# block 1

==> block_1/congestion_map.png <==
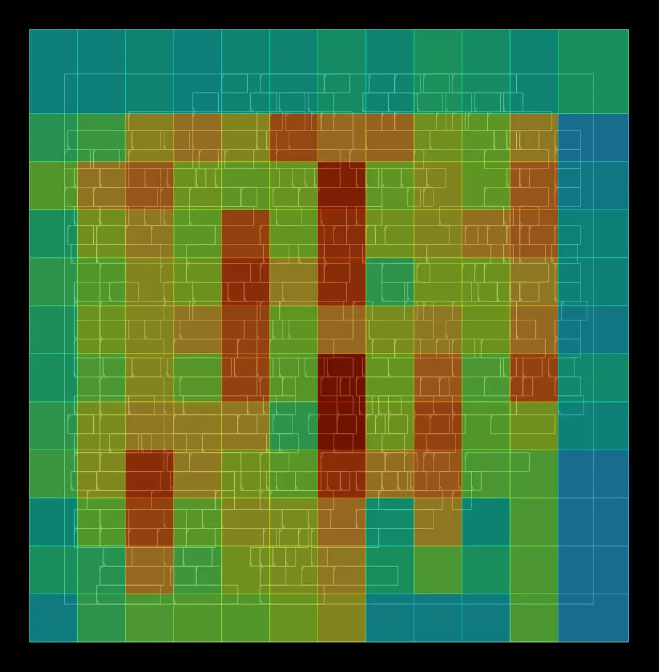

**src/rtl/calc_cmd_sequencer_if.sv**
```systemverilog
// Command/response and calculator byte-bus bundle for calc_cmd_sequencer.
// slave = sequencer side, master = environment side.
interface calc_cmd_sequencer_if #(
  parameter int WORD_WIDTH   = 8,
  parameter int RESULT_WIDTH = 16
);
  logic                    cmd_valid;
  logic                    cmd_ready;
  logic [WORD_WIDTH-1:0]   cmd_a;
  logic [WORD_WIDTH-1:0]   cmd_b;
  logic [2:0]              cmd_op;
  logic                    calc_iniciar;
  logic [WORD_WIDTH-1:0]   calc_dados;
  logic                    calc_pronto;
  logic [RESULT_WIDTH-1:0] calc_result;
  logic                    rsp_valid;
  logic                    rsp_ready;
  logic [RESULT_WIDTH-1:0] rsp_result;
  logic                    rsp_timeout;
  logic                    busy;

  modport slave (
    input  cmd_valid, cmd_a, cmd_b, cmd_op,
    input  calc_pronto, calc_result, rsp_ready,
    output cmd_ready, calc_iniciar, calc_dados,
    output rsp_valid, rsp_result, rsp_timeout, busy
  );

  modport master (
    output cmd_valid, cmd_a, cmd_b, cmd_op,
    output calc_pronto, calc_result, rsp_ready,
    input  cmd_ready, calc_iniciar, calc_dados,
    input  rsp_valid, rsp_result, rsp_timeout, busy
  );
endinterface

```
**src/rtl/calc_cmd_sequencer.sv**
```systemverilog
// Serialises one-beat calculator commands onto iniciar/dados, waits for pronto.
// Optional CALC_SEQ_STATS_EN adds saturating command/timeout counters.
module calc_cmd_sequencer #(
  parameter int WORD_WIDTH     = 8,
  parameter int RESULT_WIDTH   = 16,
  parameter int TIMEOUT_CYCLES = 8
) (
  input  logic                  clk,
  input  logic                  rst_n,
`ifdef CALC_SEQ_STATS_EN
  output logic [15:0]           stat_cmds,
  output logic [15:0]           stat_timeouts,
`endif
  calc_cmd_sequencer_if.slave   bus
);

  typedef enum logic [2:0] {
    IDLE, START, SEND_A, SEND_B,
    SEND_OP, WAIT_DONE, RESP
  } state_t;

  localparam logic [7:0] LAST = 8'(TIMEOUT_CYCLES - 1);

  state_t                  state;
  logic [WORD_WIDTH-1:0]   a_q;
  logic [WORD_WIDTH-1:0]   b_q;
  logic [2:0]              op_q;
  logic [7:0]              cnt;
  logic                    cmd_ready_q;
  logic                    iniciar_q;
  logic [WORD_WIDTH-1:0]   dados_q;
  logic                    rsp_valid_q;
  logic [RESULT_WIDTH-1:0] result_q;
  logic                    timeout_q;
  logic                    busy_q;

  assign bus.cmd_ready    = cmd_ready_q;
  assign bus.calc_iniciar = iniciar_q;
  assign bus.calc_dados   = dados_q;
  assign bus.rsp_valid    = rsp_valid_q;
  assign bus.rsp_result   = result_q;
  assign bus.rsp_timeout  = timeout_q;
  assign bus.busy         = busy_q;

  // Outputs are set on the transition into the state that presents them.
  always_ff @(posedge clk or negedge rst_n) begin
    if (!rst_n) begin
      state       <= IDLE;
      a_q         <= '0;
      b_q         <= '0;
      op_q        <= '0;
      cnt         <= '0;
      cmd_ready_q <= 1'b1;
      iniciar_q   <= 1'b0;
      dados_q     <= '0;
      rsp_valid_q <= 1'b0;
      result_q    <= '0;
      timeout_q   <= 1'b0;
      busy_q      <= 1'b0;
    end else begin
      unique case (state)
        IDLE: begin
          if (bus.cmd_valid) begin
            a_q         <= bus.cmd_a;
            b_q         <= bus.cmd_b;
            op_q        <= bus.cmd_op;
            cmd_ready_q <= 1'b0;
            busy_q      <= 1'b1;
            iniciar_q   <= 1'b1;
            dados_q     <= '0;
            state       <= START;
          end
        end
        START: begin
          iniciar_q <= 1'b0;
          dados_q   <= a_q;
          state     <= SEND_A;
        end
        SEND_A: begin
          dados_q <= b_q;
          state   <= SEND_B;
        end
        SEND_B: begin
          dados_q <= {{(WORD_WIDTH-3){1'b0}}, op_q};
          state   <= SEND_OP;
        end
        SEND_OP: begin
          dados_q <= '0;
          cnt     <= '0;
          state   <= WAIT_DONE;
        end
        WAIT_DONE: begin
          cnt <= cnt + 8'd1;
          if (bus.calc_pronto) begin
            result_q    <= bus.calc_result;
            timeout_q   <= 1'b0;
            rsp_valid_q <= 1'b1;
            state       <= RESP;
          end else if (cnt == LAST) begin
            result_q    <= '0;
            timeout_q   <= 1'b1;
            rsp_valid_q <= 1'b1;
            state       <= RESP;
          end
        end
        RESP: begin
          if (bus.rsp_ready) begin
            rsp_valid_q <= 1'b0;
            cmd_ready_q <= 1'b1;
            busy_q      <= 1'b0;
            state       <= IDLE;
          end
        end
        default: state <= IDLE;
      endcase
    end
  end

`ifdef CALC_SEQ_STATS_EN
  logic accept_ev;
  logic tmo_ev;

  assign accept_ev = (state == IDLE) && bus.cmd_valid;
  assign tmo_ev    = (state == WAIT_DONE) && !bus.calc_pronto
                     && (cnt == LAST);

  always_ff @(posedge clk or negedge rst_n) begin
    if (!rst_n) begin
      stat_cmds     <= '0;
      stat_timeouts <= '0;
    end else begin
      if (accept_ev && stat_cmds != 16'hFFFF)
        stat_cmds <= stat_cmds + 16'd1;
      if (tmo_ev && stat_timeouts != 16'hFFFF)
        stat_timeouts <= stat_timeouts + 16'd1;
    end
  end
`endif

endmodule

```
**src/flat_wrapper.sv**
```systemverilog
// flat-port wrapper written by rule: the top's interface ports become plain ports
module calc_cmd_sequencer_flat 
#(
  parameter int WORD_WIDTH     = 8,
  parameter int RESULT_WIDTH   = 16,
  parameter int TIMEOUT_CYCLES = 8
)
  (clk, rst_n, bus_cmd_valid, bus_cmd_a, bus_cmd_b, bus_cmd_op, bus_calc_pronto, bus_calc_result, bus_rsp_ready, bus_cmd_ready, bus_calc_iniciar, bus_calc_dados, bus_rsp_valid, bus_rsp_result, bus_rsp_timeout, bus_busy);
  calc_cmd_sequencer_if #(.WORD_WIDTH(WORD_WIDTH), .RESULT_WIDTH(RESULT_WIDTH)) bus_i ();
  input  logic clk;
  input  logic rst_n;
  input wire logic [$bits(bus_i.cmd_valid)-1:0] bus_cmd_valid;
  input wire logic [$bits(bus_i.cmd_a)-1:0] bus_cmd_a;
  input wire logic [$bits(bus_i.cmd_b)-1:0] bus_cmd_b;
  input wire logic [$bits(bus_i.cmd_op)-1:0] bus_cmd_op;
  input wire logic [$bits(bus_i.calc_pronto)-1:0] bus_calc_pronto;
  input wire logic [$bits(bus_i.calc_result)-1:0] bus_calc_result;
  input wire logic [$bits(bus_i.rsp_ready)-1:0] bus_rsp_ready;
  output wire logic [$bits(bus_i.cmd_ready)-1:0] bus_cmd_ready;
  output wire logic [$bits(bus_i.calc_iniciar)-1:0] bus_calc_iniciar;
  output wire logic [$bits(bus_i.calc_dados)-1:0] bus_calc_dados;
  output wire logic [$bits(bus_i.rsp_valid)-1:0] bus_rsp_valid;
  output wire logic [$bits(bus_i.rsp_result)-1:0] bus_rsp_result;
  output wire logic [$bits(bus_i.rsp_timeout)-1:0] bus_rsp_timeout;
  output wire logic [$bits(bus_i.busy)-1:0] bus_busy;
  assign bus_i.cmd_valid = bus_cmd_valid;
  assign bus_i.cmd_a = bus_cmd_a;
  assign bus_i.cmd_b = bus_cmd_b;
  assign bus_i.cmd_op = bus_cmd_op;
  assign bus_i.calc_pronto = bus_calc_pronto;
  assign bus_i.calc_result = bus_calc_result;
  assign bus_i.rsp_ready = bus_rsp_ready;
  assign bus_cmd_ready = bus_i.cmd_ready;
  assign bus_calc_iniciar = bus_i.calc_iniciar;
  assign bus_calc_dados = bus_i.calc_dados;
  assign bus_rsp_valid = bus_i.rsp_valid;
  assign bus_rsp_result = bus_i.rsp_result;
  assign bus_rsp_timeout = bus_i.rsp_timeout;
  assign bus_busy = bus_i.busy;
  calc_cmd_sequencer #(.WORD_WIDTH(WORD_WIDTH), .RESULT_WIDTH(RESULT_WIDTH), .TIMEOUT_CYCLES(TIMEOUT_CYCLES)) u_core (.clk(clk), .rst_n(rst_n), .bus(bus_i));
endmodule
```
**config.mk**
```make
export PLATFORM = sky130hd
export DESIGN_NAME = calc_cmd_sequencer_flat
export DESIGN_NICKNAME = d
export VERILOG_FILES = /design/src/rtl/calc_cmd_sequencer_if.sv /design/src/rtl/calc_cmd_sequencer.sv /design/src/flat_wrapper.sv
export SDC_FILE = /design/constraint.sdc
export NUM_CORES = 1
export LEC_CHECK = 0
export CAP_MARGIN = 5
export CORE_AREA = 5 5 81 83
export CTS_BUF_LIST = sky130_fd_sc_hd__clkbuf_16
export DETAILED_ROUTE_END_ITERATION = 8
export DIE_AREA = 0 0 86 88
export PLACE_DENSITY = 0.77
export SLEW_MARGIN = 20
export SYNTH_ARGS = -nofsm -noshare
export SYNTH_HDL_FRONTEND = slang
export SYNTH_SLANG_ARGS = --single-unit
```
**constraint.sdc**
```tcl
create_clock -name clk -period 1.9 [get_ports clk]
set_input_delay 0.475 -clock clk [delete_from_list [all_inputs] [get_ports clk]]
set_output_delay 0.475 -clock clk [all_outputs]
set_load 0.01 [all_outputs]
```
# block 2

<file path="src/rtl/bool_unit.sv">
// bool_unit: bitwise boolean function unit for the BETA ALU.
// BFN is a 4-entry truth table. Each result bit is chosen from BFN by the
// operand bit pair {B[i], A[i]}, with B as the index MSB.
// Y is purely combinational and feeds the ALU result mux.
// Y_REG and ZERO_REG are registered copies for pipelined or debug consumers.
module bool_unit #(
   parameter int WIDTH = 32
) (
   input  logic             CLK,
   input  logic             RESET,
   input  logic [3:0]       BFN,
   input  logic [WIDTH-1:0] A,
   input  logic [WIDTH-1:0] B,
   output logic [WIDTH-1:0] Y,
   output logic [WIDTH-1:0] Y_REG,
   output logic             ZERO_REG
);

   logic [WIDTH-1:0] y_reg_d;
   logic [WIDTH-1:0] y_reg_q;
   logic             zero_reg_d;
   logic             zero_reg_q;

   // Every bit has its own 4:1 truth-table lookup. There is no carry or other
   // cross-bit dependence, so each bit stays an independent LUT.
   for (genvar gi = 0; gi < WIDTH; gi++) begin : g_bit
      logic [1:0] sel;

      // Form the truth-table index for this bit. B is the MSB and A is the LSB.
      always_comb begin
         sel = {B[gi], A[gi]};
      end

      // Look up the result bit. All 16 BFN codes are legal, so no guard is needed.
      always_comb begin
         Y[gi] = BFN[sel];
      end
   end

   // Compute the next register values from the live combinational result.
   always_comb begin
      y_reg_d    = Y;
      zero_reg_d = (Y == '0);
   end

   // Capture the result and zero flag on each rising edge.
   // Reset clears the registers immediately, without waiting for a clock edge.
   // The reset value of the zero flag is 1 so that it agrees with the cleared result.
   always_ff @(posedge CLK or posedge RESET) begin
      if (RESET) begin
         y_reg_q    <= '0;
         zero_reg_q <= 1'b1;
      end else begin
         y_reg_q    <= y_reg_d;
         zero_reg_q <= zero_reg_d;
      end
   end

   assign Y_REG    = y_reg_q;
   assign ZERO_REG = zero_reg_q;

endmodule

</file>
<file path="config.mk">
export PLATFORM = sky130hd
export DESIGN_NAME = bool_unit
export DESIGN_NICKNAME = d
export VERILOG_FILES = /design/src/rtl/bool_unit.sv
export SDC_FILE = /design/constraint.sdc
export NUM_CORES = 1
export LEC_CHECK = 0
export CAP_MARGIN = 20
export CORE_ASPECT_RATIO = 0.9
export CORE_MARGIN = 5
export CORE_UTILIZATION = 33
export CTS_CLUSTER_DIAMETER = 120
export CTS_CLUSTER_SIZE = 10
export DETAILED_ROUTE_END_ITERATION = 8
export GPL_TIMING_DRIVEN = 0
export PLACE_DENSITY = 0.8
export SETUP_SLACK_MARGIN = 0.02
export SYNTH_ARGS = -nofsm -noshare
export SYNTH_HDL_FRONTEND = slang
export SYNTH_SLANG_ARGS = --single-unit
</file>
<file path="constraint.sdc">
create_clock -name CLK -period 1.7 [get_ports CLK]
set_clock_uncertainty 0.05 [all_clocks]
set_input_delay 0.425 -clock CLK [delete_from_list [all_inputs] [get_ports CLK]]
set_output_delay 0.425 -clock CLK [all_outputs]
set_load 0.03 [all_outputs]
</file>
# block 3

--- config.mk ---
export PLATFORM = sky130hd
export DESIGN_NAME = acc_prod_drain
export DESIGN_NICKNAME = d
export VERILOG_FILES = /design/src/rtl/acc_drain_pkg.sv /design/src/rtl/drain_sat_row.sv /design/src/rtl/acc_prod_drain.sv
export SDC_FILE = /design/constraint.sdc
export NUM_CORES = 1
export LEC_CHECK = 0
export ABC_AREA = 0
export CORE_MARGIN = 2
export CORE_UTILIZATION = 50
export CTS_BUF_LIST = sky130_fd_sc_hd__clkbuf_4 sky130_fd_sc_hd__clkbuf_8
export DETAILED_ROUTE_END_ITERATION = 8
export DONT_BUFFER_PORTS = 1
export PLACE_DENSITY = 0.62
export SYNTH_ARGS = -nofsm -noshare
export SYNTH_HDL_FRONTEND = slang
export SYNTH_HIERARCHICAL = 1
export SYNTH_SLANG_ARGS = --single-unit
export TNS_END_PERCENT = 30
--- constraint.sdc ---
create_clock -name clk -period 2.5 [get_ports clk]
set_clock_uncertainty 0.1 [all_clocks]
set_input_delay 0.5 -clock clk [delete_from_list [all_inputs] [get_ports clk]]
set_output_delay 0.5 -clock clk [all_outputs]
set_load 0.005 [all_outputs]
--- src/rtl/acc_drain_pkg.sv ---
// Shared types, derived widths and the lane saturation helper for the
// accumulator drain path.
`ifndef DIM_C
`define DIM_C 2
`endif
`ifndef DIM_A
`define DIM_A 2
`endif
`ifndef ACC_WIDTH
`define ACC_WIDTH 8
`endif
`ifndef DIM_B
`define DIM_B 4
`endif

package acc_drain_pkg;

  typedef enum logic [1:0] {
    IDLE,
    CLR,
    STREAM
  } drain_state_e;

  localparam int unsigned SUM_W     = `ACC_WIDTH + `DIM_B;
  localparam int unsigned ROW_W     = (`DIM_C > 1) ? $clog2(`DIM_C) : 1;
  localparam int unsigned SAT_MAX_W = 64;

  function automatic logic [SAT_MAX_W-1:0] lane_limit(input int unsigned out_w);
    return (out_w >= SAT_MAX_W) ? '1 : ((SAT_MAX_W'(1) << out_w) - SAT_MAX_W'(1));
  endfunction

  // Clamp an unsigned value to the largest value representable in out_w bits.
  function automatic logic [SAT_MAX_W-1:0] sat_lane(input logic [SAT_MAX_W-1:0] v,
                                                    input int unsigned out_w);
    return (v > lane_limit(out_w)) ? lane_limit(out_w) : v;
  endfunction

endpackage

--- src/rtl/drain_sat_row.sv ---
// Combinational saturation of one row of DIM_A accumulator lanes to OUT_WIDTH,
// with a flag raised when any lane was clipped.
module drain_sat_row
  import acc_drain_pkg::*;
#(
  parameter int unsigned DIM_A     = `DIM_A,
  parameter int unsigned SUM_W     = `ACC_WIDTH + `DIM_B,
  parameter int unsigned OUT_WIDTH = `ACC_WIDTH
) (
  input  logic [DIM_A-1:0][SUM_W-1:0]     row_in,
  output logic [DIM_A-1:0][OUT_WIDTH-1:0] row_out,
  output logic                            sat_any
);

  logic [DIM_A-1:0] lane_sat;

  for (genvar g = 0; g < DIM_A; g++) begin : g_lane
    logic [SAT_MAX_W-1:0] wide;
    logic [SAT_MAX_W-1:0] clip;

    assign wide          = SAT_MAX_W'(row_in[g]);
    assign clip          = sat_lane(wide, OUT_WIDTH);
    assign row_out[g]    = clip[OUT_WIDTH-1:0];
    assign lane_sat[g]   = (clip != wide);
  end

  assign sat_any = |lane_sat;

endmodule

--- src/rtl/acc_prod_drain.sv ---
// Drain controller: snapshots the accumulator sum array, pulses the clear and
// streams saturated rows over a valid/ready interface.
module acc_prod_drain
  import acc_drain_pkg::*;
#(
  parameter int unsigned DIM_C     = `DIM_C,
  parameter int unsigned DIM_A     = `DIM_A,
  parameter int unsigned ACC_WIDTH = `ACC_WIDTH,
  parameter int unsigned DIM_B     = `DIM_B,
  parameter int unsigned OUT_WIDTH = `ACC_WIDTH,
  localparam int unsigned SUM_W    = ACC_WIDTH + DIM_B,
  localparam int unsigned ROW_W    = (DIM_C > 1) ? $clog2(DIM_C) : 1
) (
  input  logic                                 clk,
  input  logic                                 rst_n,
  input  logic [DIM_C-1:0][DIM_A-1:0][SUM_W-1:0] sum,
  input  logic                                 start,
  output logic                                 start_ready,
  output logic                                 acc_clear,
  output logic                                 out_valid,
  input  logic                                 out_ready,
  output logic [DIM_A-1:0][OUT_WIDTH-1:0]      out_data,
  output logic [ROW_W-1:0]                     out_row,
  output logic                                 out_last,
  output logic                                 sat_flag,
  output logic                                 done
);

  localparam logic [ROW_W-1:0] ROW_LAST = ROW_W'(DIM_C - 1);

  drain_state_e state, state_nx;

  logic [DIM_C-1:0][DIM_A-1:0][SUM_W-1:0] shadow;
  logic [ROW_W-1:0]                     row;
  logic [DIM_A-1:0][OUT_WIDTH-1:0]      row_sat;
  logic                                 row_sat_any;
  logic                                 out_sat;
  logic                                 start_fire;
  logic                                 beat_fire;
  logic                                 load_beat;

  drain_sat_row #(
    .DIM_A    (DIM_A),
    .SUM_W    (SUM_W),
    .OUT_WIDTH(OUT_WIDTH)
  ) u_sat_row (
    .row_in (shadow[row]),
    .row_out(row_sat),
    .sat_any(row_sat_any)
  );

  always_ff @(posedge clk or negedge rst_n) begin
    if (!rst_n) state <= IDLE;
    else        state <= state_nx;
  end

  always_comb begin
    state_nx   = state;
    start_fire = 1'b0;
    beat_fire  = 1'b0;
    unique case (state)
      IDLE: begin
        if (start) begin
          start_fire = 1'b1;
          state_nx   = CLR;
        end
      end
      CLR: state_nx = STREAM;
      STREAM: begin
        if (out_ready) begin
          beat_fire = 1'b1;
          if (out_last) state_nx = IDLE;
        end
      end
      default: state_nx = IDLE;
    endcase
    load_beat = (state == CLR) || (beat_fire && !out_last);
  end

  assign start_ready = (state == IDLE);

  // row is a fetch pointer running one beat ahead of out_row, so each
  // presented beat is already registered when the previous one handshakes.
  always_ff @(posedge clk or negedge rst_n) begin
    if (!rst_n) begin
      shadow    <= '0;
      row       <= '0;
      out_valid <= 1'b0;
      out_data  <= '0;
      out_row   <= '0;
      out_last  <= 1'b0;
      out_sat   <= 1'b0;
      sat_flag  <= 1'b0;
      acc_clear <= 1'b0;
      done      <= 1'b0;
    end else begin
      acc_clear <= 1'b0;
      done      <= 1'b0;
      if (start_fire) begin
        shadow    <= sum;
        row       <= '0;
        sat_flag  <= 1'b0;
        acc_clear <= 1'b1;
      end
      if (load_beat) begin
        out_data <= row_sat;
        out_sat  <= row_sat_any;
        out_row  <= row;
        out_last <= (row == ROW_LAST);
        if (row != ROW_LAST) row <= row + ROW_W'(1);
      end
      if (state == CLR) out_valid <= 1'b1;
      if (beat_fire) begin
        sat_flag <= sat_flag | out_sat;
        if (out_last) begin
          out_valid <= 1'b0;
          done      <= 1'b1;
        end
      end
    end
  end

endmodule

# block 4

File: src/rtl/brch_resolve_unit.sv
// brch_resolve_unit: carries IF branch predictions into ID, resolves them, redirects the PC and flushes IF/ID on a mispredict
module brch_resolve_unit #(
  parameter int PC_W  = 32,
  parameter int CNT_W = 16
) (
  input  logic             clk,
  input  logic             rst,
  input  logic             stall_IF_ID,
  input  logic             brch_instr_detectd_IF,
  input  logic             predict_br_taken,
  input  logic [PC_W-1:0]  pc_plus4_IF,
  input  logic [PC_W-1:0]  pred_target_IF,
  input  logic             brch_instr_detectd_ID,
  input  logic             actual_brch_result,
  input  logic [PC_W-1:0]  actual_target_ID,
  output logic             pc_redirect_valid,
  output logic [PC_W-1:0]  pc_redirect,
  output logic             flush_IF_ID,
  output logic [CNT_W-1:0] brch_cnt,
  output logic [CNT_W-1:0] mispred_cnt,
  output logic             proto_err
);
  typedef enum logic [1:0] {IDLE, REDIRECT, SQUASH} state_t;
  state_t r_state, w_next;
  logic r_meta_vld, r_meta_taken;
  logic [PC_W-1:0] r_meta_pc4, r_meta_tgt, r_pc_redirect;
  logic [CNT_W-1:0] r_brch_cnt, r_mispred_cnt;
  logic r_proto_err;
  logic w_idle, w_resolve, w_mispred, w_orphan;
  logic [PC_W-1:0] w_correct_pc;
  always_comb begin
    w_idle       = r_state == IDLE;
    w_resolve    = brch_instr_detectd_ID & r_meta_vld & !stall_IF_ID & w_idle;
    w_orphan     = brch_instr_detectd_ID & !r_meta_vld & !stall_IF_ID & w_idle;
    w_mispred    = (r_meta_taken != actual_brch_result) |
                   (r_meta_taken & actual_brch_result & (r_meta_tgt != actual_target_ID));
    w_correct_pc = (r_meta_taken & !actual_brch_result) ? r_meta_pc4 : actual_target_ID;
    w_next       = r_state == REDIRECT ? SQUASH :
                   r_state == SQUASH   ? IDLE   :
                   (w_resolve & w_mispred) ? REDIRECT : IDLE;
  end
  always_ff @(posedge clk) begin
    if (rst) begin
      r_state       <= IDLE;
      r_meta_vld    <= 1'b0;
      r_meta_taken  <= 1'b0;
      r_meta_pc4    <= '0;
      r_meta_tgt    <= '0;
      r_pc_redirect <= '0;
      r_brch_cnt    <= '0;
      r_mispred_cnt <= '0;
      r_proto_err   <= 1'b0;
    end else begin
      r_state <= w_next;
      // During recovery the IF slot holds wrong-path fetches, so nothing is captured
      if (!w_idle) r_meta_vld <= 1'b0;
      else if (!stall_IF_ID) begin
        r_meta_vld   <= brch_instr_detectd_IF;
        r_meta_taken <= predict_br_taken;
        r_meta_pc4   <= pc_plus4_IF;
        r_meta_tgt   <= pred_target_IF;
      end
      if (w_resolve & w_mispred) r_pc_redirect <= w_correct_pc;
      if (w_resolve & ~&r_brch_cnt) r_brch_cnt <= r_brch_cnt + 1'b1;
      if (w_resolve & w_mispred & ~&r_mispred_cnt) r_mispred_cnt <= r_mispred_cnt + 1'b1;
      if (w_orphan) r_proto_err <= 1'b1;
    end
  end
  assign pc_redirect_valid = r_state == REDIRECT;
  assign flush_IF_ID       = r_state != IDLE;
  assign pc_redirect       = r_pc_redirect;
  assign brch_cnt          = r_brch_cnt;
  assign mispred_cnt       = r_mispred_cnt;
  assign proto_err         = r_proto_err;
endmodule

File: config.mk
export PLATFORM = sky130hd
export DESIGN_NAME = brch_resolve_unit
export DESIGN_NICKNAME = d
export VERILOG_FILES = /design/src/rtl/brch_resolve_unit.sv
export SDC_FILE = /design/constraint.sdc
export NUM_CORES = 1
export LEC_CHECK = 0
export CORE_MARGIN = 4
export CORE_UTILIZATION = 40
export CTS_CLUSTER_SIZE = 30
export DETAILED_ROUTE_END_ITERATION = 8
export PLACE_DENSITY_LB_ADDON = 0.2
export SYNTH_ARGS = -nofsm -noshare
export SYNTH_HDL_FRONTEND = slang
export SYNTH_SLANG_ARGS = --single-unit
File: constraint.sdc
create_clock -name clk -period 5.28 [get_ports clk]
set_input_delay 1.056 -clock clk [delete_from_list [all_inputs] [get_ports clk]]
set_output_delay 1.056 -clock clk [all_outputs]
set_load 0.05 [all_outputs]
# block 5

--- src/rtl/gpi_pkg.sv ---
// Shared constants for the GPI input path (debounce stage and GPI peripheral).
// Latency: n/a (constants and a width helper only).
// Backpressure: n/a.
package gpi_pkg;

  // Channel count shared by the debounce stage and the GPI peripheral pin input.
  localparam int GPI_WIDTH               = 8;
  // Default debounce tick: 1 kHz from a 100 MHz clk.
  localparam int DB_CLK_DIV_DEFAULT      = 100000;
  // Default number of consecutive ticks a new level must survive.
  localparam int DB_STABLE_TICKS_DEFAULT = 10;

  // Bits needed to count 0..n-1, never less than one bit.
  function automatic int cnt_width(input int n);
    return (n > 1) ? $clog2(n) : 1;
  endfunction

endpackage

--- src/rtl/debounce_channel.sv ---
// One debounce channel: 2-FF synchroniser, tick-qualified stability counter, edge pulses.
// Latency: 2 + (STABLE_TICKS-1)*tick_period+1 .. 2 + STABLE_TICKS*tick_period clk cycles.
// Backpressure: none; free-running, an output change is never held off.
//
// Ports: clk, reset (async, active-high), raw (asynchronous pin), tick (shared strobe),
//        db (debounced level), rise / fall (one-cycle pulses on db 0->1 / 1->0).
module debounce_channel
  import gpi_pkg::*;
#(
  parameter int STABLE_TICKS = DB_STABLE_TICKS_DEFAULT
) (
  input  logic clk,
  input  logic reset,
  input  logic raw,
  input  logic tick,
  output logic db,
  output logic rise,
  output logic fall
);

  localparam int              CW       = cnt_width(STABLE_TICKS + 1);
  localparam logic [CW-1:0]   CNT_LAST = CW'(STABLE_TICKS - 1);

  logic          sync_q1;
  logic          sync_q2;
  logic [CW-1:0] cnt;

  // Plain two-flop chain, nothing between the flops, so the first stage has a
  // full cycle to resolve metastability.
  always_ff @(posedge clk or posedge reset) begin
    if (reset) begin
      sync_q1 <= 1'b0;
      sync_q2 <= 1'b0;
    end else begin
      sync_q1 <= raw;
      sync_q2 <= sync_q1;
    end
  end

  // The counter only advances on ticks while the synchronised level disagrees
  // with db; any cycle of agreement throws away the progress made so far.
  always_ff @(posedge clk or posedge reset) begin
    if (reset) begin
      cnt  <= '0;
      db   <= 1'b0;
      rise <= 1'b0;
      fall <= 1'b0;
    end else begin
      rise <= 1'b0;
      fall <= 1'b0;
      if (sync_q2 == db) begin
        cnt <= '0;
      end else if (tick) begin
        if (cnt == CNT_LAST) begin
          db   <= sync_q2;
          cnt  <= '0;
          rise <= sync_q2;
          fall <= ~sync_q2;
        end else begin
          cnt <= cnt + CW'(1);
        end
      end
    end
  end

endmodule

--- src/rtl/gpi_debounce.sv ---
// Conditions raw GPI pins: synchronise, debounce per channel, emit rise/fall pulses.
// Latency: 2 + [(STABLE_TICKS-1)*CLK_DIV+1 .. STABLE_TICKS*CLK_DIV] clk cycles raw -> gpi_db.
// Backpressure: none; purely streaming, outputs update unconditionally.
//
// Ports: clk, reset (async, active-high), gpi_raw[WIDTH] (asynchronous pins),
//        gpi_db[WIDTH] (debounced, registered; drives the GPI peripheral gpi input),
//        rise_pulse / fall_pulse[WIDTH] (one-cycle edge strobes), tick (prescaler strobe).
module gpi_debounce
  import gpi_pkg::*;
#(
  parameter int WIDTH        = GPI_WIDTH,
  parameter int CLK_DIV      = DB_CLK_DIV_DEFAULT,
  parameter int STABLE_TICKS = DB_STABLE_TICKS_DEFAULT
) (
  input  logic             clk,
  input  logic             reset,
  input  logic [WIDTH-1:0] gpi_raw,
  output logic [WIDTH-1:0] gpi_db,
  output logic [WIDTH-1:0] rise_pulse,
  output logic [WIDTH-1:0] fall_pulse,
  output logic             tick
);

  localparam int            PW       = cnt_width(CLK_DIV);
  localparam logic [PW-1:0] PRE_LAST = PW'(CLK_DIV - 1);

  logic [PW-1:0] pre_cnt;

  // One prescaler shared by every channel. tick is registered from the
  // terminal count, so it fires the cycle after pre_cnt == CLK_DIV-1; with
  // CLK_DIV == 1 the counter sits at 0 and tick stays high every cycle.
  always_ff @(posedge clk or posedge reset) begin
    if (reset) begin
      pre_cnt <= '0;
      tick    <= 1'b0;
    end else begin
      tick    <= (pre_cnt == PRE_LAST);
      pre_cnt <= (pre_cnt == PRE_LAST) ? '0 : pre_cnt + PW'(1);
    end
  end

  for (genvar i = 0; i < WIDTH; i++) begin : g_ch
    debounce_channel #(
      .STABLE_TICKS (STABLE_TICKS)
    ) u_ch (
      .clk   (clk),
      .reset (reset),
      .raw   (gpi_raw[i]),
      .tick  (tick),
      .db    (gpi_db[i]),
      .rise  (rise_pulse[i]),
      .fall  (fall_pulse[i])
    );
  end

endmodule

--- config.mk ---
export PLATFORM = sky130hd
export DESIGN_NAME = gpi_debounce
export DESIGN_NICKNAME = d
export VERILOG_FILES = /design/src/rtl/gpi_pkg.sv /design/src/rtl/debounce_channel.sv /design/src/rtl/gpi_debounce.sv
export SDC_FILE = /design/constraint.sdc
export NUM_CORES = 1
export LEC_CHECK = 0
export CORE_ASPECT_RATIO = 1.4
export CORE_MARGIN = 8
export CORE_UTILIZATION = 40
export CTS_CLUSTER_SIZE = 40
export DETAILED_ROUTE_END_ITERATION = 8
export HOLD_SLACK_MARGIN = 0.1
export SLEW_MARGIN = 20
export SYNTH_ARGS = -nofsm -noshare
export SYNTH_HDL_FRONTEND = slang
export SYNTH_SLANG_ARGS = --single-unit
--- constraint.sdc ---
create_clock -name clk -period 7.4 [get_ports clk]
set_clock_uncertainty 0.15 [all_clocks]
set_input_delay 1.85 -clock clk [delete_from_list [all_inputs] [get_ports clk]]
set_output_delay 1.85 -clock clk [all_outputs]
set_load 0.02 [all_outputs]
==> block_4/ff_map.png <==
The bar under the picture is 50 um long.
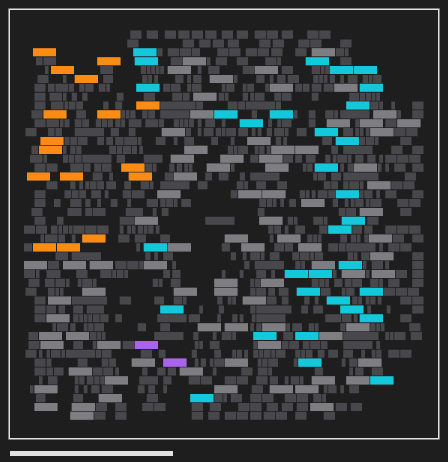
Key: `mispred_cnt` = orange [sequential cells 16]; `r_meta_pc4` = cyan [sequential cells 32]; `r_state` = purple [sequential cells 2]
Another 83 sequential cells are not colored.

==> job_summary.md, block 4 <==
### Yosys + OpenROAD results

| Metric | Value |
|---|---|
| Post-synth mux share | about 2.9% |
| Worst Setup SP | stall_IF_ID |
| Cells after DPL | between 1k and 1.5k |
| Top power group | clock |
| Power Internal | roughly 2.0 mW |
| Async SR Flop Fraction | 0% |
| Yosys Chip Area | between 0.006 and 0.007 mm2 |
| Post-CTS Setup Bufs | 0 |
| Placer congestion estimate | between 0.8 and 0.9 |
| First-pass GRT wire length | ~30000 um |
| Final setup TNS | 0 ps |
| Switching Power | around 0.63 mW |
| Leading area contributor after synthesis | dfxtp_1 |
| RSZ-0062 raised after global routing | false |
| Yosys Instances | roughly 740 |
| GR peak layer | met2 |
| Wirelength per Cell | roughly 17 um |
| Most frequent cell after synthesis | nand2_1 |
| Outcome | completed |
-- block 4: cell type report --
cell class	count	area, um2
flip-flops and latches	133	2660
fillers	1334	6180
clock buffers	18	439
well taps	184	230
inverters	36	135
multi-input cells	516	3080
clock inverters	14	220
repair buffers	177	1750
-- block 4: worst min-delay path, cell delays in order (launching register included) --
cell and delay (ps):
dfxtp_1 310, inv_1 50, a211oi_1 50
-- block 4: metrics by stage --
step | cell area, um2 | setup slack, ps | util [%]
2_1_floorplan | 6080 | 2520 | -
3_3_place_gp | 7860 | 1490 | 53.5
3_5_place_dp | 7860 | 1340 | 53.5
4_1_cts | 8520 | 1790 | 57.9
5_1_grt | 8520 | 1630 | 57.9
6_report | 8520 | 1750 | 57.9
-- block 4: sequential cells by signal, indices dropped and copies added, names as in the netlist --
name and cells:
mispred_cnt 16, r_meta_vld 1, brch_cnt 16, r_meta_tgt 32
pc_redirect 32, r_meta_pc4 32, r_meta_taken 1, r_state 2
proto_err 1
-- block 4: per-layer routing --
metal,routed length [um],vias to the layer above
met1,7820,2693
met3,1450,21
met2,8740,214
met4,306,0
met5,0,-
li1,-,2816
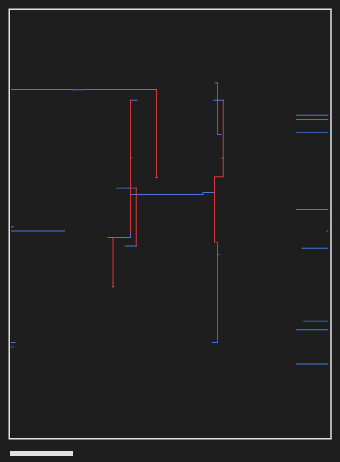
(block_5/layers.png)
The bar under the picture is 20 um long. Two of the layers only.
Key: M4 = red [wire length 201 um]; M3 = blue [wire length 196 um]

==> job_summary.md, block 5 <==
### Yosys + OpenROAD results

| Metric | Value |
|---|---|
| R2r setup slk | 5260 ps |
| Most instantiated logic cell after routing | dfrtp_1 |
| Non-Clock Inverter Count | 15 |
| Tool warnings | 34 |
| GRT Util Overall | about a tenth |
| Initial DRC count | about 110 |
| Switching Share | about a fifth |
| Cells after DPL | slightly above 500 |
| Nets | 407 |
| Post-layout min period | between 3000 and 4000 ps |
| Maximum VDD drop | 102 uV |
| Clkbuf count | 9 |
| Largest net degree at the start of global routing | ~75 |
| Placer congestion estimate | between 0.7 and 0.8 |
| Yosys Chip Area | roughly 0.0041 mm2 |
| Flops | ~90 |
| Met2 WL post-DR | between 3000 and 4000 um |
| Outcome | completed |
| Ys flop type | dfrtp_1 |
| Switching Power | 0.207 mW |
| Core Util at FP | roughly two fifths |
| Hold_buf cts | 0 |
| Slew HR | about two fifths |
| Seq area share | 48.0% |
| Post-layout instance area | between 0.004 and 0.005 mm2 |
| Hold endpoint | g_ch[4].u_ch.sync_q2 |
| Hold path start | g_ch[4].u_ch.sync_q1 |
| Finish-stage setup viols | 0 |
-- block 5: through the flow --
stage                     utilization (%)  setup WS [ps]  hold WS (ps)
after detailed placement             44.1           3830           185
after global placement               44.1           3850           184
final                                47.1           3540           198
after CTS                            47.1           3520           199
after floorplan                         -           3060           181
after global routing                 47.1           3450           207
-- block 5: registers in the layout, indices dropped and copies added (netlist names) --
signal	count
tick	1
g_ch.u_ch.rise	8
g_ch.u_ch.cnt	32
pre_cnt	17
g_ch.u_ch.sync_q1	8
g_ch.u_ch.sync_q2	8
g_ch.u_ch.db	8
g_ch.u_ch.fall	8
-- block 5: kinds of logic after synthesis --
family	Yosys count
flip-flops	90
XOR/XNOR	26
adder cells (fa/ha/maj)	17
multiplexers	9
AND/OR/NAND/NOR	128
buffers and inverters	45
AND-OR/OR-AND	49
-- block 5: synth_stat cells, drive strengths merged (2+ instances only) --
cell and number:
buf 30, mux2 8, nor2 19, and4 5
nor3b 19, xnor2 8, xor2 18, inv 15
dfrtp 90, a21boi 2, or3 4, nand2 35
and2 5, o211ai 7, a211o 2, ha 17
nand4 9, nand3 13, o31ai 3, a21o 2
a21oi 8, nor3 7, o21ai 19, and3b 2
==> block_2/route_heat.png <==
The bar under the picture is 20 um long. 17 x 16 tiles, from black (low) to pale yellow (high), scaled to the fullest tile. Values are wire area over tile area, all layers added.
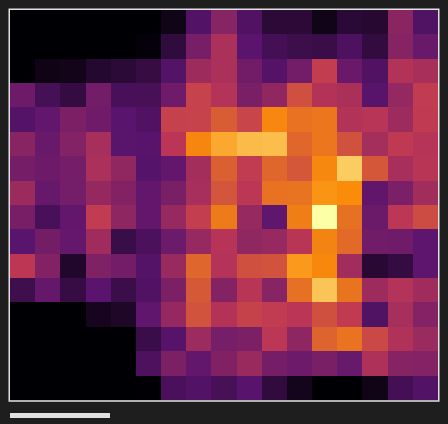
13% of the tiles are nearly empty. The mean over all tiles is 0.20. The emptiest ninth of the die: bottom left. The fullest tile reaches 0.58. 21% of the tiles are over half the peak.

==> job_summary.md, block 2 <==
### Yosys + OpenROAD results

| Metric | Value |
|---|---|
| Most frequent cells in the layout | 68 x dlygate4sd2_1, 45 x buf_6, 37 x buf_4, 32 x dfrtp_1, 32 x mux4_2 |
| RSZ-0062 raised after global routing | true |
| Worst Setup EP | Y[24] |
| Tapcell Cnt | 65 |
| Multi-In Gates | 43 |
| Failing checks | negative setup slack |
| Max-cap violations | 0 |
| Final worst slack | -139 ps |
| GRT Util Overall | a little under a quarter |
| Met2 Usage GRT | slightly above 40% |
| Fin. max-slew vios | 0 |
| Seq area share | between 20 and 25% |
| Layout area overhead | 118% |
| GR peak layer | met2 |
| Outcome | finished, violations left |
| Final instance count without filler cells | 343 |
| Finish-stage setup viols | 33 |
| Num CTS Buffers | 5 |
| Routing usage on met1 | 29.0% |
| Placer congestion estimate | slightly below 0.8 |
| Min-Delay Path Class | primary input to asynchronous set/reset pin |
| Met1 WL | ~3000 um |
| Largest net degree at the start of global routing | 22 |
| Mapped Nets | 159 |
block 2: metrics by stage:
stage,setup slack [ps],setup TNS [ps],utilization (%)
after floorplan,-48.5,-48.5,-
after global placement,-1140,-48440,64.5
after detailed placement,-1120,-40050,65.1
after CTS,-139,-3460,73.5
after global routing,-158,-4300,75.3
final,-139,-3720,75.3
block 2: kinds of logic (layout without fill, tap and decap cells):
| group | after synthesis | after routing | share of synthesized area [%] |
|---|---|---|---|
| buffers and inverters | 13 | 202 | 4.04 |
| DFF | 33 | 33 | 48.6 |
| muxes | 32 | 32 | 42.4 |
| and+or+nand+nor | 11 | 11 | 5.00 |
block 2: flip-flops by register name, summed over array words and instances (netlist names):
| signal | flops |
|---|---|
| Y_REG | 32 |
| ZERO_REG | 1 |
block 2: report_power, final:
part | switching, mW | total [mW] | internal [mW]
Clock | 0.278 | 0.568 | 0.291
Sequential | 0.0180 | 0.879 | 0.861
Combinational | 0.681 | 1.29 | 0.610
block 2: cell usage after synthesis:
cell / number
buf_2: 7
buf_4: 1
buf_6: 1
clkbuf_1: 3
dfrtp_1: 32
dfstp_2: 1
inv_1: 1
mux4_2: 32
nand4_1: 2
nor2_1: 1
nor4_1: 5
nor4_2: 3
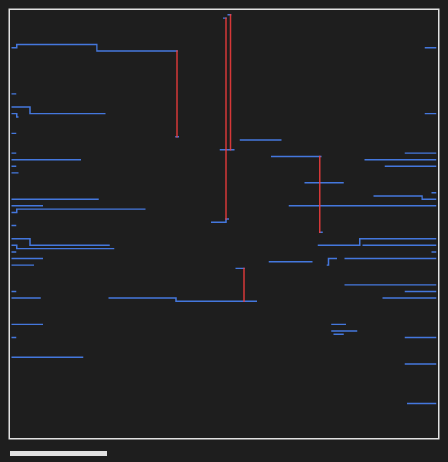
(block_3/layers.png)
The bar under the picture is 20 um long. Two of the layers only.
Key: M3 = blue [wire length 492 um]; M4 = red [wire length 110 um]

==> job_summary.md, block 3 <==
### Yosys + OpenROAD results

| Metric | Value |
|---|---|
| Num CTS Buffers | 9 |
| Leading area contributor after synthesis | dfrtp_1 |
| Post-layout instance area | ~0.0039 mm2 |
| Critical-path maximum fanout | 10 |
| Layout area overhead | 8.30% |
| Average cell area after synthesis | between 10 and 15 um2 |
| Total gr overflow | 0 |
| Port Buffers | 0 |
| Nets | around 330 |
| Syn. warnings | 6 |
| Reg-to-Reg End | out_data[8] |
| Most frequent cell after synthesis | dfrtp_1 |
| Outcome | completed |
| Worst-Margin Slew | approximately 600 ps |
| Worst Path Required | 2610 ps |
| Final setup TNS | 0 ps |
| Synth Seq Share | approximately half |
| Die X-Extent | just under 90 um |
| R2r worst-path depth | 5 |
| Critical R2R Launch | row |
| Hold slack | between 150 and 200 ps |
| Crit path launch type | register |
| Core Util at FP | approximately 52% |
| Worst Setup SP | row |
| Count of different cell masters after synthesis | 29 |
| Post-layout util | a little under three fifths |
| Yosys Chip Area | 0.00356 mm2 |
| Setup CP Type | register to register |
| Fmax | between 400 and 500 MHz |
| Tool warnings | 26 |
| Crit path buf inv count | 0 |
| CTS tree | yes |
| Post-layout min period | 2220 ps |
| Hold path start | sum[15] |
| Setup crit end kind | register |
## block 3: placed cells by master, fill, tap and decap left out, types with 2 or more instances in the layout
cell type and count:
mux2_2 63, nor2_1 21, o21ai_1 9, bufinv_16 2, mux2i_1 17, clkbuf_8 10
dfrtp_1 73, nand2b_1 18, a21oi_1 2, nand3_1 2, o22ai_1 17, nand2_1 6
buf_4 6, o21ai_0 8, nor4_4 2, mux2_4 9
## block 3: layout make-up
class                      count  area share, %
tap                           96           3.12
sequential                    73           47.4
clock buffer                  10           3.57
clock inverter                 6           2.34
inverter                       1         0.0974
timing repair buffer           9           2.66
multi-input combinational    183           40.8
## block 3: routing by layer
metal | global-route usage, % | share of wire [%]
met1 | 25.3 | 47
met2 | 26.7 | 44
met3 | 8.02 | 7.1
met4 | 5.23 | 1.6
met5 | 0 | 0
## block 3: logic make-up (layout without fill, tap and decap cells)
group                  after synthesis  count (layout)  share of synthesized area [%]
buffers and inverters               21              26                           4.46
AND-OR/OR-AND                       39              39                           6.33
AND/OR/NAND/NOR                     55              55                           9.39
multiplexers                        89              89                           28.5
flip-flops                          73              73                           51.3
==> block_1/ff_map.png <==
The bar under the picture is 20 um long.
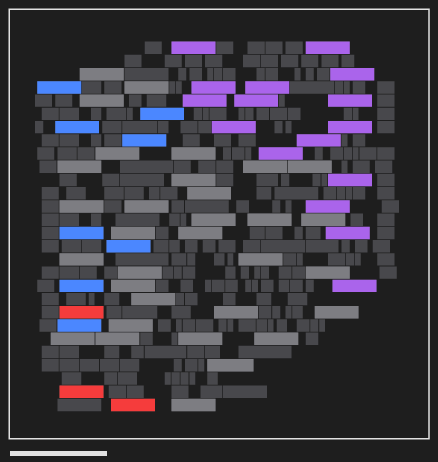
Key: `u_core.op_q` = red [sequential cells 3]; `u_core.a_q` = blue [sequential cells 8]; `u_core.bus.rsp_result` = purple [sequential cells 16]

Notes on block_1/congestion_map.png above:
routing usage on met1: 22.1%
GRT met3 Usage: 6.21%
GR peak layer: met2

==> job_summary.md, block 1 <==
### Yosys + OpenROAD results

| Metric | Value |
|---|---|
| Non-Clock Inverter Count | 18 |
| Outcome | completed |
| Layout cells sized above 1 | between 10% and 20% |
| Num CTS Buffers | 9 |
| Fin. max-slew vios | 0 |
| Most frequent cell after synthesis | dfrtp_1 |
| Largest net degree at the start of global routing | 39 |
| Crit path launch type | register |
| Mapped Nets | approximately 270 |
| Die X-Extent | 86 um |
| Antenna viol nets, final | 0 |
| Tapcell Cnt | approximately 75 |
| CTS root buf | clkbuf_16 |
| Final setup TNS | 0 ps |
| Setup CP Type | register to output port |
| Async SR Flop Fraction | 100% |
| Count of different cell masters after synthesis | around 44 |
| First-pass DRT Iterations | 5 |
| Buffers excl. clock | about 80 |
| Finish-stage setup viols | 0 |
| Via/cell ratio | 5.37 |
## block 1: placed cells by master, fill, tap and decap left out, types with 9 or more instances in the layout
cell,synthesis,layout
buf_4,1,10
clkbuf_16,0,9
clkdlybuf4s50_1,0,66
inv_1,18,18
a22oi_1,19,19
dfrtp_1,58,58
mux2_2,22,22
o21ai_0,22,22
nand2_1,12,12
## block 1: sequential cells by signal (all words and copies together), names as in the netlist
| signal | cells |
|---|---|
| u_core.state | 3 |
| u_core.b_q | 8 |
| u_core.a_q | 8 |
| u_core.bus.rsp_timeout | 1 |
| u_core.op_q | 3 |
| u_core.bus.rsp_result | 16 |
| u_core.bus.calc_dados | 8 |
| u_core.bus.calc_iniciar | 1 |
| u_core.cnt | 8 |
| u_core.bus.cmd_ready | 1 |
| u_core.bus.rsp_valid | 1 |
| u_core.bus.busy | 1 |
## block 1: logic make-up after synthesis
family	after synthesis	share of synthesized area, %
adder cells (fa/ha/maj)	1	0.466
multiplexers	26	10.8
AND-OR/OR-AND	66	17.5
XOR/XNOR	1	0.326
flip-flops	59	55.0
AND/OR/NAND/NOR	48	10.5
buffers and inverters	32	5.50

==> screenshots <==
Logic cells by family.
(a)
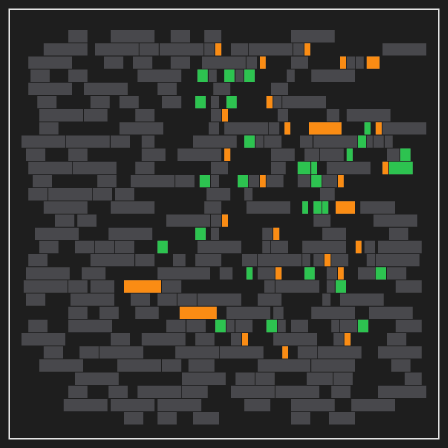
(b)
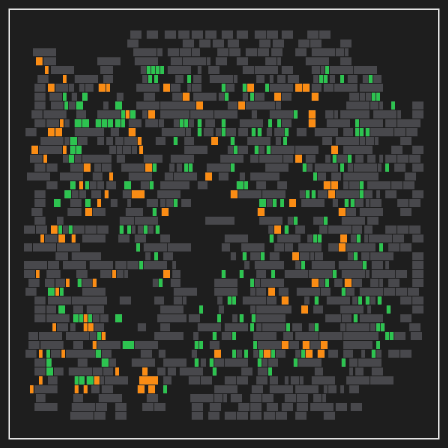
(c)
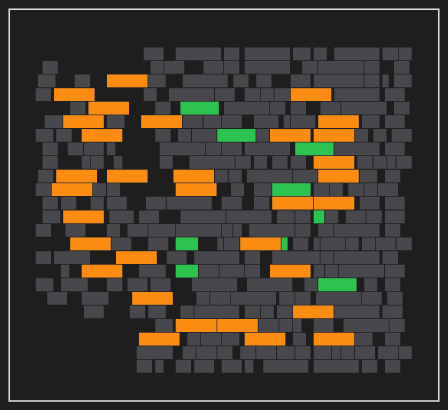
(d)
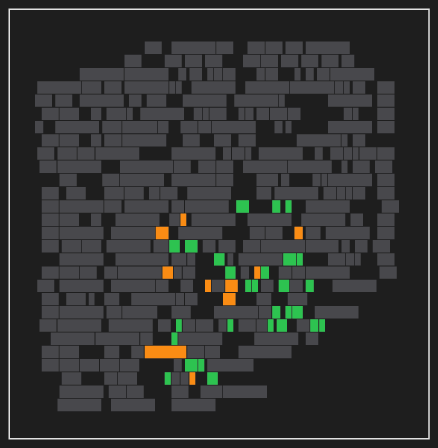
(e)
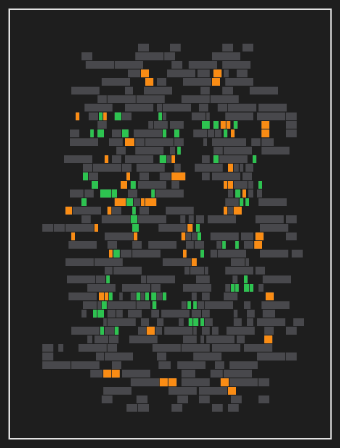
block 4: (b)
block 2: (c)
block 5: (e)
block 3: (a)
block 1: (d)

Key to (b):
Key: nor cells = orange [cells 92, where spread over the die]; nand cells = green [cells 177, where spread over the die]


# block 6

==> src/rtl/prog_loader.sv <==
// -----------------------------------------------------------------------------
// prog_loader
//
// Program loader that sits between the UART receive mux, the instruction
// memory write port and the CPU reset input. When program-receive mode starts
// (rising edge of prog_recv), the CPU is held in reset. Incoming bytes are
// paired into little-endian 16-bit words and written to consecutive
// instruction memory addresses starting at START_ADDR. The terminator word
// TERM_WORD ends the load. It is never written to memory, and the CPU is
// released one cycle later.
//
// Optional build macro: PROG_ECHO_EN
//   When defined, the 8-bit sum of all data bytes is sent once to the UART
//   transmitter (tx_ready handshake) after the terminator, before the load
//   completes. When undefined, wr and tx_data are tied low.
//
// Ports:
//   rst        in   async reset, active-high
//   clk        in   clock
//   prog_recv  in   program-receive mode flag from the UART mux
//   rx_data    in   received byte, valid while rx_full=1
//   rx_full    in   received byte available
//   rd         out  consume current byte (combinational)
//   tx_data    out  byte to transmit (echo feature)
//   wr         out  one-cycle transmit strobe (echo feature)
//   tx_ready   in   UART transmitter ready
//   mem_addr   out  instruction memory write address
//   mem_wdata  out  instruction memory write data
//   mem_we     out  instruction memory write enable, one cycle per word
//   cpu_rst    out  CPU reset request, high for the whole load
//   load_done  out  one-cycle pulse at end of load
//   overflow   out  sticky, a word arrived beyond memory capacity
//   word_count out  words written in the current/last load
// -----------------------------------------------------------------------------
module prog_loader #(
  parameter int unsigned           ADDR_WIDTH = 10,
  parameter logic [ADDR_WIDTH-1:0] START_ADDR = '0,
  parameter logic [15:0]           TERM_WORD  = 16'hFF7F
) (
  input  logic                  rst,
  input  logic                  clk,
  input  logic                  prog_recv,
  input  logic [7:0]            rx_data,
  input  logic                  rx_full,
  output logic                  rd,
  output logic [7:0]            tx_data,
  output logic                  wr,
  input  logic                  tx_ready,
  output logic [ADDR_WIDTH-1:0] mem_addr,
  output logic [15:0]           mem_wdata,
  output logic                  mem_we,
  output logic                  cpu_rst,
  output logic                  load_done,
  output logic                  overflow,
  output logic [ADDR_WIDTH:0]   word_count
);

  // Memory capacity in words; word_count is one bit wider so it can reach it.
  localparam logic [ADDR_WIDTH:0] CAPACITY = {1'b1, {ADDR_WIDTH{1'b0}}};

  typedef enum logic [2:0] {
    IDLE  = 3'd0,
    LO    = 3'd1,
    HI    = 3'd2,
    WRITE = 3'd3,
    DONE  = 3'd4
`ifdef PROG_ECHO_EN
    ,
    SEND  = 3'd5
`endif
  } state_t;

  state_t      state;
  state_t      next_state;
  logic        prog_prev;
  logic        prog_rise;
  logic [7:0]  low_byte;
  logic [15:0] word;
  logic        has_room;

  assign prog_rise = prog_recv & ~prog_prev;
  assign word      = {rx_data, low_byte};
  assign has_room  = (word_count < CAPACITY);

  // State register.
  always_ff @(posedge clk or posedge rst) begin
    if (rst) begin
      state <= IDLE;
    end else begin
      state <= next_state;
    end
  end

  // Next-state logic and byte-consume strobe.
  always_comb begin
    next_state = state;
    rd         = 1'b0;
    case (state)
      IDLE: begin
        if (prog_rise) begin
          next_state = LO;
        end else begin
          next_state = IDLE;
        end
      end
      LO: begin
        rd = rx_full;
        if (rx_full) begin
          next_state = HI;
        end else begin
          next_state = LO;
        end
      end
      HI: begin
        rd = rx_full;
        if (rx_full) begin
          if (word == TERM_WORD) begin
`ifdef PROG_ECHO_EN
            next_state = SEND;
`else
            next_state = DONE;
`endif
          end else begin
            next_state = WRITE;
          end
        end else begin
          next_state = HI;
        end
      end
      WRITE: begin
        next_state = LO;
      end
`ifdef PROG_ECHO_EN
      SEND: begin
        if (tx_ready) begin
          next_state = DONE;
        end else begin
          next_state = SEND;
        end
      end
`endif
      DONE: begin
        next_state = IDLE;
      end
      default: begin
        next_state = IDLE;
      end
    endcase
  end

  // Load datapath: address/count, write data, strobes and status flags.
  always_ff @(posedge clk or posedge rst) begin
    if (rst) begin
      prog_prev  <= 1'b0;
      low_byte   <= 8'd0;
      mem_addr   <= START_ADDR;
      mem_wdata  <= 16'd0;
      mem_we     <= 1'b0;
      cpu_rst    <= 1'b0;
      load_done  <= 1'b0;
      overflow   <= 1'b0;
      word_count <= '0;
    end else begin
      prog_prev <= prog_recv;
      // Write enable lines up with the WRITE cycle, when address/data are
      // stable; suppressed once the memory is full.
      mem_we    <= (state == HI) && (next_state == WRITE) && has_room;
      load_done <= (next_state == DONE);
      case (state)
        IDLE: begin
          if (prog_rise) begin
            cpu_rst    <= 1'b1;
            mem_addr   <= START_ADDR;
            word_count <= '0;
            overflow   <= 1'b0;
          end
        end
        LO: begin
          if (rx_full) begin
            low_byte <= rx_data;
          end
        end
        HI: begin
          if (rx_full && (word != TERM_WORD)) begin
            mem_wdata <= word;
          end
        end
        WRITE: begin
          // Once full, the address stays put, so wrapping can never
          // overwrite earlier words.
          if (has_room) begin
            mem_addr   <= mem_addr + ADDR_WIDTH'(1);
            word_count <= word_count + (ADDR_WIDTH + 1)'(1);
          end else begin
            overflow <= 1'b1;
          end
        end
        DONE: begin
          cpu_rst <= 1'b0;
        end
        default: begin
        end
      endcase
    end
  end

`ifdef PROG_ECHO_EN
  logic [7:0] checksum;

  // 8-bit running sum of both bytes of a data word.
  function automatic logic [7:0] add_word_bytes(input logic [7:0] acc,
                                                input logic [15:0] w);
    return acc + w[7:0] + w[15:8];
  endfunction

  // Checksum accumulation and echo byte capture.
  always_ff @(posedge clk or posedge rst) begin
    if (rst) begin
      checksum <= 8'd0;
      tx_data  <= 8'd0;
    end else begin
      if ((state == IDLE) && prog_rise) begin
        checksum <= 8'd0;
      end else if ((state == HI) && (next_state == WRITE)) begin
        checksum <= add_word_bytes(checksum, word);
      end else if ((state == HI) && (next_state == SEND)) begin
        tx_data <= checksum;
      end
    end
  end

  assign wr = (state == SEND) & tx_ready;
`else
  logic unused_tx_ready;

  assign unused_tx_ready = tx_ready;
  assign wr              = 1'b0;
  assign tx_data         = 8'd0;
`endif

endmodule
==> config.mk <==
export PLATFORM = sky130hd
export DESIGN_NAME = prog_loader
export DESIGN_NICKNAME = d
export VERILOG_FILES = /design/src/rtl/prog_loader.sv
export SDC_FILE = /design/constraint.sdc
export NUM_CORES = 1
export LEC_CHECK = 0
export CORE_MARGIN = 1
export CORE_UTILIZATION = 42
export CTS_CLUSTER_DIAMETER = 30
export DETAILED_ROUTE_END_ITERATION = 6
export GPL_TIMING_DRIVEN = 0
export PLACE_DENSITY = 0.7
export SYNTH_ARGS = -nofsm -noshare
export SYNTH_HDL_FRONTEND = slang
export SYNTH_SLANG_ARGS = --single-unit
export TNS_END_PERCENT = 100
==> constraint.sdc <==
create_clock -name clk -period 3.67 [get_ports clk]
set_input_delay 0.367 -clock clk [delete_from_list [all_inputs] [get_ports clk]]
set_output_delay 0.367 -clock clk [all_outputs]
set_load 0.02 [all_outputs]
# block 7

<file path="src/rtl/prog_loader.sv">
// -----------------------------------------------------------------------------
// prog_loader
// Receives a byte stream and writes it into an instruction memory. The stream
// starts with a 16-bit word count N (high byte first), followed by N 16-bit
// instruction words (each high byte first). The processor is held in reset
// until a complete program has been written.
//
// Ports
//   clk          single clock, rising edge
//   rst          synchronous active-high reset
//   start        begins a new load from IDLE, DONE or ERR
//   byte_in      incoming stream byte
//   byte_valid   byte_in carries data this cycle
//   byte_ready   loader takes byte_in this cycle (registered)
//   rom_we       one-cycle instruction-memory write strobe
//   rom_addr     instruction-memory write address (ROM_SIZE bits)
//   rom_data     instruction word to write
//   cpu_rst      processor reset hold, low only once a program is loaded
//   done         load finished successfully
//   error        load rejected because the header asked for too many words
// -----------------------------------------------------------------------------
module prog_loader #(
   parameter int ROM_SIZE = 16
) (
   input  logic                clk,
   input  logic                rst,
   input  logic                start,
   input  logic [7:0]          byte_in,
   input  logic                byte_valid,
   output logic                byte_ready,
   output logic                rom_we,
   output logic [ROM_SIZE-1:0] rom_addr,
   output logic [15:0]         rom_data,
   output logic                cpu_rst,
   output logic                done,
   output logic                error
);

   localparam logic [2:0] IDLE   = 3'd0;
   localparam logic [2:0] HDR_HI = 3'd1;
   localparam logic [2:0] HDR_LO = 3'd2;
   localparam logic [2:0] DAT_HI = 3'd3;
   localparam logic [2:0] DAT_LO = 3'd4;
   localparam logic [2:0] WRITE  = 3'd5;
   localparam logic [2:0] DONE   = 3'd6;
   localparam logic [2:0] ERR    = 3'd7;

   logic [2:0]        state;
   logic [2:0]        state_nxt;
   logic [7:0]        hi_byte;
   logic [15:0]       n_words;
   logic [ROM_SIZE:0] idx;
   logic [15:0]       hdr_word;
   logic              accept;
   logic              too_big;
   logic              last_word;

   // A byte is only consumed when both sides agree; byte_ready is registered
   // so it always reflects the current state.
   assign accept   = byte_valid & byte_ready;
   assign hdr_word = {hi_byte, byte_in};

   // The limit check is done in 32 bits so that 2**ROM_SIZE itself is always
   // representable, even when ROM_SIZE equals the 16-bit count width.
   assign too_big  = 32'(hdr_word) > (32'd1 << ROM_SIZE);

   // The index carries one extra bit so a full-size load never wraps; the
   // last word is the one whose index equals N-1.
   assign last_word = (32'(idx) + 32'd1) == 32'(n_words);

   // Next-state decision. Start is only honoured in the resting states, and
   // every streaming state advances only on an accepted byte.
   always_comb begin
      state_nxt = state;
      case (state)
         IDLE, DONE, ERR: begin
            if (start) state_nxt = HDR_HI;
         end
         HDR_HI: begin
            if (accept) state_nxt = HDR_LO;
         end
         HDR_LO: begin
            if (accept) begin
               if (hdr_word == 16'd0) state_nxt = DONE;
               else if (too_big)      state_nxt = ERR;
               else                   state_nxt = DAT_HI;
            end
         end
         DAT_HI: begin
            if (accept) state_nxt = DAT_LO;
         end
         DAT_LO: begin
            if (accept) state_nxt = WRITE;
         end
         WRITE: begin
            state_nxt = last_word ? DONE : DAT_HI;
         end
         default: state_nxt = IDLE;
      endcase
   end

   // State register plus all outputs. Status outputs are derived from the
   // next state so they line up with the state they describe; the memory
   // address/data are only loaded on the low data byte and otherwise hold.
   always_ff @(posedge clk) begin
      if (rst) begin
         state      <= IDLE;
         byte_ready <= 1'b0;
         rom_we     <= 1'b0;
         rom_addr   <= '0;
         rom_data   <= 16'd0;
         cpu_rst    <= 1'b1;
         done       <= 1'b0;
         error      <= 1'b0;
         idx        <= '0;
         n_words    <= 16'd0;
         hi_byte    <= 8'd0;
      end else begin
         state      <= state_nxt;
         byte_ready <= (state_nxt == HDR_HI) || (state_nxt == HDR_LO) ||
                       (state_nxt == DAT_HI) || (state_nxt == DAT_LO);
         rom_we     <= (state_nxt == WRITE);
         done       <= (state_nxt == DONE);
         error      <= (state_nxt == ERR);
         cpu_rst    <= (state_nxt != DONE);

         case (state)
            IDLE, DONE, ERR: begin
               if (start) idx <= '0;
            end
            HDR_HI, DAT_HI: begin
               if (accept) hi_byte <= byte_in;
            end
            HDR_LO: begin
               if (accept) n_words <= hdr_word;
            end
            DAT_LO: begin
               if (accept) begin
                  rom_data <= hdr_word;
                  rom_addr <= idx[ROM_SIZE-1:0];
               end
            end
            WRITE: begin
               idx <= idx + 1'b1;
            end
            default: ;
         endcase
      end
   end

endmodule
</file>
<file path="config.mk">
export PLATFORM = sky130hd
export DESIGN_NAME = prog_loader
export DESIGN_NICKNAME = d
export VERILOG_FILES = /design/src/rtl/prog_loader.sv
export SDC_FILE = /design/constraint.sdc
export NUM_CORES = 1
export LEC_CHECK = 0
export ABC_CLOCK_PERIOD_IN_PS = 3000
export CAP_MARGIN = 30
export CELL_PAD_IN_SITES_DETAIL_PLACEMENT = 0
export CELL_PAD_IN_SITES_GLOBAL_PLACEMENT = 1
export CORE_MARGIN = 3
export CORE_UTILIZATION = 36
export DETAILED_ROUTE_END_ITERATION = 7
export PLACE_DENSITY = 0.84
export SYNTH_ARGS = -nofsm -noshare
export SYNTH_HDL_FRONTEND = slang
export SYNTH_SLANG_ARGS = --single-unit
export TNS_END_PERCENT = 50
</file>
<file path="constraint.sdc">
create_clock -name clk -period 3 [get_ports clk]
set_input_delay 0.6 -clock clk [delete_from_list [all_inputs] [get_ports clk]]
set_output_delay 0.6 -clock clk [all_outputs]
set_load 0.01 [all_outputs]
</file>
# block 8

--- config.mk ---
export PLATFORM = sky130hd
export DESIGN_NAME = fetch_stage_flat
export DESIGN_NICKNAME = d
export VERILOG_FILES = /design/src/rtl/fetch_stage_if.sv /design/src/rtl/fetch_stage.sv /design/src/flat_wrapper.sv
export SDC_FILE = /design/constraint.sdc
export NUM_CORES = 1
export LEC_CHECK = 0
export CAP_MARGIN = 10
export CORE_MARGIN = 5
export CORE_UTILIZATION = 36
export DETAILED_ROUTE_END_ITERATION = 8
export PLACE_DENSITY = 0.67
export RECOVER_POWER = 100
export SKIP_CTS_REPAIR_TIMING = 1
export SLEW_MARGIN = 20
export SYNTH_ARGS = -nofsm -noshare
export SYNTH_HDL_FRONTEND = slang
export SYNTH_SLANG_ARGS = --single-unit
--- constraint.sdc ---
create_clock -name clk -period 1.8 [get_ports clk]
set_input_delay 0.18 -clock clk [delete_from_list [all_inputs] [get_ports clk]]
set_output_delay 0.18 -clock clk [all_outputs]
set_load 0.02 [all_outputs]
--- src/rtl/fetch_stage_if.sv ---
// Fetch-stage bus: instruction memory port plus the IF/ID register outputs
// handed to decode and the immediate extender.
interface fetch_stage_if #(
    parameter int unsigned PC_WIDTH    = 10,
    parameter int unsigned INSTR_WIDTH = 9,
    parameter int unsigned IMM_WIDTH   = 3
);
    logic [PC_WIDTH-1:0]    imem_addr;
    logic [INSTR_WIDTH-1:0] imem_data;
    logic                   if_valid;
    logic [INSTR_WIDTH-1:0] if_instr;
    logic [PC_WIDTH-1:0]    if_pc;
    logic [IMM_WIDTH-1:0]   imm_field;
    logic                   imm_is_signed;

    modport master (
        output imem_addr,
        input  imem_data,
        output if_valid,
        output if_instr,
        output if_pc,
        output imm_field,
        output imm_is_signed
    );

    modport slave (
        input  imem_addr,
        output imem_data,
        input  if_valid,
        input  if_instr,
        input  if_pc,
        input  imm_field,
        input  imm_is_signed
    );
endinterface

--- src/rtl/fetch_stage.sv ---
// Instruction fetch stage with IF/ID pipeline register, start/halt sequencing,
// stall hold and branch redirect/flush.
module fetch_stage #(
    parameter int unsigned           PC_WIDTH    = 10,
    parameter int unsigned           INSTR_WIDTH = 9,
    parameter int unsigned           IMM_WIDTH   = 3,
    parameter int unsigned           SIGN_BIT    = 5,
    parameter logic [INSTR_WIDTH-1:0] HALT_INSTR = 9'h1FF
) (
    input  logic                clk,
    input  logic                rst_n,
    input  logic                start,
    input  logic                stall,
    input  logic                branch_taken,
    input  logic [PC_WIDTH-1:0] branch_target,
    fetch_stage_if.master       bus,
    output logic                done
);

    typedef enum logic [1:0] {StIdle, StRun, StHalted} state_e;

    state_e                 state_q, state_d;
    logic [PC_WIDTH-1:0]    pc_q, pc_d;
    logic                   valid_q, valid_d;
    logic [INSTR_WIDTH-1:0] instr_q, instr_d;
    logic [PC_WIDTH-1:0]    if_pc_q, if_pc_d;

    logic capture;
    logic is_halt;

    // A normal fetch happens only in RUN with no redirect and no stall.
    assign capture = (state_q == StRun) && !branch_taken && !stall;
    assign is_halt = (bus.imem_data == HALT_INSTR);

    always_ff @(posedge clk or negedge rst_n) begin
        if (!rst_n) begin
            state_q <= StIdle;
        end else begin
            state_q <= state_d;
        end
    end

    always_comb begin
        state_d = state_q;
        case (state_q)
            StIdle:   if (start) state_d = StRun;
            StRun:    if (capture && is_halt) state_d = StHalted;
            StHalted: if (start) state_d = StRun;
            default:  state_d = StIdle;
        endcase
    end

    always_comb begin
        pc_d    = pc_q;
        valid_d = valid_q;
        instr_d = instr_q;
        if_pc_d = if_pc_q;
        done    = 1'b0;
        case (state_q)
            StIdle: begin
                valid_d = 1'b0;
                if (start) pc_d = '0;
            end
            StRun: begin
                if (branch_taken) begin
                    pc_d    = branch_target;
                    valid_d = 1'b0;
                end else if (!stall) begin
                    instr_d = bus.imem_data;
                    if_pc_d = pc_q;
                    valid_d = 1'b1;
                    // The HALT word freezes the PC on its own address.
                    if (!is_halt) pc_d = pc_q + PC_WIDTH'(1);
                end
            end
            StHalted: begin
                done    = 1'b1;
                valid_d = 1'b0;
                if (start) pc_d = '0;
            end
            default: begin
                valid_d = 1'b0;
            end
        endcase
    end

    always_ff @(posedge clk or negedge rst_n) begin
        if (!rst_n) begin
            pc_q    <= '0;
            valid_q <= 1'b0;
            instr_q <= '0;
            if_pc_q <= '0;
        end else begin
            pc_q    <= pc_d;
            valid_q <= valid_d;
            instr_q <= instr_d;
            if_pc_q <= if_pc_d;
        end
    end

    assign bus.imem_addr     = pc_q;
    assign bus.if_valid      = valid_q;
    assign bus.if_instr      = instr_q;
    assign bus.if_pc         = if_pc_q;
    assign bus.imm_field     = instr_q[IMM_WIDTH-1:0];
    assign bus.imm_is_signed = instr_q[SIGN_BIT];

endmodule
--- src/flat_wrapper.sv ---
// flat-port wrapper written by rule: the top's interface ports become plain ports
module fetch_stage_flat 
#(
    parameter int unsigned           PC_WIDTH    = 10,
    parameter int unsigned           INSTR_WIDTH = 9,
    parameter int unsigned           IMM_WIDTH   = 3,
    parameter int unsigned           SIGN_BIT    = 5,
    parameter logic [INSTR_WIDTH-1:0] HALT_INSTR = 9'h1FF
)
  (clk, rst_n, start, stall, branch_taken, branch_target, done, bus_imem_addr, bus_imem_data, bus_if_valid, bus_if_instr, bus_if_pc, bus_imm_field, bus_imm_is_signed);
  fetch_stage_if #(.PC_WIDTH(PC_WIDTH), .INSTR_WIDTH(INSTR_WIDTH), .IMM_WIDTH(IMM_WIDTH)) bus_i ();
  input  logic clk;
  input  logic rst_n;
  input  logic start;
  input  logic stall;
  input  logic branch_taken;
  input  logic [PC_WIDTH-1:0] branch_target;
  output logic done;
  output wire logic [$bits(bus_i.imem_addr)-1:0] bus_imem_addr;
  input wire logic [$bits(bus_i.imem_data)-1:0] bus_imem_data;
  output wire logic [$bits(bus_i.if_valid)-1:0] bus_if_valid;
  output wire logic [$bits(bus_i.if_instr)-1:0] bus_if_instr;
  output wire logic [$bits(bus_i.if_pc)-1:0] bus_if_pc;
  output wire logic [$bits(bus_i.imm_field)-1:0] bus_imm_field;
  output wire logic [$bits(bus_i.imm_is_signed)-1:0] bus_imm_is_signed;
  assign bus_imem_addr = bus_i.imem_addr;
  assign bus_i.imem_data = bus_imem_data;
  assign bus_if_valid = bus_i.if_valid;
  assign bus_if_instr = bus_i.if_instr;
  assign bus_if_pc = bus_i.if_pc;
  assign bus_imm_field = bus_i.imm_field;
  assign bus_imm_is_signed = bus_i.imm_is_signed;
  fetch_stage #(.PC_WIDTH(PC_WIDTH), .INSTR_WIDTH(INSTR_WIDTH), .IMM_WIDTH(IMM_WIDTH), .SIGN_BIT(SIGN_BIT), .HALT_INSTR(HALT_INSTR)) u_core (.clk(clk), .rst_n(rst_n), .start(start), .stall(stall), .branch_taken(branch_taken), .branch_target(branch_target), .bus(bus_i), .done(done));
endmodule
==> block_6/class_map.png <==
The bar under the picture is 20 um long.
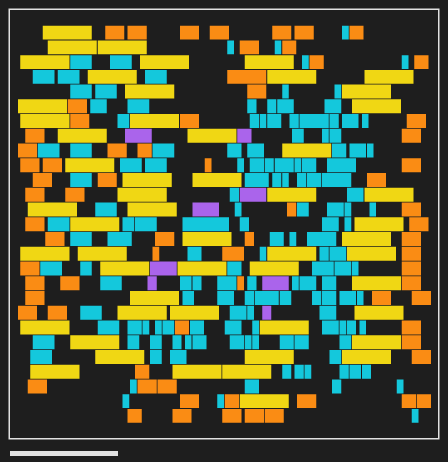
Key: clock drivers and dummy loads = purple [cells 8]; registers = yellow [cells 53]; remaining buffers and delay cells = orange [cells 71]; remaining logic cells = cyan [cells 148]

==> job_summary.md, block 6 <==
### Yosys + OpenROAD results

| Metric | Value |
|---|---|
| Biggest area consumer among cell classes | registers |
| Final Hold Vio Count | 0 |
| Slowest cell delay on critical path | roughly 600 ps |
| Final worst-path cycle share | 76.6% |
| Num CTS Buffers | 5 |
| Placed Area | roughly 0.0032 mm2 |
| Port Buffers | about 53 |
| Filler cell count | between 500 and 600 |
| Place WS | just over 800 ps |
| Tool warnings | 27 |
| CP arrival | between 2000 and 2500 ps |
| Power Internal | between 1 and 1.5 mW |
| Leading registers by flop count | mem_wdata x16, word_count x11, mem_addr x10 |
| # clock sinks | roughly 53 |
| Syn. warnings | 0 |
| Critical R2R Launch | state[0] |
| Nets | ~290 |
| Clk_skew | approximately 5.5 ps |
| Max reg flops | 16 |
| Min-Delay Path Class | primary input to asynchronous set/reset pin |
| Max-cap violations | 0 |
| Met2 Usage GRT | 28.6% |
| Top layer in use | met4 |
| Logic pwr share | roughly two fifths |
| Most frequent cell after synthesis | dfrtp_1 |
| Setup crit end kind | output port |
| Outcome | completed |
| Placer congestion estimate | 0.783 |
| Critical-path maximum fanout | 10 |
| Post-CTS Setup Bufs | 0 |
| H-tree depth | 2 |
| Leading area contributor after synthesis | dfrtp_1 |
| Number of synthesized flops with an enable pin | 0 |
| Cell leakage power | 1.35 nW |
| Vias in the first global route | 1828 |
| Non-clk buf share | about a fifth |
| Flops | roughly 53 |
| GRT met3 Usage | under 10% |
-- block 6: placed cells by master (no fill, tap or decap), drive strengths merged, types with 6 or more instances in the layout --
cell type and n:
a21oi 6, buf 16, clkbuf 7, clkdlybuf4s50 53, conb 9, dfrtp 53
mux2 24, nand2 12, nand3 8, nand4 6, nor2 15, o21ai 7
xnor2 8
-- block 6: logic make-up (layout without fill, tap and decap cells) --
group                      after synthesis  after routing  synth area share, %
AOI/OAI and AO/OA                       34             34                 10.6
xor gates and xnor gates                11             11                 3.87
adders and majority gates                2              2                 1.01
buffers and inverters                   21             83                 5.23
DFF                                     53             53                 53.3
muxes                                   24             24                 10.9
other                                    1              9                0.151
and+or+nand+nor                         64             64                 15.0
-- block 6: worst max path at each step --
| stage | start | to | slack (ps) | cells after the start |
|---|---|---|---|---|
| after CTS | rx_full | rd | 830 | 6 |
| after global routing | rx_full | rd | 670 | 6 |
| final | rx_full | rd | 860 | 6 |
| after floorplan | state[0] | mem_wdata[15] | 1780 | 6 |
| after global placement | rx_full | rd | 850 | 6 |
| after detailed placement | rx_full | rd | 830 | 6 |
-- block 6: worst max-delay path: cells and delay by family --
family	cells	cell delay (ps)
simple gates	3	480
buf+inv	3	1600
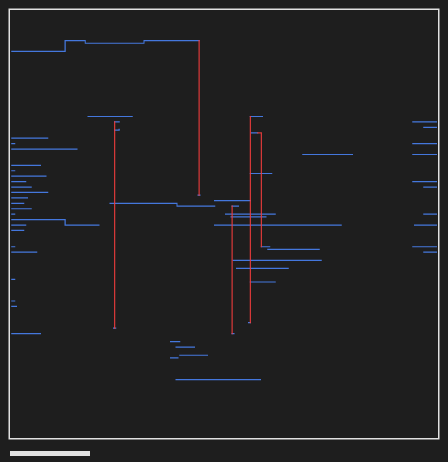
(block_7/layers.png)
The bar under the picture is 20 um long. Two of the layers only.
Key: M4 = red [wire length 204 um]; M3 = blue [wire length 437 um]

==> job_summary.md, block 7 <==
### Yosys + OpenROAD results

| Metric | Value |
|---|---|
| Syn. warnings | 0 |
| Die Area | approximately 0.012 mm2 |
| # clock sinks | between 80 and 90 |
| Ys flop type | dfxtp_1 |
| Clk slew on worst S/H paths | ~90 ps |
| Via count of the routed design | roughly 3.5k |
| # DRC | 0 |
| Setup CP Type | register to register |
| Largest cells by area | dfxtp_1 44%, nand2_1 14%, a21oi_1 11% |
| Fin. max-slew vios | 0 |
| Most instantiated logic cell after routing | nand2_1 |
| Synth logic family | simple AND/OR/NAND/NOR gates |
| Logic pwr share | under 10% |
| Flops after synth | about 80 |
| Place WS | -2.20 ps |
| Placer congestion estimate | between 0.8 and 0.9 |
| Final instance count without filler cells | ~680 |
| Filler cell count | 988 |
| Number of synthesized flops with an enable pin | 0 |
| PwrDens | 434 mW/mm2 |
| Outcome | completed |
| Post-layout min period | ~2900 ps |
| Final worst-path cycle share | between 90% and 100% |
| Syn Inst Count | slightly below 500 |
| Post-layout util | roughly 47% |
| Wirelength per Cell | around 14 um |
| Finish-stage setup viols | 0 |
| Cell leakage power | approximately 1.5 nW |
| FP Rows | 36 |
| Adder share | less than 1% |
| DRT Wirelength | 9760 um |
| Resized cells post-CTS | 1 |
| Leading area contributor after synthesis | dfxtp_1 |
| Post-CTS Setup Bufs | 0 |
| Clk_skew | between 5 and 6 ps |
==> block 7: metal layers <==
layer / part of all wire [%] / global-route usage, % / vias to the layer above
li1: - / - / 1781
met1: 46 / 23.2 / 1662
met2: 47 / 28.9 / 76
met3: 4.5 / 3.42 / 15
met4: 2.1 / 7.31 / 0
met5: 0 / 0 / -
==> block 7: final cells by class <==
| type | instances | area (um2) | area share, % |
|---|---|---|---|
| clock inverters | 7 | 77.6 | 1.69 |
| repair buffers | 73 | 663 | 14.4 |
| well taps | 133 | 166 | 3.62 |
| inverters | 7 | 26.3 | 0.572 |
| flip-flops and latches | 81 | 1620 | 35.3 |
| clock buffers | 9 | 124 | 2.70 |
| multi-input cells | 369 | 1910 | 41.6 |
==> block 7: worst max-delay path: cells and delay by family (launching register included) <==
family          cells  cell delay (ps)
fa+ha+maj           1              190
simple gates        3             1440
compound gates      4              820
flops               1              350
==> block 7: final timing paths <==
kind / end / slack, ps / depth (start not counted) / start
max: cpu_rst / 80 / 8 / idx[1]
min: rom_addr[7] / 460 / 2 / rom_addr[7]
max reg2reg: cpu_rst / 80 / 8 / idx[1]
min reg2reg: rom_addr[7] / 460 / 2 / rom_addr[7]
==> block_8/gates.png <==
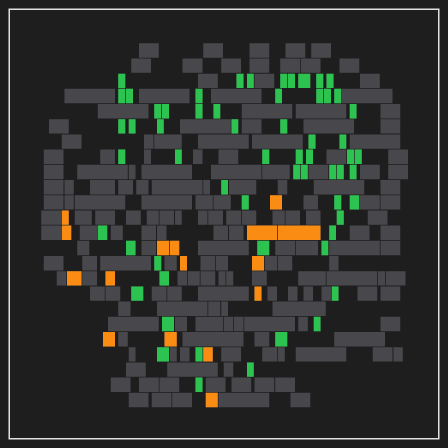
Key: nand cells = green [cells 60]; nor cells = orange [cells 16]

==> job_summary.md, block 8 <==
### Yosys + OpenROAD results

| Metric | Value |
|---|---|
| Post-synth mux share | less than 1% |
| Switching Share | a little under a third |
| Logic pwr share | between 20 and 30% |
| Cell leakage power | around 1.1 nW |
| Mapped Nets | approximately 210 |
| Core Footprint | approximately 0.0043 mm2 |
| Port Buffers | 58 |
| Top layer in use | met4 |
| Outcome | completed |
| Flops | 32 |
| Gate Area | roughly 700 um2 |
| Largest net degree at the start of global routing | 33 |
| Antenna fix cells | 0 |
| Reg area | around 800 um2 |
| Synth logic family | simple AND/OR/NAND/NOR gates |
| Vias in the first global route | about 1.5k |
| Place WS | -92.7 ps |
| Max-cap violations | 0 |
| GRT Util Overall | 15.4% |
| GR peak layer | met2 |
| Ys flop type | dfrtp_1 |
| CP arrival | 1540 ps |
| Routing usage on met1 | 21.2% |
| Layout area overhead | 50.3% |
| Setup CP Type | register to output port |
| Count of different cell masters after synthesis | 35 |
-- block 8: through the flow --
stage / util, % / setup TNS (ps)
3_3_place_gp: 53.2 / -490
5_1_grt: 55.5 / 0
4_1_cts: 55.7 / 0
3_5_place_dp: 53.2 / -560
6_report: 55.5 / 0
2_1_floorplan: - / 0
-- block 8: critical path, cell delays in order, from the launching register on --
cell and delay (ps):
dfrtp_2 440, and2b_1 220, clkdlybuf4s50_1 600
-- block 8: path summary, 6_finish.rpt --
kind | from | to | slack (ps) | cells after the start
worst min register to register | u_core.bus.if_instr[6] | u_core.bus.if_instr[6] | 470 | 2
worst max-delay path | u_core.state_q[0] | done | 80 | 2
max in group asynchronous | rst_n | u_core.state_q[0] | 730 | 2
worst min-delay path | bus_imem_data[3] | u_core.bus.if_instr[3] | 460 | 3
worst max register to register | u_core.state_q[1] | u_core.bus.imem_addr[2] | 140 | 5
min in group asynchronous | rst_n | u_core.bus.if_instr[0] | 510 | 2
-- block 8: state kept, by name, indices dropped and copies added, names as in the netlist --
register,cells
u_core.bus.imem_addr,10
u_core.bus.if_valid,1
u_core.bus.if_pc,10
u_core.bus.if_instr,9
u_core.state_q,2

# block 9

==> src/rtl/multi_key_beep_pkg.sv <==
// multi_key_beep_pkg: beep FSM states and counter width helper
package multi_key_beep_pkg;
    typedef enum logic {IDLE, TONE} state_t;
    function automatic int unsigned cw(input int unsigned v);
        return (v < 2) ? 1 : $clog2(v);
    endfunction
endpackage

==> src/rtl/key_filter_ch.sv <==
// key_filter_ch: one key channel with 2-flop synchroniser, debounce and press flag
module key_filter_ch
    import multi_key_beep_pkg::*;
#(
    parameter int CNT_MAX = 1_000_000
) (
    input  logic sys_clk,
    input  logic sys_rst,
    input  logic key,
    output logic key_level,
    output logic key_flag
);
    localparam int CW = cw(CNT_MAX);
    logic r_s1, r_s2, r_lvl, r_lvl_d, r_flag;
    logic [CW-1:0] r_cnt;
    logic w_diff, w_done;
    assign w_diff = r_s2 != r_lvl;
    assign w_done = w_diff && (r_cnt == CW'(CNT_MAX - 1));
    always_ff @(posedge sys_clk) begin
        if (sys_rst) begin
            r_s1    <= 1'b1;
            r_s2    <= 1'b1;
            r_lvl   <= 1'b1;
            r_lvl_d <= 1'b1;
            r_flag  <= 1'b0;
            r_cnt   <= '0;
        end else begin
            r_s1    <= key;
            r_s2    <= r_s1;
            r_lvl_d <= r_lvl;
            r_flag  <= r_lvl_d & ~r_lvl;
            r_cnt   <= (!w_diff || w_done) ? '0 : r_cnt + 1'b1;
            if (w_done) r_lvl <= r_s2;
        end
    end
    assign key_level = r_lvl;
    assign key_flag  = r_flag;
endmodule

==> src/rtl/multi_key_beep.sv <==
// multi_key_beep: debounced keys trigger a timed square-wave burst whose pitch depends on the key
module multi_key_beep
    import multi_key_beep_pkg::*;
#(
    parameter int KEY_NUM   = 4,
    parameter int CNT_MAX   = 1_000_000,
    parameter int TONE_BASE = 25_000,
    parameter int BURST_LEN = 10_000_000,
    parameter int RETRIG    = 1
) (
    input  logic                       sys_clk,
    input  logic                       sys_rst,
    input  logic [KEY_NUM-1:0]         key,
    output logic [KEY_NUM-1:0]         key_level,
    output logic [KEY_NUM-1:0]         key_flag,
    output logic                       beep,
    output logic                       busy,
    output logic [cw(KEY_NUM)-1:0]     active_ch
);
    localparam int CHW = cw(KEY_NUM);
    localparam int TW  = cw(TONE_BASE * KEY_NUM);
    localparam int BW  = cw(BURST_LEN);
    state_t r_state, w_state_nxt;
    logic [TW-1:0] r_tone, w_tone_nxt, w_half_m1;
    logic [BW-1:0] r_burst, w_burst_nxt;
    logic [CHW-1:0] r_ch, w_ch_nxt, w_sel;
    logic r_beep, w_beep_nxt, w_trig;
    for (genvar i = 0; i < KEY_NUM; i++) begin : g_ch
        key_filter_ch #(.CNT_MAX(CNT_MAX)) u_ch (
            .sys_clk  (sys_clk),
            .sys_rst  (sys_rst),
            .key      (key[i]),
            .key_level(key_level[i]),
            .key_flag (key_flag[i])
        );
    end
    always_comb begin
        w_sel = '0;
        for (int i = KEY_NUM - 1; i >= 0; i--) if (key_flag[i]) w_sel = CHW'(i);
    end
    assign w_half_m1 = TW'(TONE_BASE * (int'(r_ch) + 1) - 1);
    // in TONE only RETRIG lets a new press win over the normal count/return path
    assign w_trig = (|key_flag) && (r_state == IDLE || RETRIG != 0);
    always_comb begin
        w_state_nxt = r_state;
        w_tone_nxt  = r_tone + 1'b1;
        w_burst_nxt = r_burst + 1'b1;
        w_beep_nxt  = r_beep;
        w_ch_nxt    = r_ch;
        if (w_trig) begin
            w_state_nxt = TONE;
            w_ch_nxt    = w_sel;
            w_tone_nxt  = '0;
            w_burst_nxt = '0;
            w_beep_nxt  = 1'b1;
        end else if (r_state == IDLE || r_burst == BW'(BURST_LEN - 1)) begin
            w_state_nxt = IDLE;
            w_tone_nxt  = '0;
            w_burst_nxt = '0;
            w_beep_nxt  = 1'b0;
        end else if (r_tone == w_half_m1) begin
            w_tone_nxt = '0;
            w_beep_nxt = ~r_beep;
        end
    end
    always_ff @(posedge sys_clk) begin
        if (sys_rst) begin
            r_state <= IDLE;
            r_tone  <= '0;
            r_burst <= '0;
            r_beep  <= 1'b0;
            r_ch    <= '0;
        end else begin
            r_state <= w_state_nxt;
            r_tone  <= w_tone_nxt;
            r_burst <= w_burst_nxt;
            r_beep  <= w_beep_nxt;
            r_ch    <= w_ch_nxt;
        end
    end
    assign beep      = r_beep;
    assign busy      = r_state == TONE;
    assign active_ch = r_ch;
endmodule

==> config.mk <==
export PLATFORM = sky130hd
export DESIGN_NAME = multi_key_beep
export DESIGN_NICKNAME = d
export VERILOG_FILES = /design/src/rtl/multi_key_beep_pkg.sv /design/src/rtl/key_filter_ch.sv /design/src/rtl/multi_key_beep.sv
export SDC_FILE = /design/constraint.sdc
export NUM_CORES = 1
export LEC_CHECK = 0
export CAP_MARGIN = 10
export CORE_ASPECT_RATIO = 0.5
export CORE_MARGIN = 4
export CORE_UTILIZATION = 50
export CTS_CLUSTER_DIAMETER = 50
export CTS_CLUSTER_SIZE = 40
export DETAILED_ROUTE_END_ITERATION = 10
export GPL_TIMING_DRIVEN = 0
export HOLD_SLACK_MARGIN = 0.12
export PLACE_DENSITY = 0.8
export SLEW_MARGIN = 5
export SYNTH_ARGS = -nofsm -noshare
export SYNTH_HDL_FRONTEND = slang
export SYNTH_SLANG_ARGS = --single-unit
==> constraint.sdc <==
create_clock -name sys_clk -period 2.85 [get_ports sys_clk]
set_clock_uncertainty 0.05 [all_clocks]
set_input_delay 0.57 -clock sys_clk [delete_from_list [all_inputs] [get_ports sys_clk]]
set_output_delay 0.57 -clock sys_clk [all_outputs]
set_load 0.01 [all_outputs]
# block 10

**src/rtl/alu_op_sequencer.sv**
```systemverilog
// Hardwired T0-T5 control sequencer for Rd <= Ra op Rb on the Datapath,
// with GPR preload via MDR, start/done handshake and illegal-op trap.
//
// Ports:
//   clk, clr (async active-low)   clock / reset
//   start                         begin a run (IDLE only)
//   pl_valid/pl_ready/pl_data/pl_reg  preload word handshake
//   instr_in                      instruction presented in T1
//   mdata_out, md_read            Datapath MDataIn side
//   bus_oe, bus_sel               bus source select
//   en_vec                        register enables
//   inc_pc, alu_ctrl              PC increment / ALU op
//   busy, done, err               status
module alu_op_sequencer #(
  parameter int W       = 32,
  parameter int SEL_W   = 5,
  parameter int EN_W    = 32,
  parameter int MAX_PL  = 8,
  parameter int PC_IDX  = 20,
  parameter int MDR_IDX = 21,
  parameter int IR_IDX  = 23,
  parameter int Z_IDX   = 24,
  parameter int MAR_IDX = 25,
  parameter int Y_IDX   = 27,
  parameter int ZLO_IDX = 19
) (
  input  logic             clk,
  input  logic             clr,
  input  logic             start,
  input  logic             pl_valid,
  output logic             pl_ready,
  input  logic [W-1:0]     pl_data,
  input  logic [3:0]       pl_reg,
  input  logic [W-1:0]     instr_in,
  output logic [W-1:0]     mdata_out,
  output logic             md_read,
  output logic             bus_oe,
  output logic [SEL_W-1:0] bus_sel,
  output logic [EN_W-1:0]  en_vec,
  output logic             inc_pc,
  output logic [3:0]       alu_ctrl,
  output logic             busy,
  output logic             done,
  output logic             err
);

  localparam int CNT_W = $clog2(MAX_PL + 1);

  localparam logic [4:0] OP_ADD = 5'b00011;
  localparam logic [4:0] OP_SUB = 5'b00100;
  localparam logic [4:0] OP_AND = 5'b00101;
  localparam logic [4:0] OP_OR  = 5'b00110;

  typedef enum logic [3:0] {
    S_IDLE,
    S_LA,
    S_LB,
    S_T0,
    S_T1,
    S_T2,
    S_T3,
    S_T4,
    S_T5,
    S_DONE
  } state_t;

  state_t           state;
  state_t           state_nx;
  logic [CNT_W-1:0] cnt;
  logic [CNT_W-1:0] cnt_inc;
  logic [3:0]       pl_reg_q;
  // Only the decoded fields [31:15] of the instruction are kept.
  logic [16:0]      ir_q;

  logic [4:0] op;
  logic [3:0] rd;
  logic [3:0] ra;
  logic [3:0] rb;
  logic [3:0] alu_dec;
  logic       legal;

  logic             pl_ready_nx;
  logic [W-1:0]     mdata_nx;
  logic             md_read_nx;
  logic             bus_oe_nx;
  logic [SEL_W-1:0] bus_sel_nx;
  logic [EN_W-1:0]  en_nx;
  logic             inc_pc_nx;
  logic [3:0]       alu_nx;
  logic             busy_nx;
  logic             done_nx;

  assign op = ir_q[16:12];
  assign rd = ir_q[11:8];
  assign ra = ir_q[7:4];
  assign rb = ir_q[3:0];

  assign cnt_inc = cnt + 1'b1;

  always_comb begin
    alu_dec = 4'd0;
    unique case (1'b1)
      (op == OP_ADD): alu_dec = 4'd1;
      (op == OP_SUB): alu_dec = 4'd2;
      (op == OP_AND): alu_dec = 4'd3;
      (op == OP_OR):  alu_dec = 4'd4;
      default:        alu_dec = 4'd0;
    endcase
  end

  assign legal = (alu_dec != 4'd0);

  always_comb begin
    state_nx = state;
    unique case (state)
      S_IDLE: begin
        if (start)
          state_nx = pl_valid ? S_LA : S_T0;
      end
      S_LA: state_nx = S_LB;
      S_LB: begin
        if (pl_valid && (cnt_inc < CNT_W'(MAX_PL)))
          state_nx = S_LA;
        else
          state_nx = S_T0;
      end
      S_T0: state_nx = S_T1;
      S_T1: state_nx = S_T2;
      S_T2: state_nx = legal ? S_T3 : S_DONE;
      S_T3: state_nx = S_T4;
      S_T4: state_nx = S_T5;
      S_T5: state_nx = S_DONE;
      S_DONE: state_nx = S_IDLE;
      default: state_nx = S_IDLE;
    endcase
  end

  // Outputs are decoded for the state being entered and registered,
  // so each state's controls are flop outputs for its whole cycle.
  always_comb begin
    pl_ready_nx = 1'b0;
    mdata_nx    = '0;
    md_read_nx  = 1'b0;
    bus_oe_nx   = 1'b0;
    bus_sel_nx  = '0;
    en_nx       = '0;
    inc_pc_nx   = 1'b0;
    alu_nx      = 4'd0;
    done_nx     = 1'b0;
    busy_nx     = (state_nx != S_IDLE);
    unique case (state_nx)
      S_LA: begin
        mdata_nx       = pl_data;
        md_read_nx     = 1'b1;
        en_nx[MDR_IDX] = 1'b1;
      end
      S_LB: begin
        bus_oe_nx       = 1'b1;
        bus_sel_nx      = SEL_W'(MDR_IDX);
        en_nx[pl_reg_q] = 1'b1;
        pl_ready_nx     = 1'b1;
      end
      S_T0: begin
        bus_oe_nx      = 1'b1;
        bus_sel_nx     = SEL_W'(PC_IDX);
        en_nx[MAR_IDX] = 1'b1;
        inc_pc_nx      = 1'b1;
      end
      S_T1: begin
        mdata_nx       = instr_in;
        md_read_nx     = 1'b1;
        en_nx[MDR_IDX] = 1'b1;
      end
      S_T2: begin
        bus_oe_nx     = 1'b1;
        bus_sel_nx    = SEL_W'(MDR_IDX);
        en_nx[IR_IDX] = 1'b1;
      end
      S_T3: begin
        bus_oe_nx    = 1'b1;
        bus_sel_nx   = SEL_W'(ra);
        en_nx[Y_IDX] = 1'b1;
      end
      S_T4: begin
        bus_oe_nx    = 1'b1;
        bus_sel_nx   = SEL_W'(rb);
        en_nx[Z_IDX] = 1'b1;
        alu_nx       = alu_dec;
      end
      S_T5: begin
        bus_oe_nx  = 1'b1;
        bus_sel_nx = SEL_W'(ZLO_IDX);
        en_nx[rd]  = 1'b1;
      end
      S_DONE: done_nx = 1'b1;
      default: ;
    endcase
  end

  always_ff @(posedge clk or negedge clr) begin
    if (!clr) begin
      state     <= S_IDLE;
      cnt       <= '0;
      pl_reg_q  <= '0;
      ir_q      <= '0;
      pl_ready  <= 1'b0;
      mdata_out <= '0;
      md_read   <= 1'b0;
      bus_oe    <= 1'b0;
      bus_sel   <= '0;
      en_vec    <= '0;
      inc_pc    <= 1'b0;
      alu_ctrl  <= 4'd0;
      busy      <= 1'b0;
      done      <= 1'b0;
      err       <= 1'b0;
    end else begin
      state     <= state_nx;
      pl_ready  <= pl_ready_nx;
      mdata_out <= mdata_nx;
      md_read   <= md_read_nx;
      bus_oe    <= bus_oe_nx;
      bus_sel   <= bus_sel_nx;
      en_vec    <= en_nx;
      inc_pc    <= inc_pc_nx;
      alu_ctrl  <= alu_nx;
      busy      <= busy_nx;
      done      <= done_nx;
      if (state == S_IDLE && start) begin
        cnt <= '0;
        err <= 1'b0;
      end
      // Destination GPR travels with the word captured into MDR.
      if (state_nx == S_LA)
        pl_reg_q <= pl_reg;
      if (state == S_LB)
        cnt <= cnt_inc;
      if (state == S_T0)
        ir_q <= instr_in[31:15];
      if (state == S_T2 && !legal)
        err <= 1'b1;
    end
  end

endmodule
```
**config.mk**
```make
export PLATFORM = sky130hd
export DESIGN_NAME = alu_op_sequencer
export DESIGN_NICKNAME = d
export VERILOG_FILES = /design/src/rtl/alu_op_sequencer.sv
export SDC_FILE = /design/constraint.sdc
export NUM_CORES = 1
export LEC_CHECK = 0
export ABC_AREA = 1
export CORE_ASPECT_RATIO = 2
export CORE_MARGIN = 2
export CORE_UTILIZATION = 44
export DETAILED_ROUTE_END_ITERATION = 10
export HOLD_SLACK_MARGIN = 0.12
export PLACE_DENSITY = 0.89
export SLEW_MARGIN = 5
export SYNTH_ARGS = -nofsm -noshare
export SYNTH_HDL_FRONTEND = slang
export SYNTH_SLANG_ARGS = --single-unit
```
**constraint.sdc**
```tcl
create_clock -name clk -period 1.8 [get_ports clk]
set_input_delay 0.18 -clock clk [delete_from_list [all_inputs] [get_ports clk]]
set_output_delay 0.18 -clock clk [all_outputs]
set_load 0.005 [all_outputs]
```
# block 11

$ cat src/rtl/div_unit_pkg.sv
// Shared types for the RV32M divide unit: operation encoding, FSM states, tag width.
package div_unit_pkg;

  typedef enum logic [2:0] {
    divop_nop,
    divop_div,
    divop_divu,
    divop_rem,
    divop_remu
  } rv32_divop;

  typedef enum logic [2:0] {
    div_idle,
    div_prep,
    div_iter,
    div_fix,
    div_done
  } div_state;

  localparam int DIV_TAG_W = 5;

  function automatic logic is_signed_op(input rv32_divop op);
    return (op == divop_div) || (op == divop_rem);
  endfunction

  function automatic logic is_rem_op(input rv32_divop op);
    return (op == divop_rem) || (op == divop_remu);
  endfunction

endpackage

$ cat src/rtl/div_iter_step.sv
// One restoring-division step: shift {rem,quot} left by one, keep the subtraction
// when the widened partial remainder is not below the divisor.
module div_iter_step #(
  parameter int XLEN = 32
) (
  input  logic [XLEN-1:0] rem_in,
  input  logic [XLEN-1:0] quot_in,
  input  logic [XLEN-1:0] divisor,
  output logic [XLEN-1:0] rem_out,
  output logic [XLEN-1:0] quot_out
);

  logic [XLEN:0]   shifted;
  logic [XLEN-1:0] diff;
  logic            ge;

  // The remainder stays below the divisor, so after a successful subtract it fits XLEN bits.
  always_comb begin
    shifted  = {rem_in, quot_in[XLEN-1]};
    ge       = shifted >= {1'b0, divisor};
    diff     = shifted[XLEN-1:0] - divisor;
    rem_out  = ge ? diff : shifted[XLEN-1:0];
    quot_out = {quot_in[XLEN-2:0], ge};
  end

endmodule

$ cat src/rtl/div_unit.sv
// Iterative RV32M divide/remainder unit: one op at a time, valid/ready on both sides,
// special cases resolved in PREP, signs applied in FIX.
module div_unit
  import div_unit_pkg::*;
#(
  parameter int XLEN           = 32,
  parameter int BITS_PER_CYCLE = 1
) (
  input  logic                 i_clk,
  input  logic                 i_rst,
  input  logic                 i_valid,
  output logic                 o_ready,
  input  rv32_divop            i_divop,
  input  logic [XLEN-1:0]      i_rs1,
  input  logic [XLEN-1:0]      i_rs2,
  input  logic [DIV_TAG_W-1:0] i_rd,
  input  logic                 i_flush,
  output logic                 o_valid,
  input  logic                 i_ready,
  output logic [XLEN-1:0]      o_result,
  output logic [DIV_TAG_W-1:0] o_rd,
  output logic                 o_busy
);

  localparam int ITERS = XLEN / BITS_PER_CYCLE;
  localparam int CNT_W = $clog2(ITERS) + 1;
  localparam logic [XLEN-1:0] MIN_NEG  = {1'b1, {(XLEN-1){1'b0}}};
  localparam logic [XLEN-1:0] ALL_ONES = '1;

  div_state             state_q, state_d;
  rv32_divop            op_q, op_d;
  logic [DIV_TAG_W-1:0] rd_q, rd_d;
  logic [XLEN-1:0]      quot_q, quot_d;
  logic [XLEN-1:0]      rem_q, rem_d;
  logic [XLEN-1:0]      dvsr_q, dvsr_d;
  logic [XLEN-1:0]      result_q, result_d;
  logic                 neg_quot_q, neg_quot_d;
  logic                 neg_rem_q, neg_rem_d;
  logic [CNT_W-1:0]     cnt_q, cnt_d;

  logic                 accept, signed_op, s1, s2;
  logic [XLEN-1:0]      mag1, mag2, q_fix, r_fix;

  logic [BITS_PER_CYCLE:0][XLEN-1:0] rem_chain, quot_chain;

  assign rem_chain[0]  = rem_q;
  assign quot_chain[0] = quot_q;

  for (genvar g = 0; g < BITS_PER_CYCLE; g++) begin : g_step
    div_iter_step #(.XLEN(XLEN)) u_step (
      .rem_in  (rem_chain[g]),
      .quot_in (quot_chain[g]),
      .divisor (dvsr_q),
      .rem_out (rem_chain[g+1]),
      .quot_out(quot_chain[g+1])
    );
  end

  assign o_ready  = (state_q == div_idle);
  assign o_busy   = (state_q != div_idle);
  // Gated by flush so a flush coinciding with i_ready never completes a handshake.
  assign o_valid  = (state_q == div_done) && !i_flush;
  assign o_result = result_q;
  assign o_rd     = rd_q;

  always_comb begin
    state_d    = state_q;
    op_d       = op_q;
    rd_d       = rd_q;
    quot_d     = quot_q;
    rem_d      = rem_q;
    dvsr_d     = dvsr_q;
    result_d   = result_q;
    neg_quot_d = neg_quot_q;
    neg_rem_d  = neg_rem_q;
    cnt_d      = cnt_q;

    accept    = i_valid && o_ready && (i_divop != divop_nop) && !i_flush;
    signed_op = is_signed_op(op_q);
    s1        = signed_op & quot_q[XLEN-1];
    s2        = signed_op & dvsr_q[XLEN-1];
    mag1      = s1 ? -quot_q : quot_q;
    mag2      = s2 ? -dvsr_q : dvsr_q;
    q_fix     = neg_quot_q ? -quot_q : quot_q;
    r_fix     = neg_rem_q ? -rem_q : rem_q;

    case (state_q)
      div_idle: begin
        if (accept) begin
          state_d = div_prep;
          op_d    = i_divop;
          rd_d    = i_rd;
          quot_d  = i_rs1;
          dvsr_d  = i_rs2;
        end
      end
      div_prep: begin
        if (dvsr_q == '0) begin
          result_d = is_rem_op(op_q) ? quot_q : ALL_ONES;
          state_d  = div_done;
        end else if (signed_op && quot_q == MIN_NEG && dvsr_q == ALL_ONES) begin
          result_d = is_rem_op(op_q) ? '0 : quot_q;
          state_d  = div_done;
        end else begin
          quot_d     = mag1;
          dvsr_d     = mag2;
          rem_d      = '0;
          cnt_d      = '0;
          neg_quot_d = s1 ^ s2;
          neg_rem_d  = s1;
          state_d    = div_iter;
        end
      end
      div_iter: begin
        quot_d = quot_chain[BITS_PER_CYCLE];
        rem_d  = rem_chain[BITS_PER_CYCLE];
        cnt_d  = cnt_q + 1'b1;
        if (cnt_q == CNT_W'(ITERS - 1)) state_d = div_fix;
      end
      div_fix: begin
        result_d = is_rem_op(op_q) ? r_fix : q_fix;
        state_d  = div_done;
      end
      div_done: begin
        if (i_ready) state_d = div_idle;
      end
      default: state_d = div_idle;
    endcase

    if (i_flush) state_d = div_idle;
  end

  always_ff @(posedge i_clk) begin
    if (i_rst) begin
      state_q    <= div_idle;
      op_q       <= divop_nop;
      rd_q       <= '0;
      quot_q     <= '0;
      rem_q      <= '0;
      dvsr_q     <= '0;
      result_q   <= '0;
      neg_quot_q <= 1'b0;
      neg_rem_q  <= 1'b0;
      cnt_q      <= '0;
    end else begin
      state_q    <= state_d;
      op_q       <= op_d;
      rd_q       <= rd_d;
      quot_q     <= quot_d;
      rem_q      <= rem_d;
      dvsr_q     <= dvsr_d;
      result_q   <= result_d;
      neg_quot_q <= neg_quot_d;
      neg_rem_q  <= neg_rem_d;
      cnt_q      <= cnt_d;
    end
  end

endmodule

$ cat config.mk
export PLATFORM = sky130hd
export DESIGN_NAME = div_unit
export DESIGN_NICKNAME = d
export VERILOG_FILES = /design/src/rtl/div_unit_pkg.sv /design/src/rtl/div_iter_step.sv /design/src/rtl/div_unit.sv
export SDC_FILE = /design/constraint.sdc
export NUM_CORES = 1
export LEC_CHECK = 0
export CAP_MARGIN = 5
export CORE_ASPECT_RATIO = 1.25
export CORE_MARGIN = 5
export CORE_UTILIZATION = 45
export CTS_CLUSTER_DIAMETER = 60
export DETAILED_ROUTE_END_ITERATION = 8
export PLACE_DENSITY = 0.72
export REMOVE_ABC_BUFFERS = 1
export SLEW_MARGIN = 20
export SYNTH_ARGS = -nofsm -noshare
export SYNTH_HDL_FRONTEND = slang
export SYNTH_HIERARCHICAL = 1
export SYNTH_SLANG_ARGS = --single-unit
$ cat constraint.sdc
create_clock -name i_clk -period 4.3 [get_ports i_clk]
set_clock_uncertainty 0.15 [all_clocks]
set_input_delay 1.29 -clock i_clk [delete_from_list [all_inputs] [get_ports i_clk]]
set_output_delay 1.29 -clock i_clk [all_outputs]
set_load 0.02 [all_outputs]
# block 12

==> src/rtl/trip_ctrl_pkg.sv <==
// trip_ctrl_pkg: trip state codes and speed-level width shared with the meter and motor blocks
package trip_ctrl_pkg;
    localparam int SPEED_W = 2;
    typedef enum logic [2:0] {
        IDLE  = 3'd0,
        RUN   = 3'd1,
        WAIT  = 3'd2,
        PAUSE = 3'd3,
        DONE  = 3'd4
    } trip_state_e;
endpackage

==> src/rtl/trip_ctrl_tick_gen.sv <==
// tick_gen: free-running prescaler emitting a one-cycle tick every TICK_DIV cycles
module tick_gen #(
    parameter int TICK_DIV = 50_000_000
) (
    input  logic clk_M,
    input  logic reset,
    output logic tick
);
    localparam int CW = $clog2(TICK_DIV + 1);
    logic [CW-1:0] cnt;
    assign tick = cnt == CW'(TICK_DIV - 1);
    always_ff @(posedge clk_M or negedge reset) begin
        if (!reset) cnt <= '0;
        else cnt <= tick ? '0 : cnt + 1'b1;
    end
endmodule

==> src/rtl/trip_ctrl.sv <==
// trip_ctrl: taxi trip FSM with ramped speed output and red-light wait-seconds counter
module trip_ctrl
    import trip_ctrl_pkg::*;
#(
    parameter int TICK_DIV   = 50_000_000,
    parameter int RAMP_TICKS = 1,
    parameter int WAIT_LIMIT = 180
) (
    input  logic               clk_M,
    input  logic               reset,
    input  logic               start_req,
    input  logic               pause_req,
    input  logic               wait_req,
    input  logic               end_req,
    input  logic               clr_req,
    input  logic [SPEED_W-1:0] speed_req,
    output logic               start,
    output logic               pause,
    output logic               waitL,
    output logic [SPEED_W-1:0] speedup,
    output logic [2:0]         trip_state,
    output logic               trip_done,
    output logic [7:0]         wait_sec,
    output logic               overtime
);
    localparam int RW = $clog2(RAMP_TICKS + 1);
    trip_state_e state, nxt, saved;
    logic tick, ramp_done;
    logic start_d, pause_d, waitl_d, done_d;
    logic [RW-1:0] ramp_cnt;
    logic [SPEED_W-1:0] step, speed_d;
    logic [7:0] wsec_d;

    tick_gen #(.TICK_DIV(TICK_DIV)) u_tick_gen (
        .clk_M (clk_M),
        .reset (reset),
        .tick  (tick)
    );

    assign trip_state = state;
    assign ramp_done  = ramp_cnt == RW'(RAMP_TICKS - 1);

    always_ff @(posedge clk_M or negedge reset) begin
        if (!reset) begin
            state     <= IDLE;
            saved     <= RUN;
            start     <= 1'b0;
            pause     <= 1'b0;
            waitL     <= 1'b0;
            trip_done <= 1'b0;
            speedup   <= '0;
            ramp_cnt  <= '0;
            wait_sec  <= '0;
            overtime  <= 1'b0;
        end else begin
            state     <= nxt;
            if (nxt == PAUSE && state != PAUSE) saved <= state;
            start     <= start_d;
            pause     <= pause_d;
            waitL     <= waitl_d;
            trip_done <= done_d;
            speedup   <= speed_d;
            ramp_cnt  <= state != RUN ? '0 : tick ? (ramp_done ? '0 : ramp_cnt + 1'b1) : ramp_cnt;
            wait_sec  <= wsec_d;
            overtime  <= 32'(wsec_d) >= WAIT_LIMIT;
        end
    end

    always_comb begin
        nxt = IDLE;
        case (state)
            IDLE:      nxt = start_req ? RUN : IDLE;
            RUN, WAIT: nxt = end_req ? DONE : pause_req ? PAUSE :
                             wait_req ? (state == RUN ? WAIT : RUN) : state;
            PAUSE:     nxt = end_req ? DONE : pause_req ? saved : PAUSE;
            DONE:      nxt = clr_req ? IDLE : DONE;
            default:   nxt = IDLE;
        endcase
    end

    // Outputs are decoded from the next state so they appear registered on the same edge
    always_comb begin
        start_d = nxt inside {RUN, WAIT, PAUSE};
        pause_d = nxt == PAUSE;
        waitl_d = nxt == WAIT;
        done_d  = nxt == DONE && state != DONE;
        step    = speed_req > speedup ? speedup + 1'b1 :
                  speed_req < speedup ? speedup - 1'b1 : speedup;
        speed_d = nxt != RUN ? '0 : (state == RUN && tick && ramp_done) ? step : speedup;
        wsec_d  = (state == IDLE && nxt == RUN) ? '0 :
                  (state == WAIT && tick && wait_sec != 8'hFF) ? wait_sec + 8'd1 : wait_sec;
    end
endmodule

==> config.mk <==
export PLATFORM = sky130hd
export DESIGN_NAME = trip_ctrl
export DESIGN_NICKNAME = d
export VERILOG_FILES = /design/src/rtl/trip_ctrl_pkg.sv /design/src/rtl/trip_ctrl_tick_gen.sv /design/src/rtl/trip_ctrl.sv
export SDC_FILE = /design/constraint.sdc
export NUM_CORES = 1
export LEC_CHECK = 0
export CORE_MARGIN = 1
export CORE_UTILIZATION = 50
export CTS_BUF_LIST = sky130_fd_sc_hd__clkbuf_8
export DETAILED_ROUTE_END_ITERATION = 8
export HOLD_SLACK_MARGIN = 0.12
export PLACE_DENSITY_LB_ADDON = 0.05
export SETUP_SLACK_MARGIN = 0.3
export SLEW_MARGIN = 20
export SYNTH_ARGS = -nofsm -noshare
export SYNTH_HDL_FRONTEND = slang
export SYNTH_SLANG_ARGS = --single-unit
export TNS_END_PERCENT = 10
==> constraint.sdc <==
create_clock -name clk_M -period 1.8 [get_ports clk_M]
set_input_delay 0.27 -clock clk_M [delete_from_list [all_inputs] [get_ports clk_M]]
set_output_delay 0.27 -clock clk_M [all_outputs]
set_load 0.005 [all_outputs]

==> screenshots <==
Register map, names as in the netlist.
shot_01.png
The bar under the picture is 50 um long.
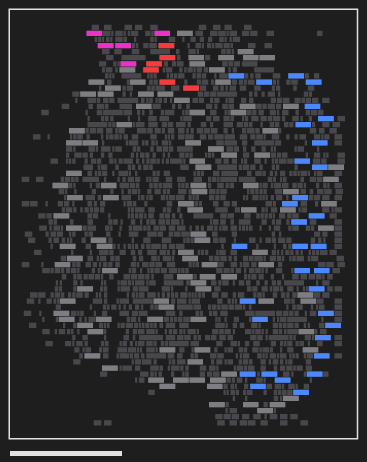
shot_02.png
The bar under the picture is 50 um long.
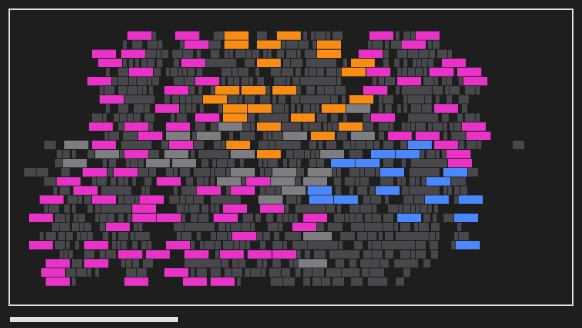
shot_03.png
The bar under the picture is 20 um long.
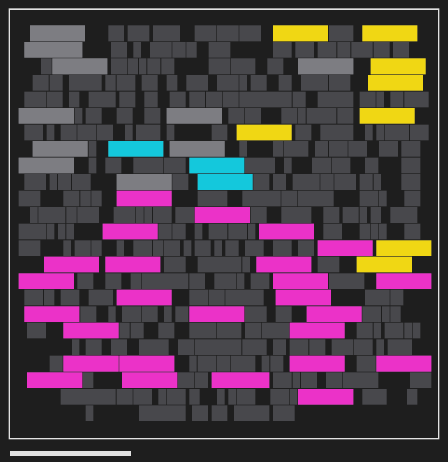
shot_04.png
The bar under the picture is 20 um long.
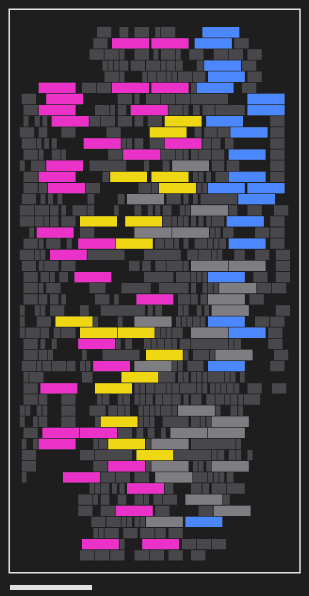
block 10: shot_04.png
block 12: shot_03.png
block 11: shot_01.png
block 9: shot_02.png

Key to shot_03.png:
Key: `wait_sec` = yellow [sequential cells 8]; `u_tick_gen.cnt` = magenta [sequential cells 26]; `trip_state` = cyan [sequential cells 3]

==> block_9/gates.png <==
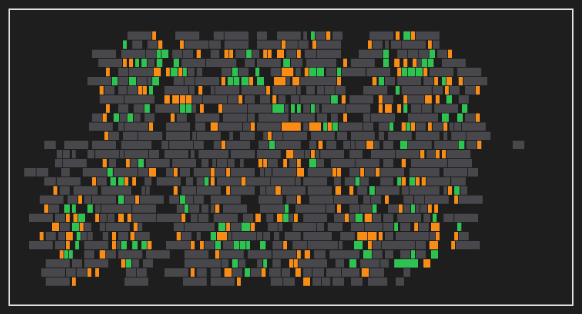
Key: nand cells = green [cells 111]; nor cells = orange [cells 189]

==> job_summary.md, block 9 <==
### Yosys + OpenROAD results

| Metric | Value |
|---|---|
| Final Hold Vio Count | 0 |
| Final worst slack | 96.7 ps |
| Number of synthesized flops with an enable pin | 0 |
| DP HPWL | about 8200 um |
| Area leader share | between 40% and 50% |
| Cell leakage power | about 2.5 nW |
| Final setup TNS | 0 ps |
| Slowest cell delay on critical path | approximately 360 ps |
| Most instantiated logic cell after routing | nor2_1 |
| Port Buffers | 16 |
| Synth Seq Share | between 40 and 50% |
| Outcome | completed |
| Finish-stage setup viols | 0 |
| Max-cap violations | 0 |
| R2r worst-path depth | 10 |
| Num CTS Buffers | 17 |
| Cells after DPL | ~900 |
| P_comb | between 0.03 and 0.04 mW |
| Die Area | around 0.015 mm2 |
| Hold path start | g_ch[2].u_ch.r_lvl_d |
## block 9: timing repair
action,in CTS,in global routing
endpoints found under the setup margin,18,11
setup buffers,3,4
cloned,0,0
pin swaps,3,3
resized,7,2
## block 9: worst max-delay path: cells and delay by family, from the launching register on
kind | cells | cell delay [ps]
simple gates | 3 | 620
fa+ha+maj | 2 | 590
flops | 1 | 360
buf+inv | 1 | 110
xor+xnor | 2 | 370
compound gates | 2 | 540
## block 9: final cells by class
class	count	area, um2	area share (%)
sequential	145	2910	39.1
clock inverter	9	130	1.75
multi-input combinational	522	3280	44.0
buffer	26	148	1.98
inverter	22	86.3	1.16
timing repair buffer	23	213	2.86
clock buffer	22	474	6.37
tap	165	206	2.77
## block 9: flip-flops by register name, summed over array words and instances (netlist names), 4 cells and up
name	cells
g_ch.u_ch.r_s2	4
g_ch.u_ch.r_s1	4
r_tone	17
g_ch.u_ch.r_lvl_d	4
g_ch.u_ch.key_flag	4
r_burst	24
g_ch.u_ch.r_cnt	80
g_ch.u_ch.key_level	4
==> block_12/gates.png <==
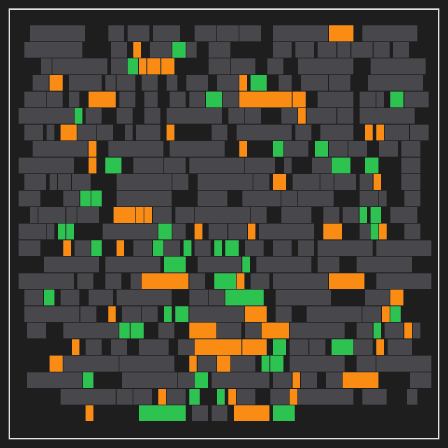
Key: nor cells = orange [cells 53, where spread over the die]; nand cells = green [cells 45, where spread over the die]

==> block_12/congestion_map.png <==
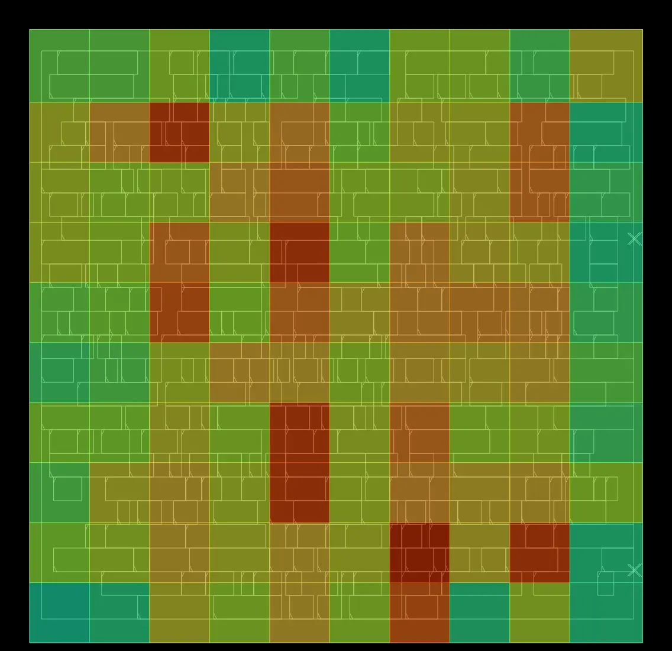
met2 Usage GRT: 35.2%
GRT Util Overall: 22.2%
GR peak layer: met2

==> job_summary.md, block 12 <==
### Yosys + OpenROAD results

| Metric | Value |
|---|---|
| Area leader share | 49.1% |
| # clock sinks | between 40 and 50 |
| Core Util at FP | between 50% and 60% |
| DRT Wirelength | 5260 um |
| Most common library cells after synthesis | 46 x dfrtp_1, 36 x nor2_1, 19 x xor2_1 |
| Min-Delay Path Class | primary input to asynchronous set/reset pin |
| Vias in the first global route | 1870 |
| Hold slack | approximately 430 ps |
| Placed Area | 0.00312 mm2 |
| Via/cell ratio | 5.32 |
| Post-layout min period | about 2000 ps |
| Initial antenna violation count | 0 |
| CP arrival | around 2200 ps |
| Resized cells post-CTS | 21 |
| Placer congestion estimate | 0.826 |
| Setup crit end kind | register |
| Flops after synth | between 40 and 50 |
| Synth logic family | simple AND/OR/NAND/NOR gates |
| Finish-stage setup viols | 5 |
| Met1 WL | around 2500 um |
| Chip height | 70.5 um |
| Core Footprint | between 0.004 and 0.005 mm2 |
| CTS tree | yes |
| # DRC | 4 |
| Count of different cell masters after synthesis | 44 |
| Num CTS Buffers | 5 |
| Worst Setup SP | u_tick_gen.cnt[9] |
| RSZ-0062 raised after global routing | true |
| Met2 WL post-DR | roughly 2600 um |
| Critical-path maximum fanout | 5 |
| Slew HR | just over 70% |
| Failing checks | design-rule violations, negative setup slack |
| Worst-Margin Slew | between 400 and 500 ps |
| Clk slew on worst S/H paths | about 90 ps |
| Post-Synth AOI/OAI Area | 5.66% |
| Yosys Instances | about 230 |
| Nets | 329 |
| PwrDens | roughly 760 mW/mm2 |
| Final worst slack | -166 ps |
| Cell breakdown of the critical path | nor4_2, nand3_2, and4bb_2, xnor2_2, a2111oi_2, o211a_1 |
| First-pass DRT Iterations | 6 |
| Max-cap violations | 0 |
| Reg-to-Reg End | overtime |
| Outcome | finished, violations left |
==> block 12: area by class of cell <==
cell class / instances / area (um2)
well taps: 52 / 65.1
flip-flops and latches: 47 / 1180
multi-input cells: 167 / 1290
repair buffers: 86 / 749
fillers: 330 / 1030
clock buffers: 5 / 68.8
clock inverters: 3 / 20.0
inverters: 9 / 33.8
==> block 12: per-layer routing <==
metal  vias up  GRT usage, %
li1        968             -
met4         0          5.44
met5         -             0
met2        32          35.2
met1       958          32.2
met3         6          3.46
==> block 12: report_power, final <==
group          internal [mW]  switching [mW]
Combinational          0.400           0.345
Sequential              1.14          0.0686
Clock                  0.271           0.354
==> block 12: state kept, by name (all words and copies together) (netlist names) <==
name	flops
overtime	1
u_tick_gen.cnt	26
pause	1
saved	3
trip_state	3
speedup	2
trip_done	1
waitL	1
start	1
wait_sec	8
==> block 12: worst max-delay path, delay by kind of cell, from the launching register on <==
family | cells | cell delay, ps
xor+xnor | 1 | 80
compound gates | 2 | 540
flops | 1 | 440
simple gates | 3 | 840
==> block_11/class_map.png <==
The bar under the picture is 50 um long.
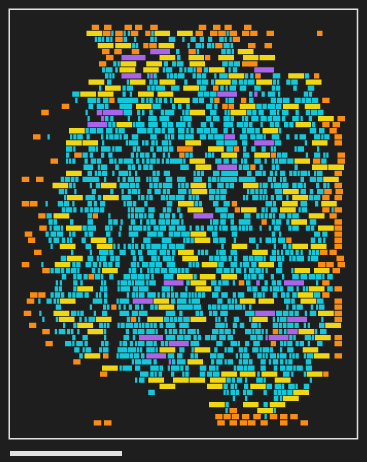
Key: remaining buffers and delay cells = orange [cells 147]; registers = yellow [cells 147]; clock drivers and dummy loads = purple [cells 28]; remaining logic cells = cyan [cells 1288]

==> block_11/layers.png <==
The bar under the picture is 50 um long. Two of the layers only.
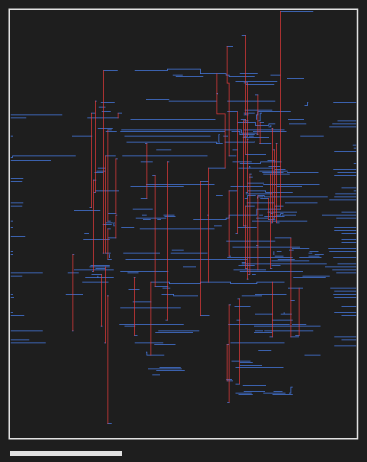
Key: M3 = blue [wire length 2940 um]; M4 = red [wire length 1730 um]

==> job_summary.md, block 11 <==
### Yosys + OpenROAD results

| Metric | Value |
|---|---|
| Final instance count without filler cells | around 2.0k |
| Wirelength per Cell | between 15 and 20 um |
| Number of synthesized flops with an enable pin | 0 |
| Final worst slack | about 390 ps |
| Setup crit end kind | output port |
| Cell breakdown of the critical path | clkdlybuf4s50_1, nor2_1, clkdlybuf4s50_1 |
| Layout cells sized above 1 | roughly 8% |
| Initial antenna violation count | 1 |
| Average cell area after synthesis | approximately 7.4 um2 |
| Basic Gates by Area | 23.8% |
| # clock sinks | around 150 |
| Nets | ~1.7k |
| Cell Area, Synth | about 0.012 mm2 |
| Clock buffer depth | 2 |
| Filler cell count | between 2k and 3k |
| Post-layout min period | ~4000 ps |
| CP max-delay cell | clkdlybuf4s50_1 |
| Min-Delay Path Class | register to register |
| Outcome | completed |
| Hold_buf cts | 0 |
| Area leader share | around a quarter |
| XOR-XNOR Cells, Area Fraction | 7.32% |
| Async SR Flop Fraction | 0% |
| Post-Synth AOI/OAI Area | 27.4% |
| Critical R2R Launch | dvsr_q[3] |
| Count of different cell masters after synthesis | 81 |
| Final setup TNS | 0 ps |
| Slew HR | approximately a third |
| Initial DRC count | around 940 |
| Logic pwr share | approximately 26% |
| Max-cap violations | 0 |
| Placer congestion estimate | between 0.9 and 1 |
| Flops after synth | 147 |
| CP arrival | about 2500 ps |
| Die Area | 0.0297 mm2 |
| R2r setup slk | about 610 ps |
| GRT Util Overall | 24.3% |
| Clk network pwr share | roughly 36% |
| Num CTS Buffers | 17 |
block 11: sequential cells by signal (all words and copies together) (netlist names):
register / count
neg_rem_q: 1
op_q: 3
neg_quot_q: 1
quot_q: 32
dvsr_q: 32
o_result: 32
o_rd: 5
rem_q: 32
state_q: 3
cnt_q: 6
block 11: layout make-up:
cell class / count / area share (%)
sequential: 147 / 21.9
clock buffer: 22 / 3.45
clock inverter: 6 / 0.614
antenna: 1 / 0.0186
multi-input combinational: 1237 / 58.9
inverter: 51 / 1.42
tap: 340 / 3.16
timing repair buffer: 147 / 10.5
block 11: power by group through the flow:
stage	Combinational (mW)	Sequential, mW	Clock [mW]
2_1_floorplan	0.674	1.51	0
3_3_place_gp	0.985	1.53	0
3_5_place_dp	1.00	1.53	0
4_1_cts	1.01	1.50	1.46
5_1_grt	1.12	1.52	1.52
6_report	1.02	1.51	1.44
block 11: layer usage:
| layer | global-route usage [%] | part of all wire (%) |
|---|---|---|
| met1 | 30.9 | 40 |
| met2 | 40.0 | 47 |
| met3 | 3.56 | 7.9 |
| met4 | 12.6 | 4.7 |
| met5 | 0 | 0 |
==> block_10/class_map.png <==
The bar under the picture is 20 um long.
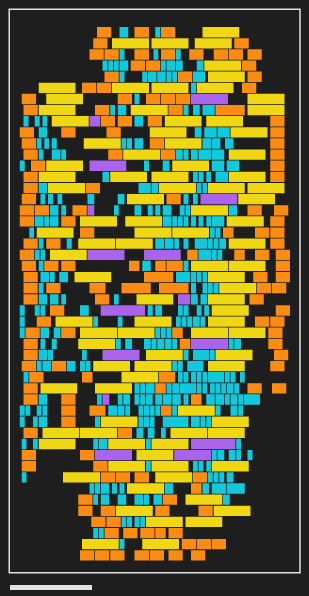
Key: clock drivers and dummy loads = purple [cells 15]; remaining buffers and delay cells = orange [cells 160]; remaining logic cells = cyan [cells 295]; registers = yellow [cells 95]

==> job_summary.md, block 10 <==
### Yosys + OpenROAD results

| Metric | Value |
|---|---|
| Outcome | completed |
| Logic pwr share | between 40% and 50% |
| H-tree depth | 3 |
| Fmax | a little under 600 MHz |
| Chip height | ~140 um |
| Yosys Instances | 410 |
| Final worst slack | between 70 and 80 ps |
| Number of synthesized flops with an enable pin | 0 |
| Switching Power | approximately 3.8 mW |
| First-pass GRT wire length | ~17000 um |
| Initial antenna violation count | 0 |
| P_comb | 4.65 mW |
| R2r worst-path depth | 9 |
| Largest net degree at the start of global routing | about 46 |
| Maximum VDD drop | between 1000 and 1500 uV |
| Antenna fix cells | 0 |
| Post-layout instance area | ~0.006 mm2 |
| Layout area overhead | 49.3% |
| Worst skew pair latency | approximately 340 ps |
| Top power group | combinational logic |
| Clock buffer depth | 2 |
| Cell Area, Synth | between 0.003 and 0.004 mm2 |
## block 10: area by class of cell
| type | instances | area [um2] | share of cell area [%] |
|---|---|---|---|
| clock buffers | 9 | 225 | 3.86 |
| clock inverters | 6 | 86.3 | 1.48 |
| inverters | 38 | 143 | 2.44 |
| multi-input cells | 257 | 1270 | 21.7 |
| flip-flops and latches | 95 | 2380 | 40.7 |
| well taps | 100 | 125 | 2.14 |
| repair buffers | 160 | 1610 | 27.6 |
## block 10: sequential cells by signal (all words and copies together) (netlist names)
name,flops
err,1
pl_ready,1
bus_sel,5
bus_oe,1
state,4
mdata_out,32
cnt,4
done,1
pl_reg_q,4
alu_ctrl,3
busy,1
ir_q,17
en_vec,21
## block 10: cell usage after synthesis, types with 5 or more instances
cell | instances | share of area, %
nand3_1 | 14 | 1.8
nand4_1 | 38 | 6.1
dfrtp_1 | 95 | 61
clkbuf_1 | 5 | 0.48
buf_2 | 8 | 1.0
nor2_1 | 25 | 2.4
inv_1 | 36 | 3.5
buf_4 | 16 | 3.1
nand2_1 | 116 | 11
o32ai_1 | 12 | 2.7
o22ai_1 | 5 | 0.80
o21ai_0 | 19 | 2.4


==> layout pictures side by side <==
Logic cells by family.
panel A
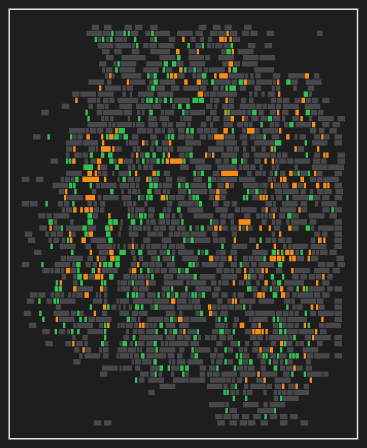
panel B
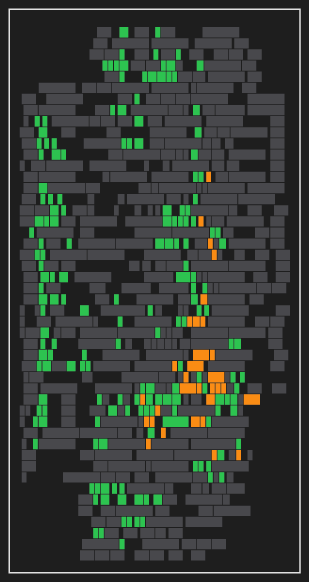
panel C
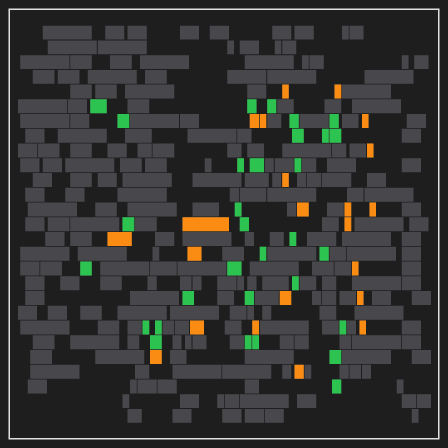
panel D
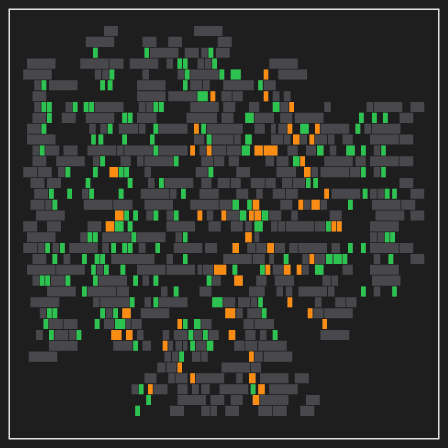
- panel D = block 7
- panel A = block 11
- panel B = block 10
- panel C = block 6
The one with the fewest cells is panel C.


==> layout pictures side by side <==
Routing congestion map.
Plate I
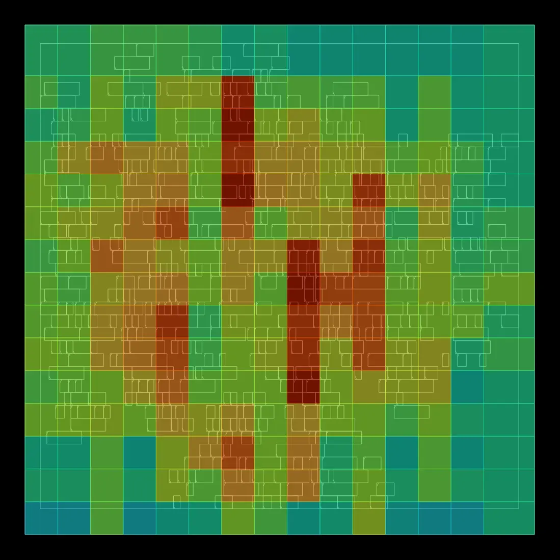
Plate II
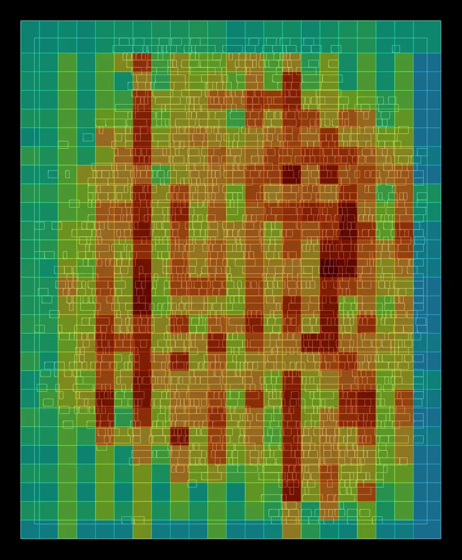
Plate III
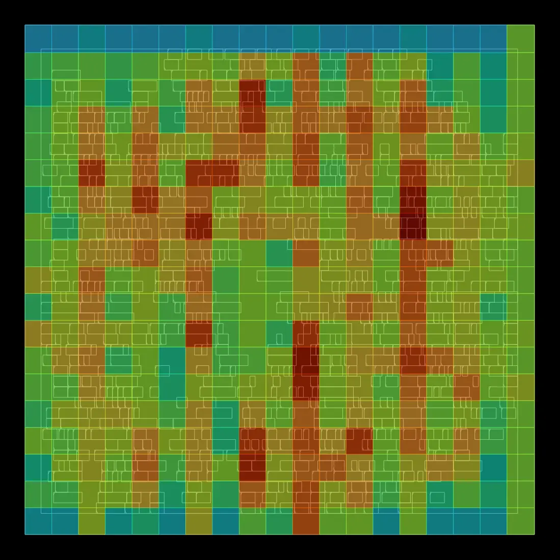
Plate IV
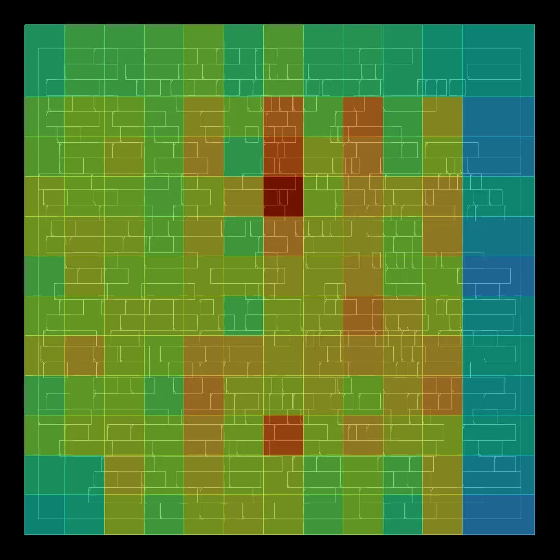
Plate V
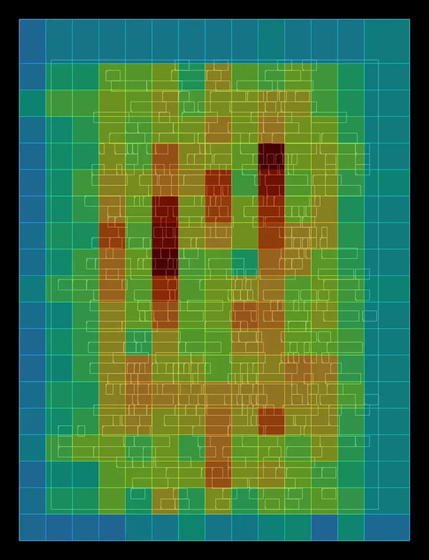
Plate VI
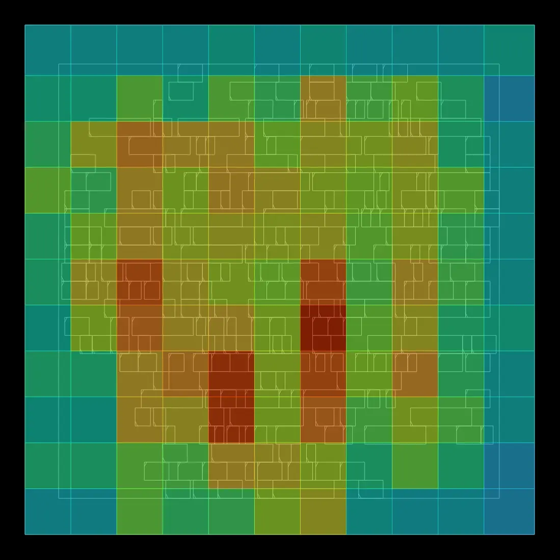
| from | picture |
|---|---|
| block 8 | Plate VI |
| block 11 | Plate II |
| block 5 | Plate V |
| block 3 | Plate IV |
| block 7 | Plate I |
| block 4 | Plate III |
The one with the lowest track usage is Plate V.
The one with the highest track usage is Plate II.

Power and IR drop assume default switching activity.
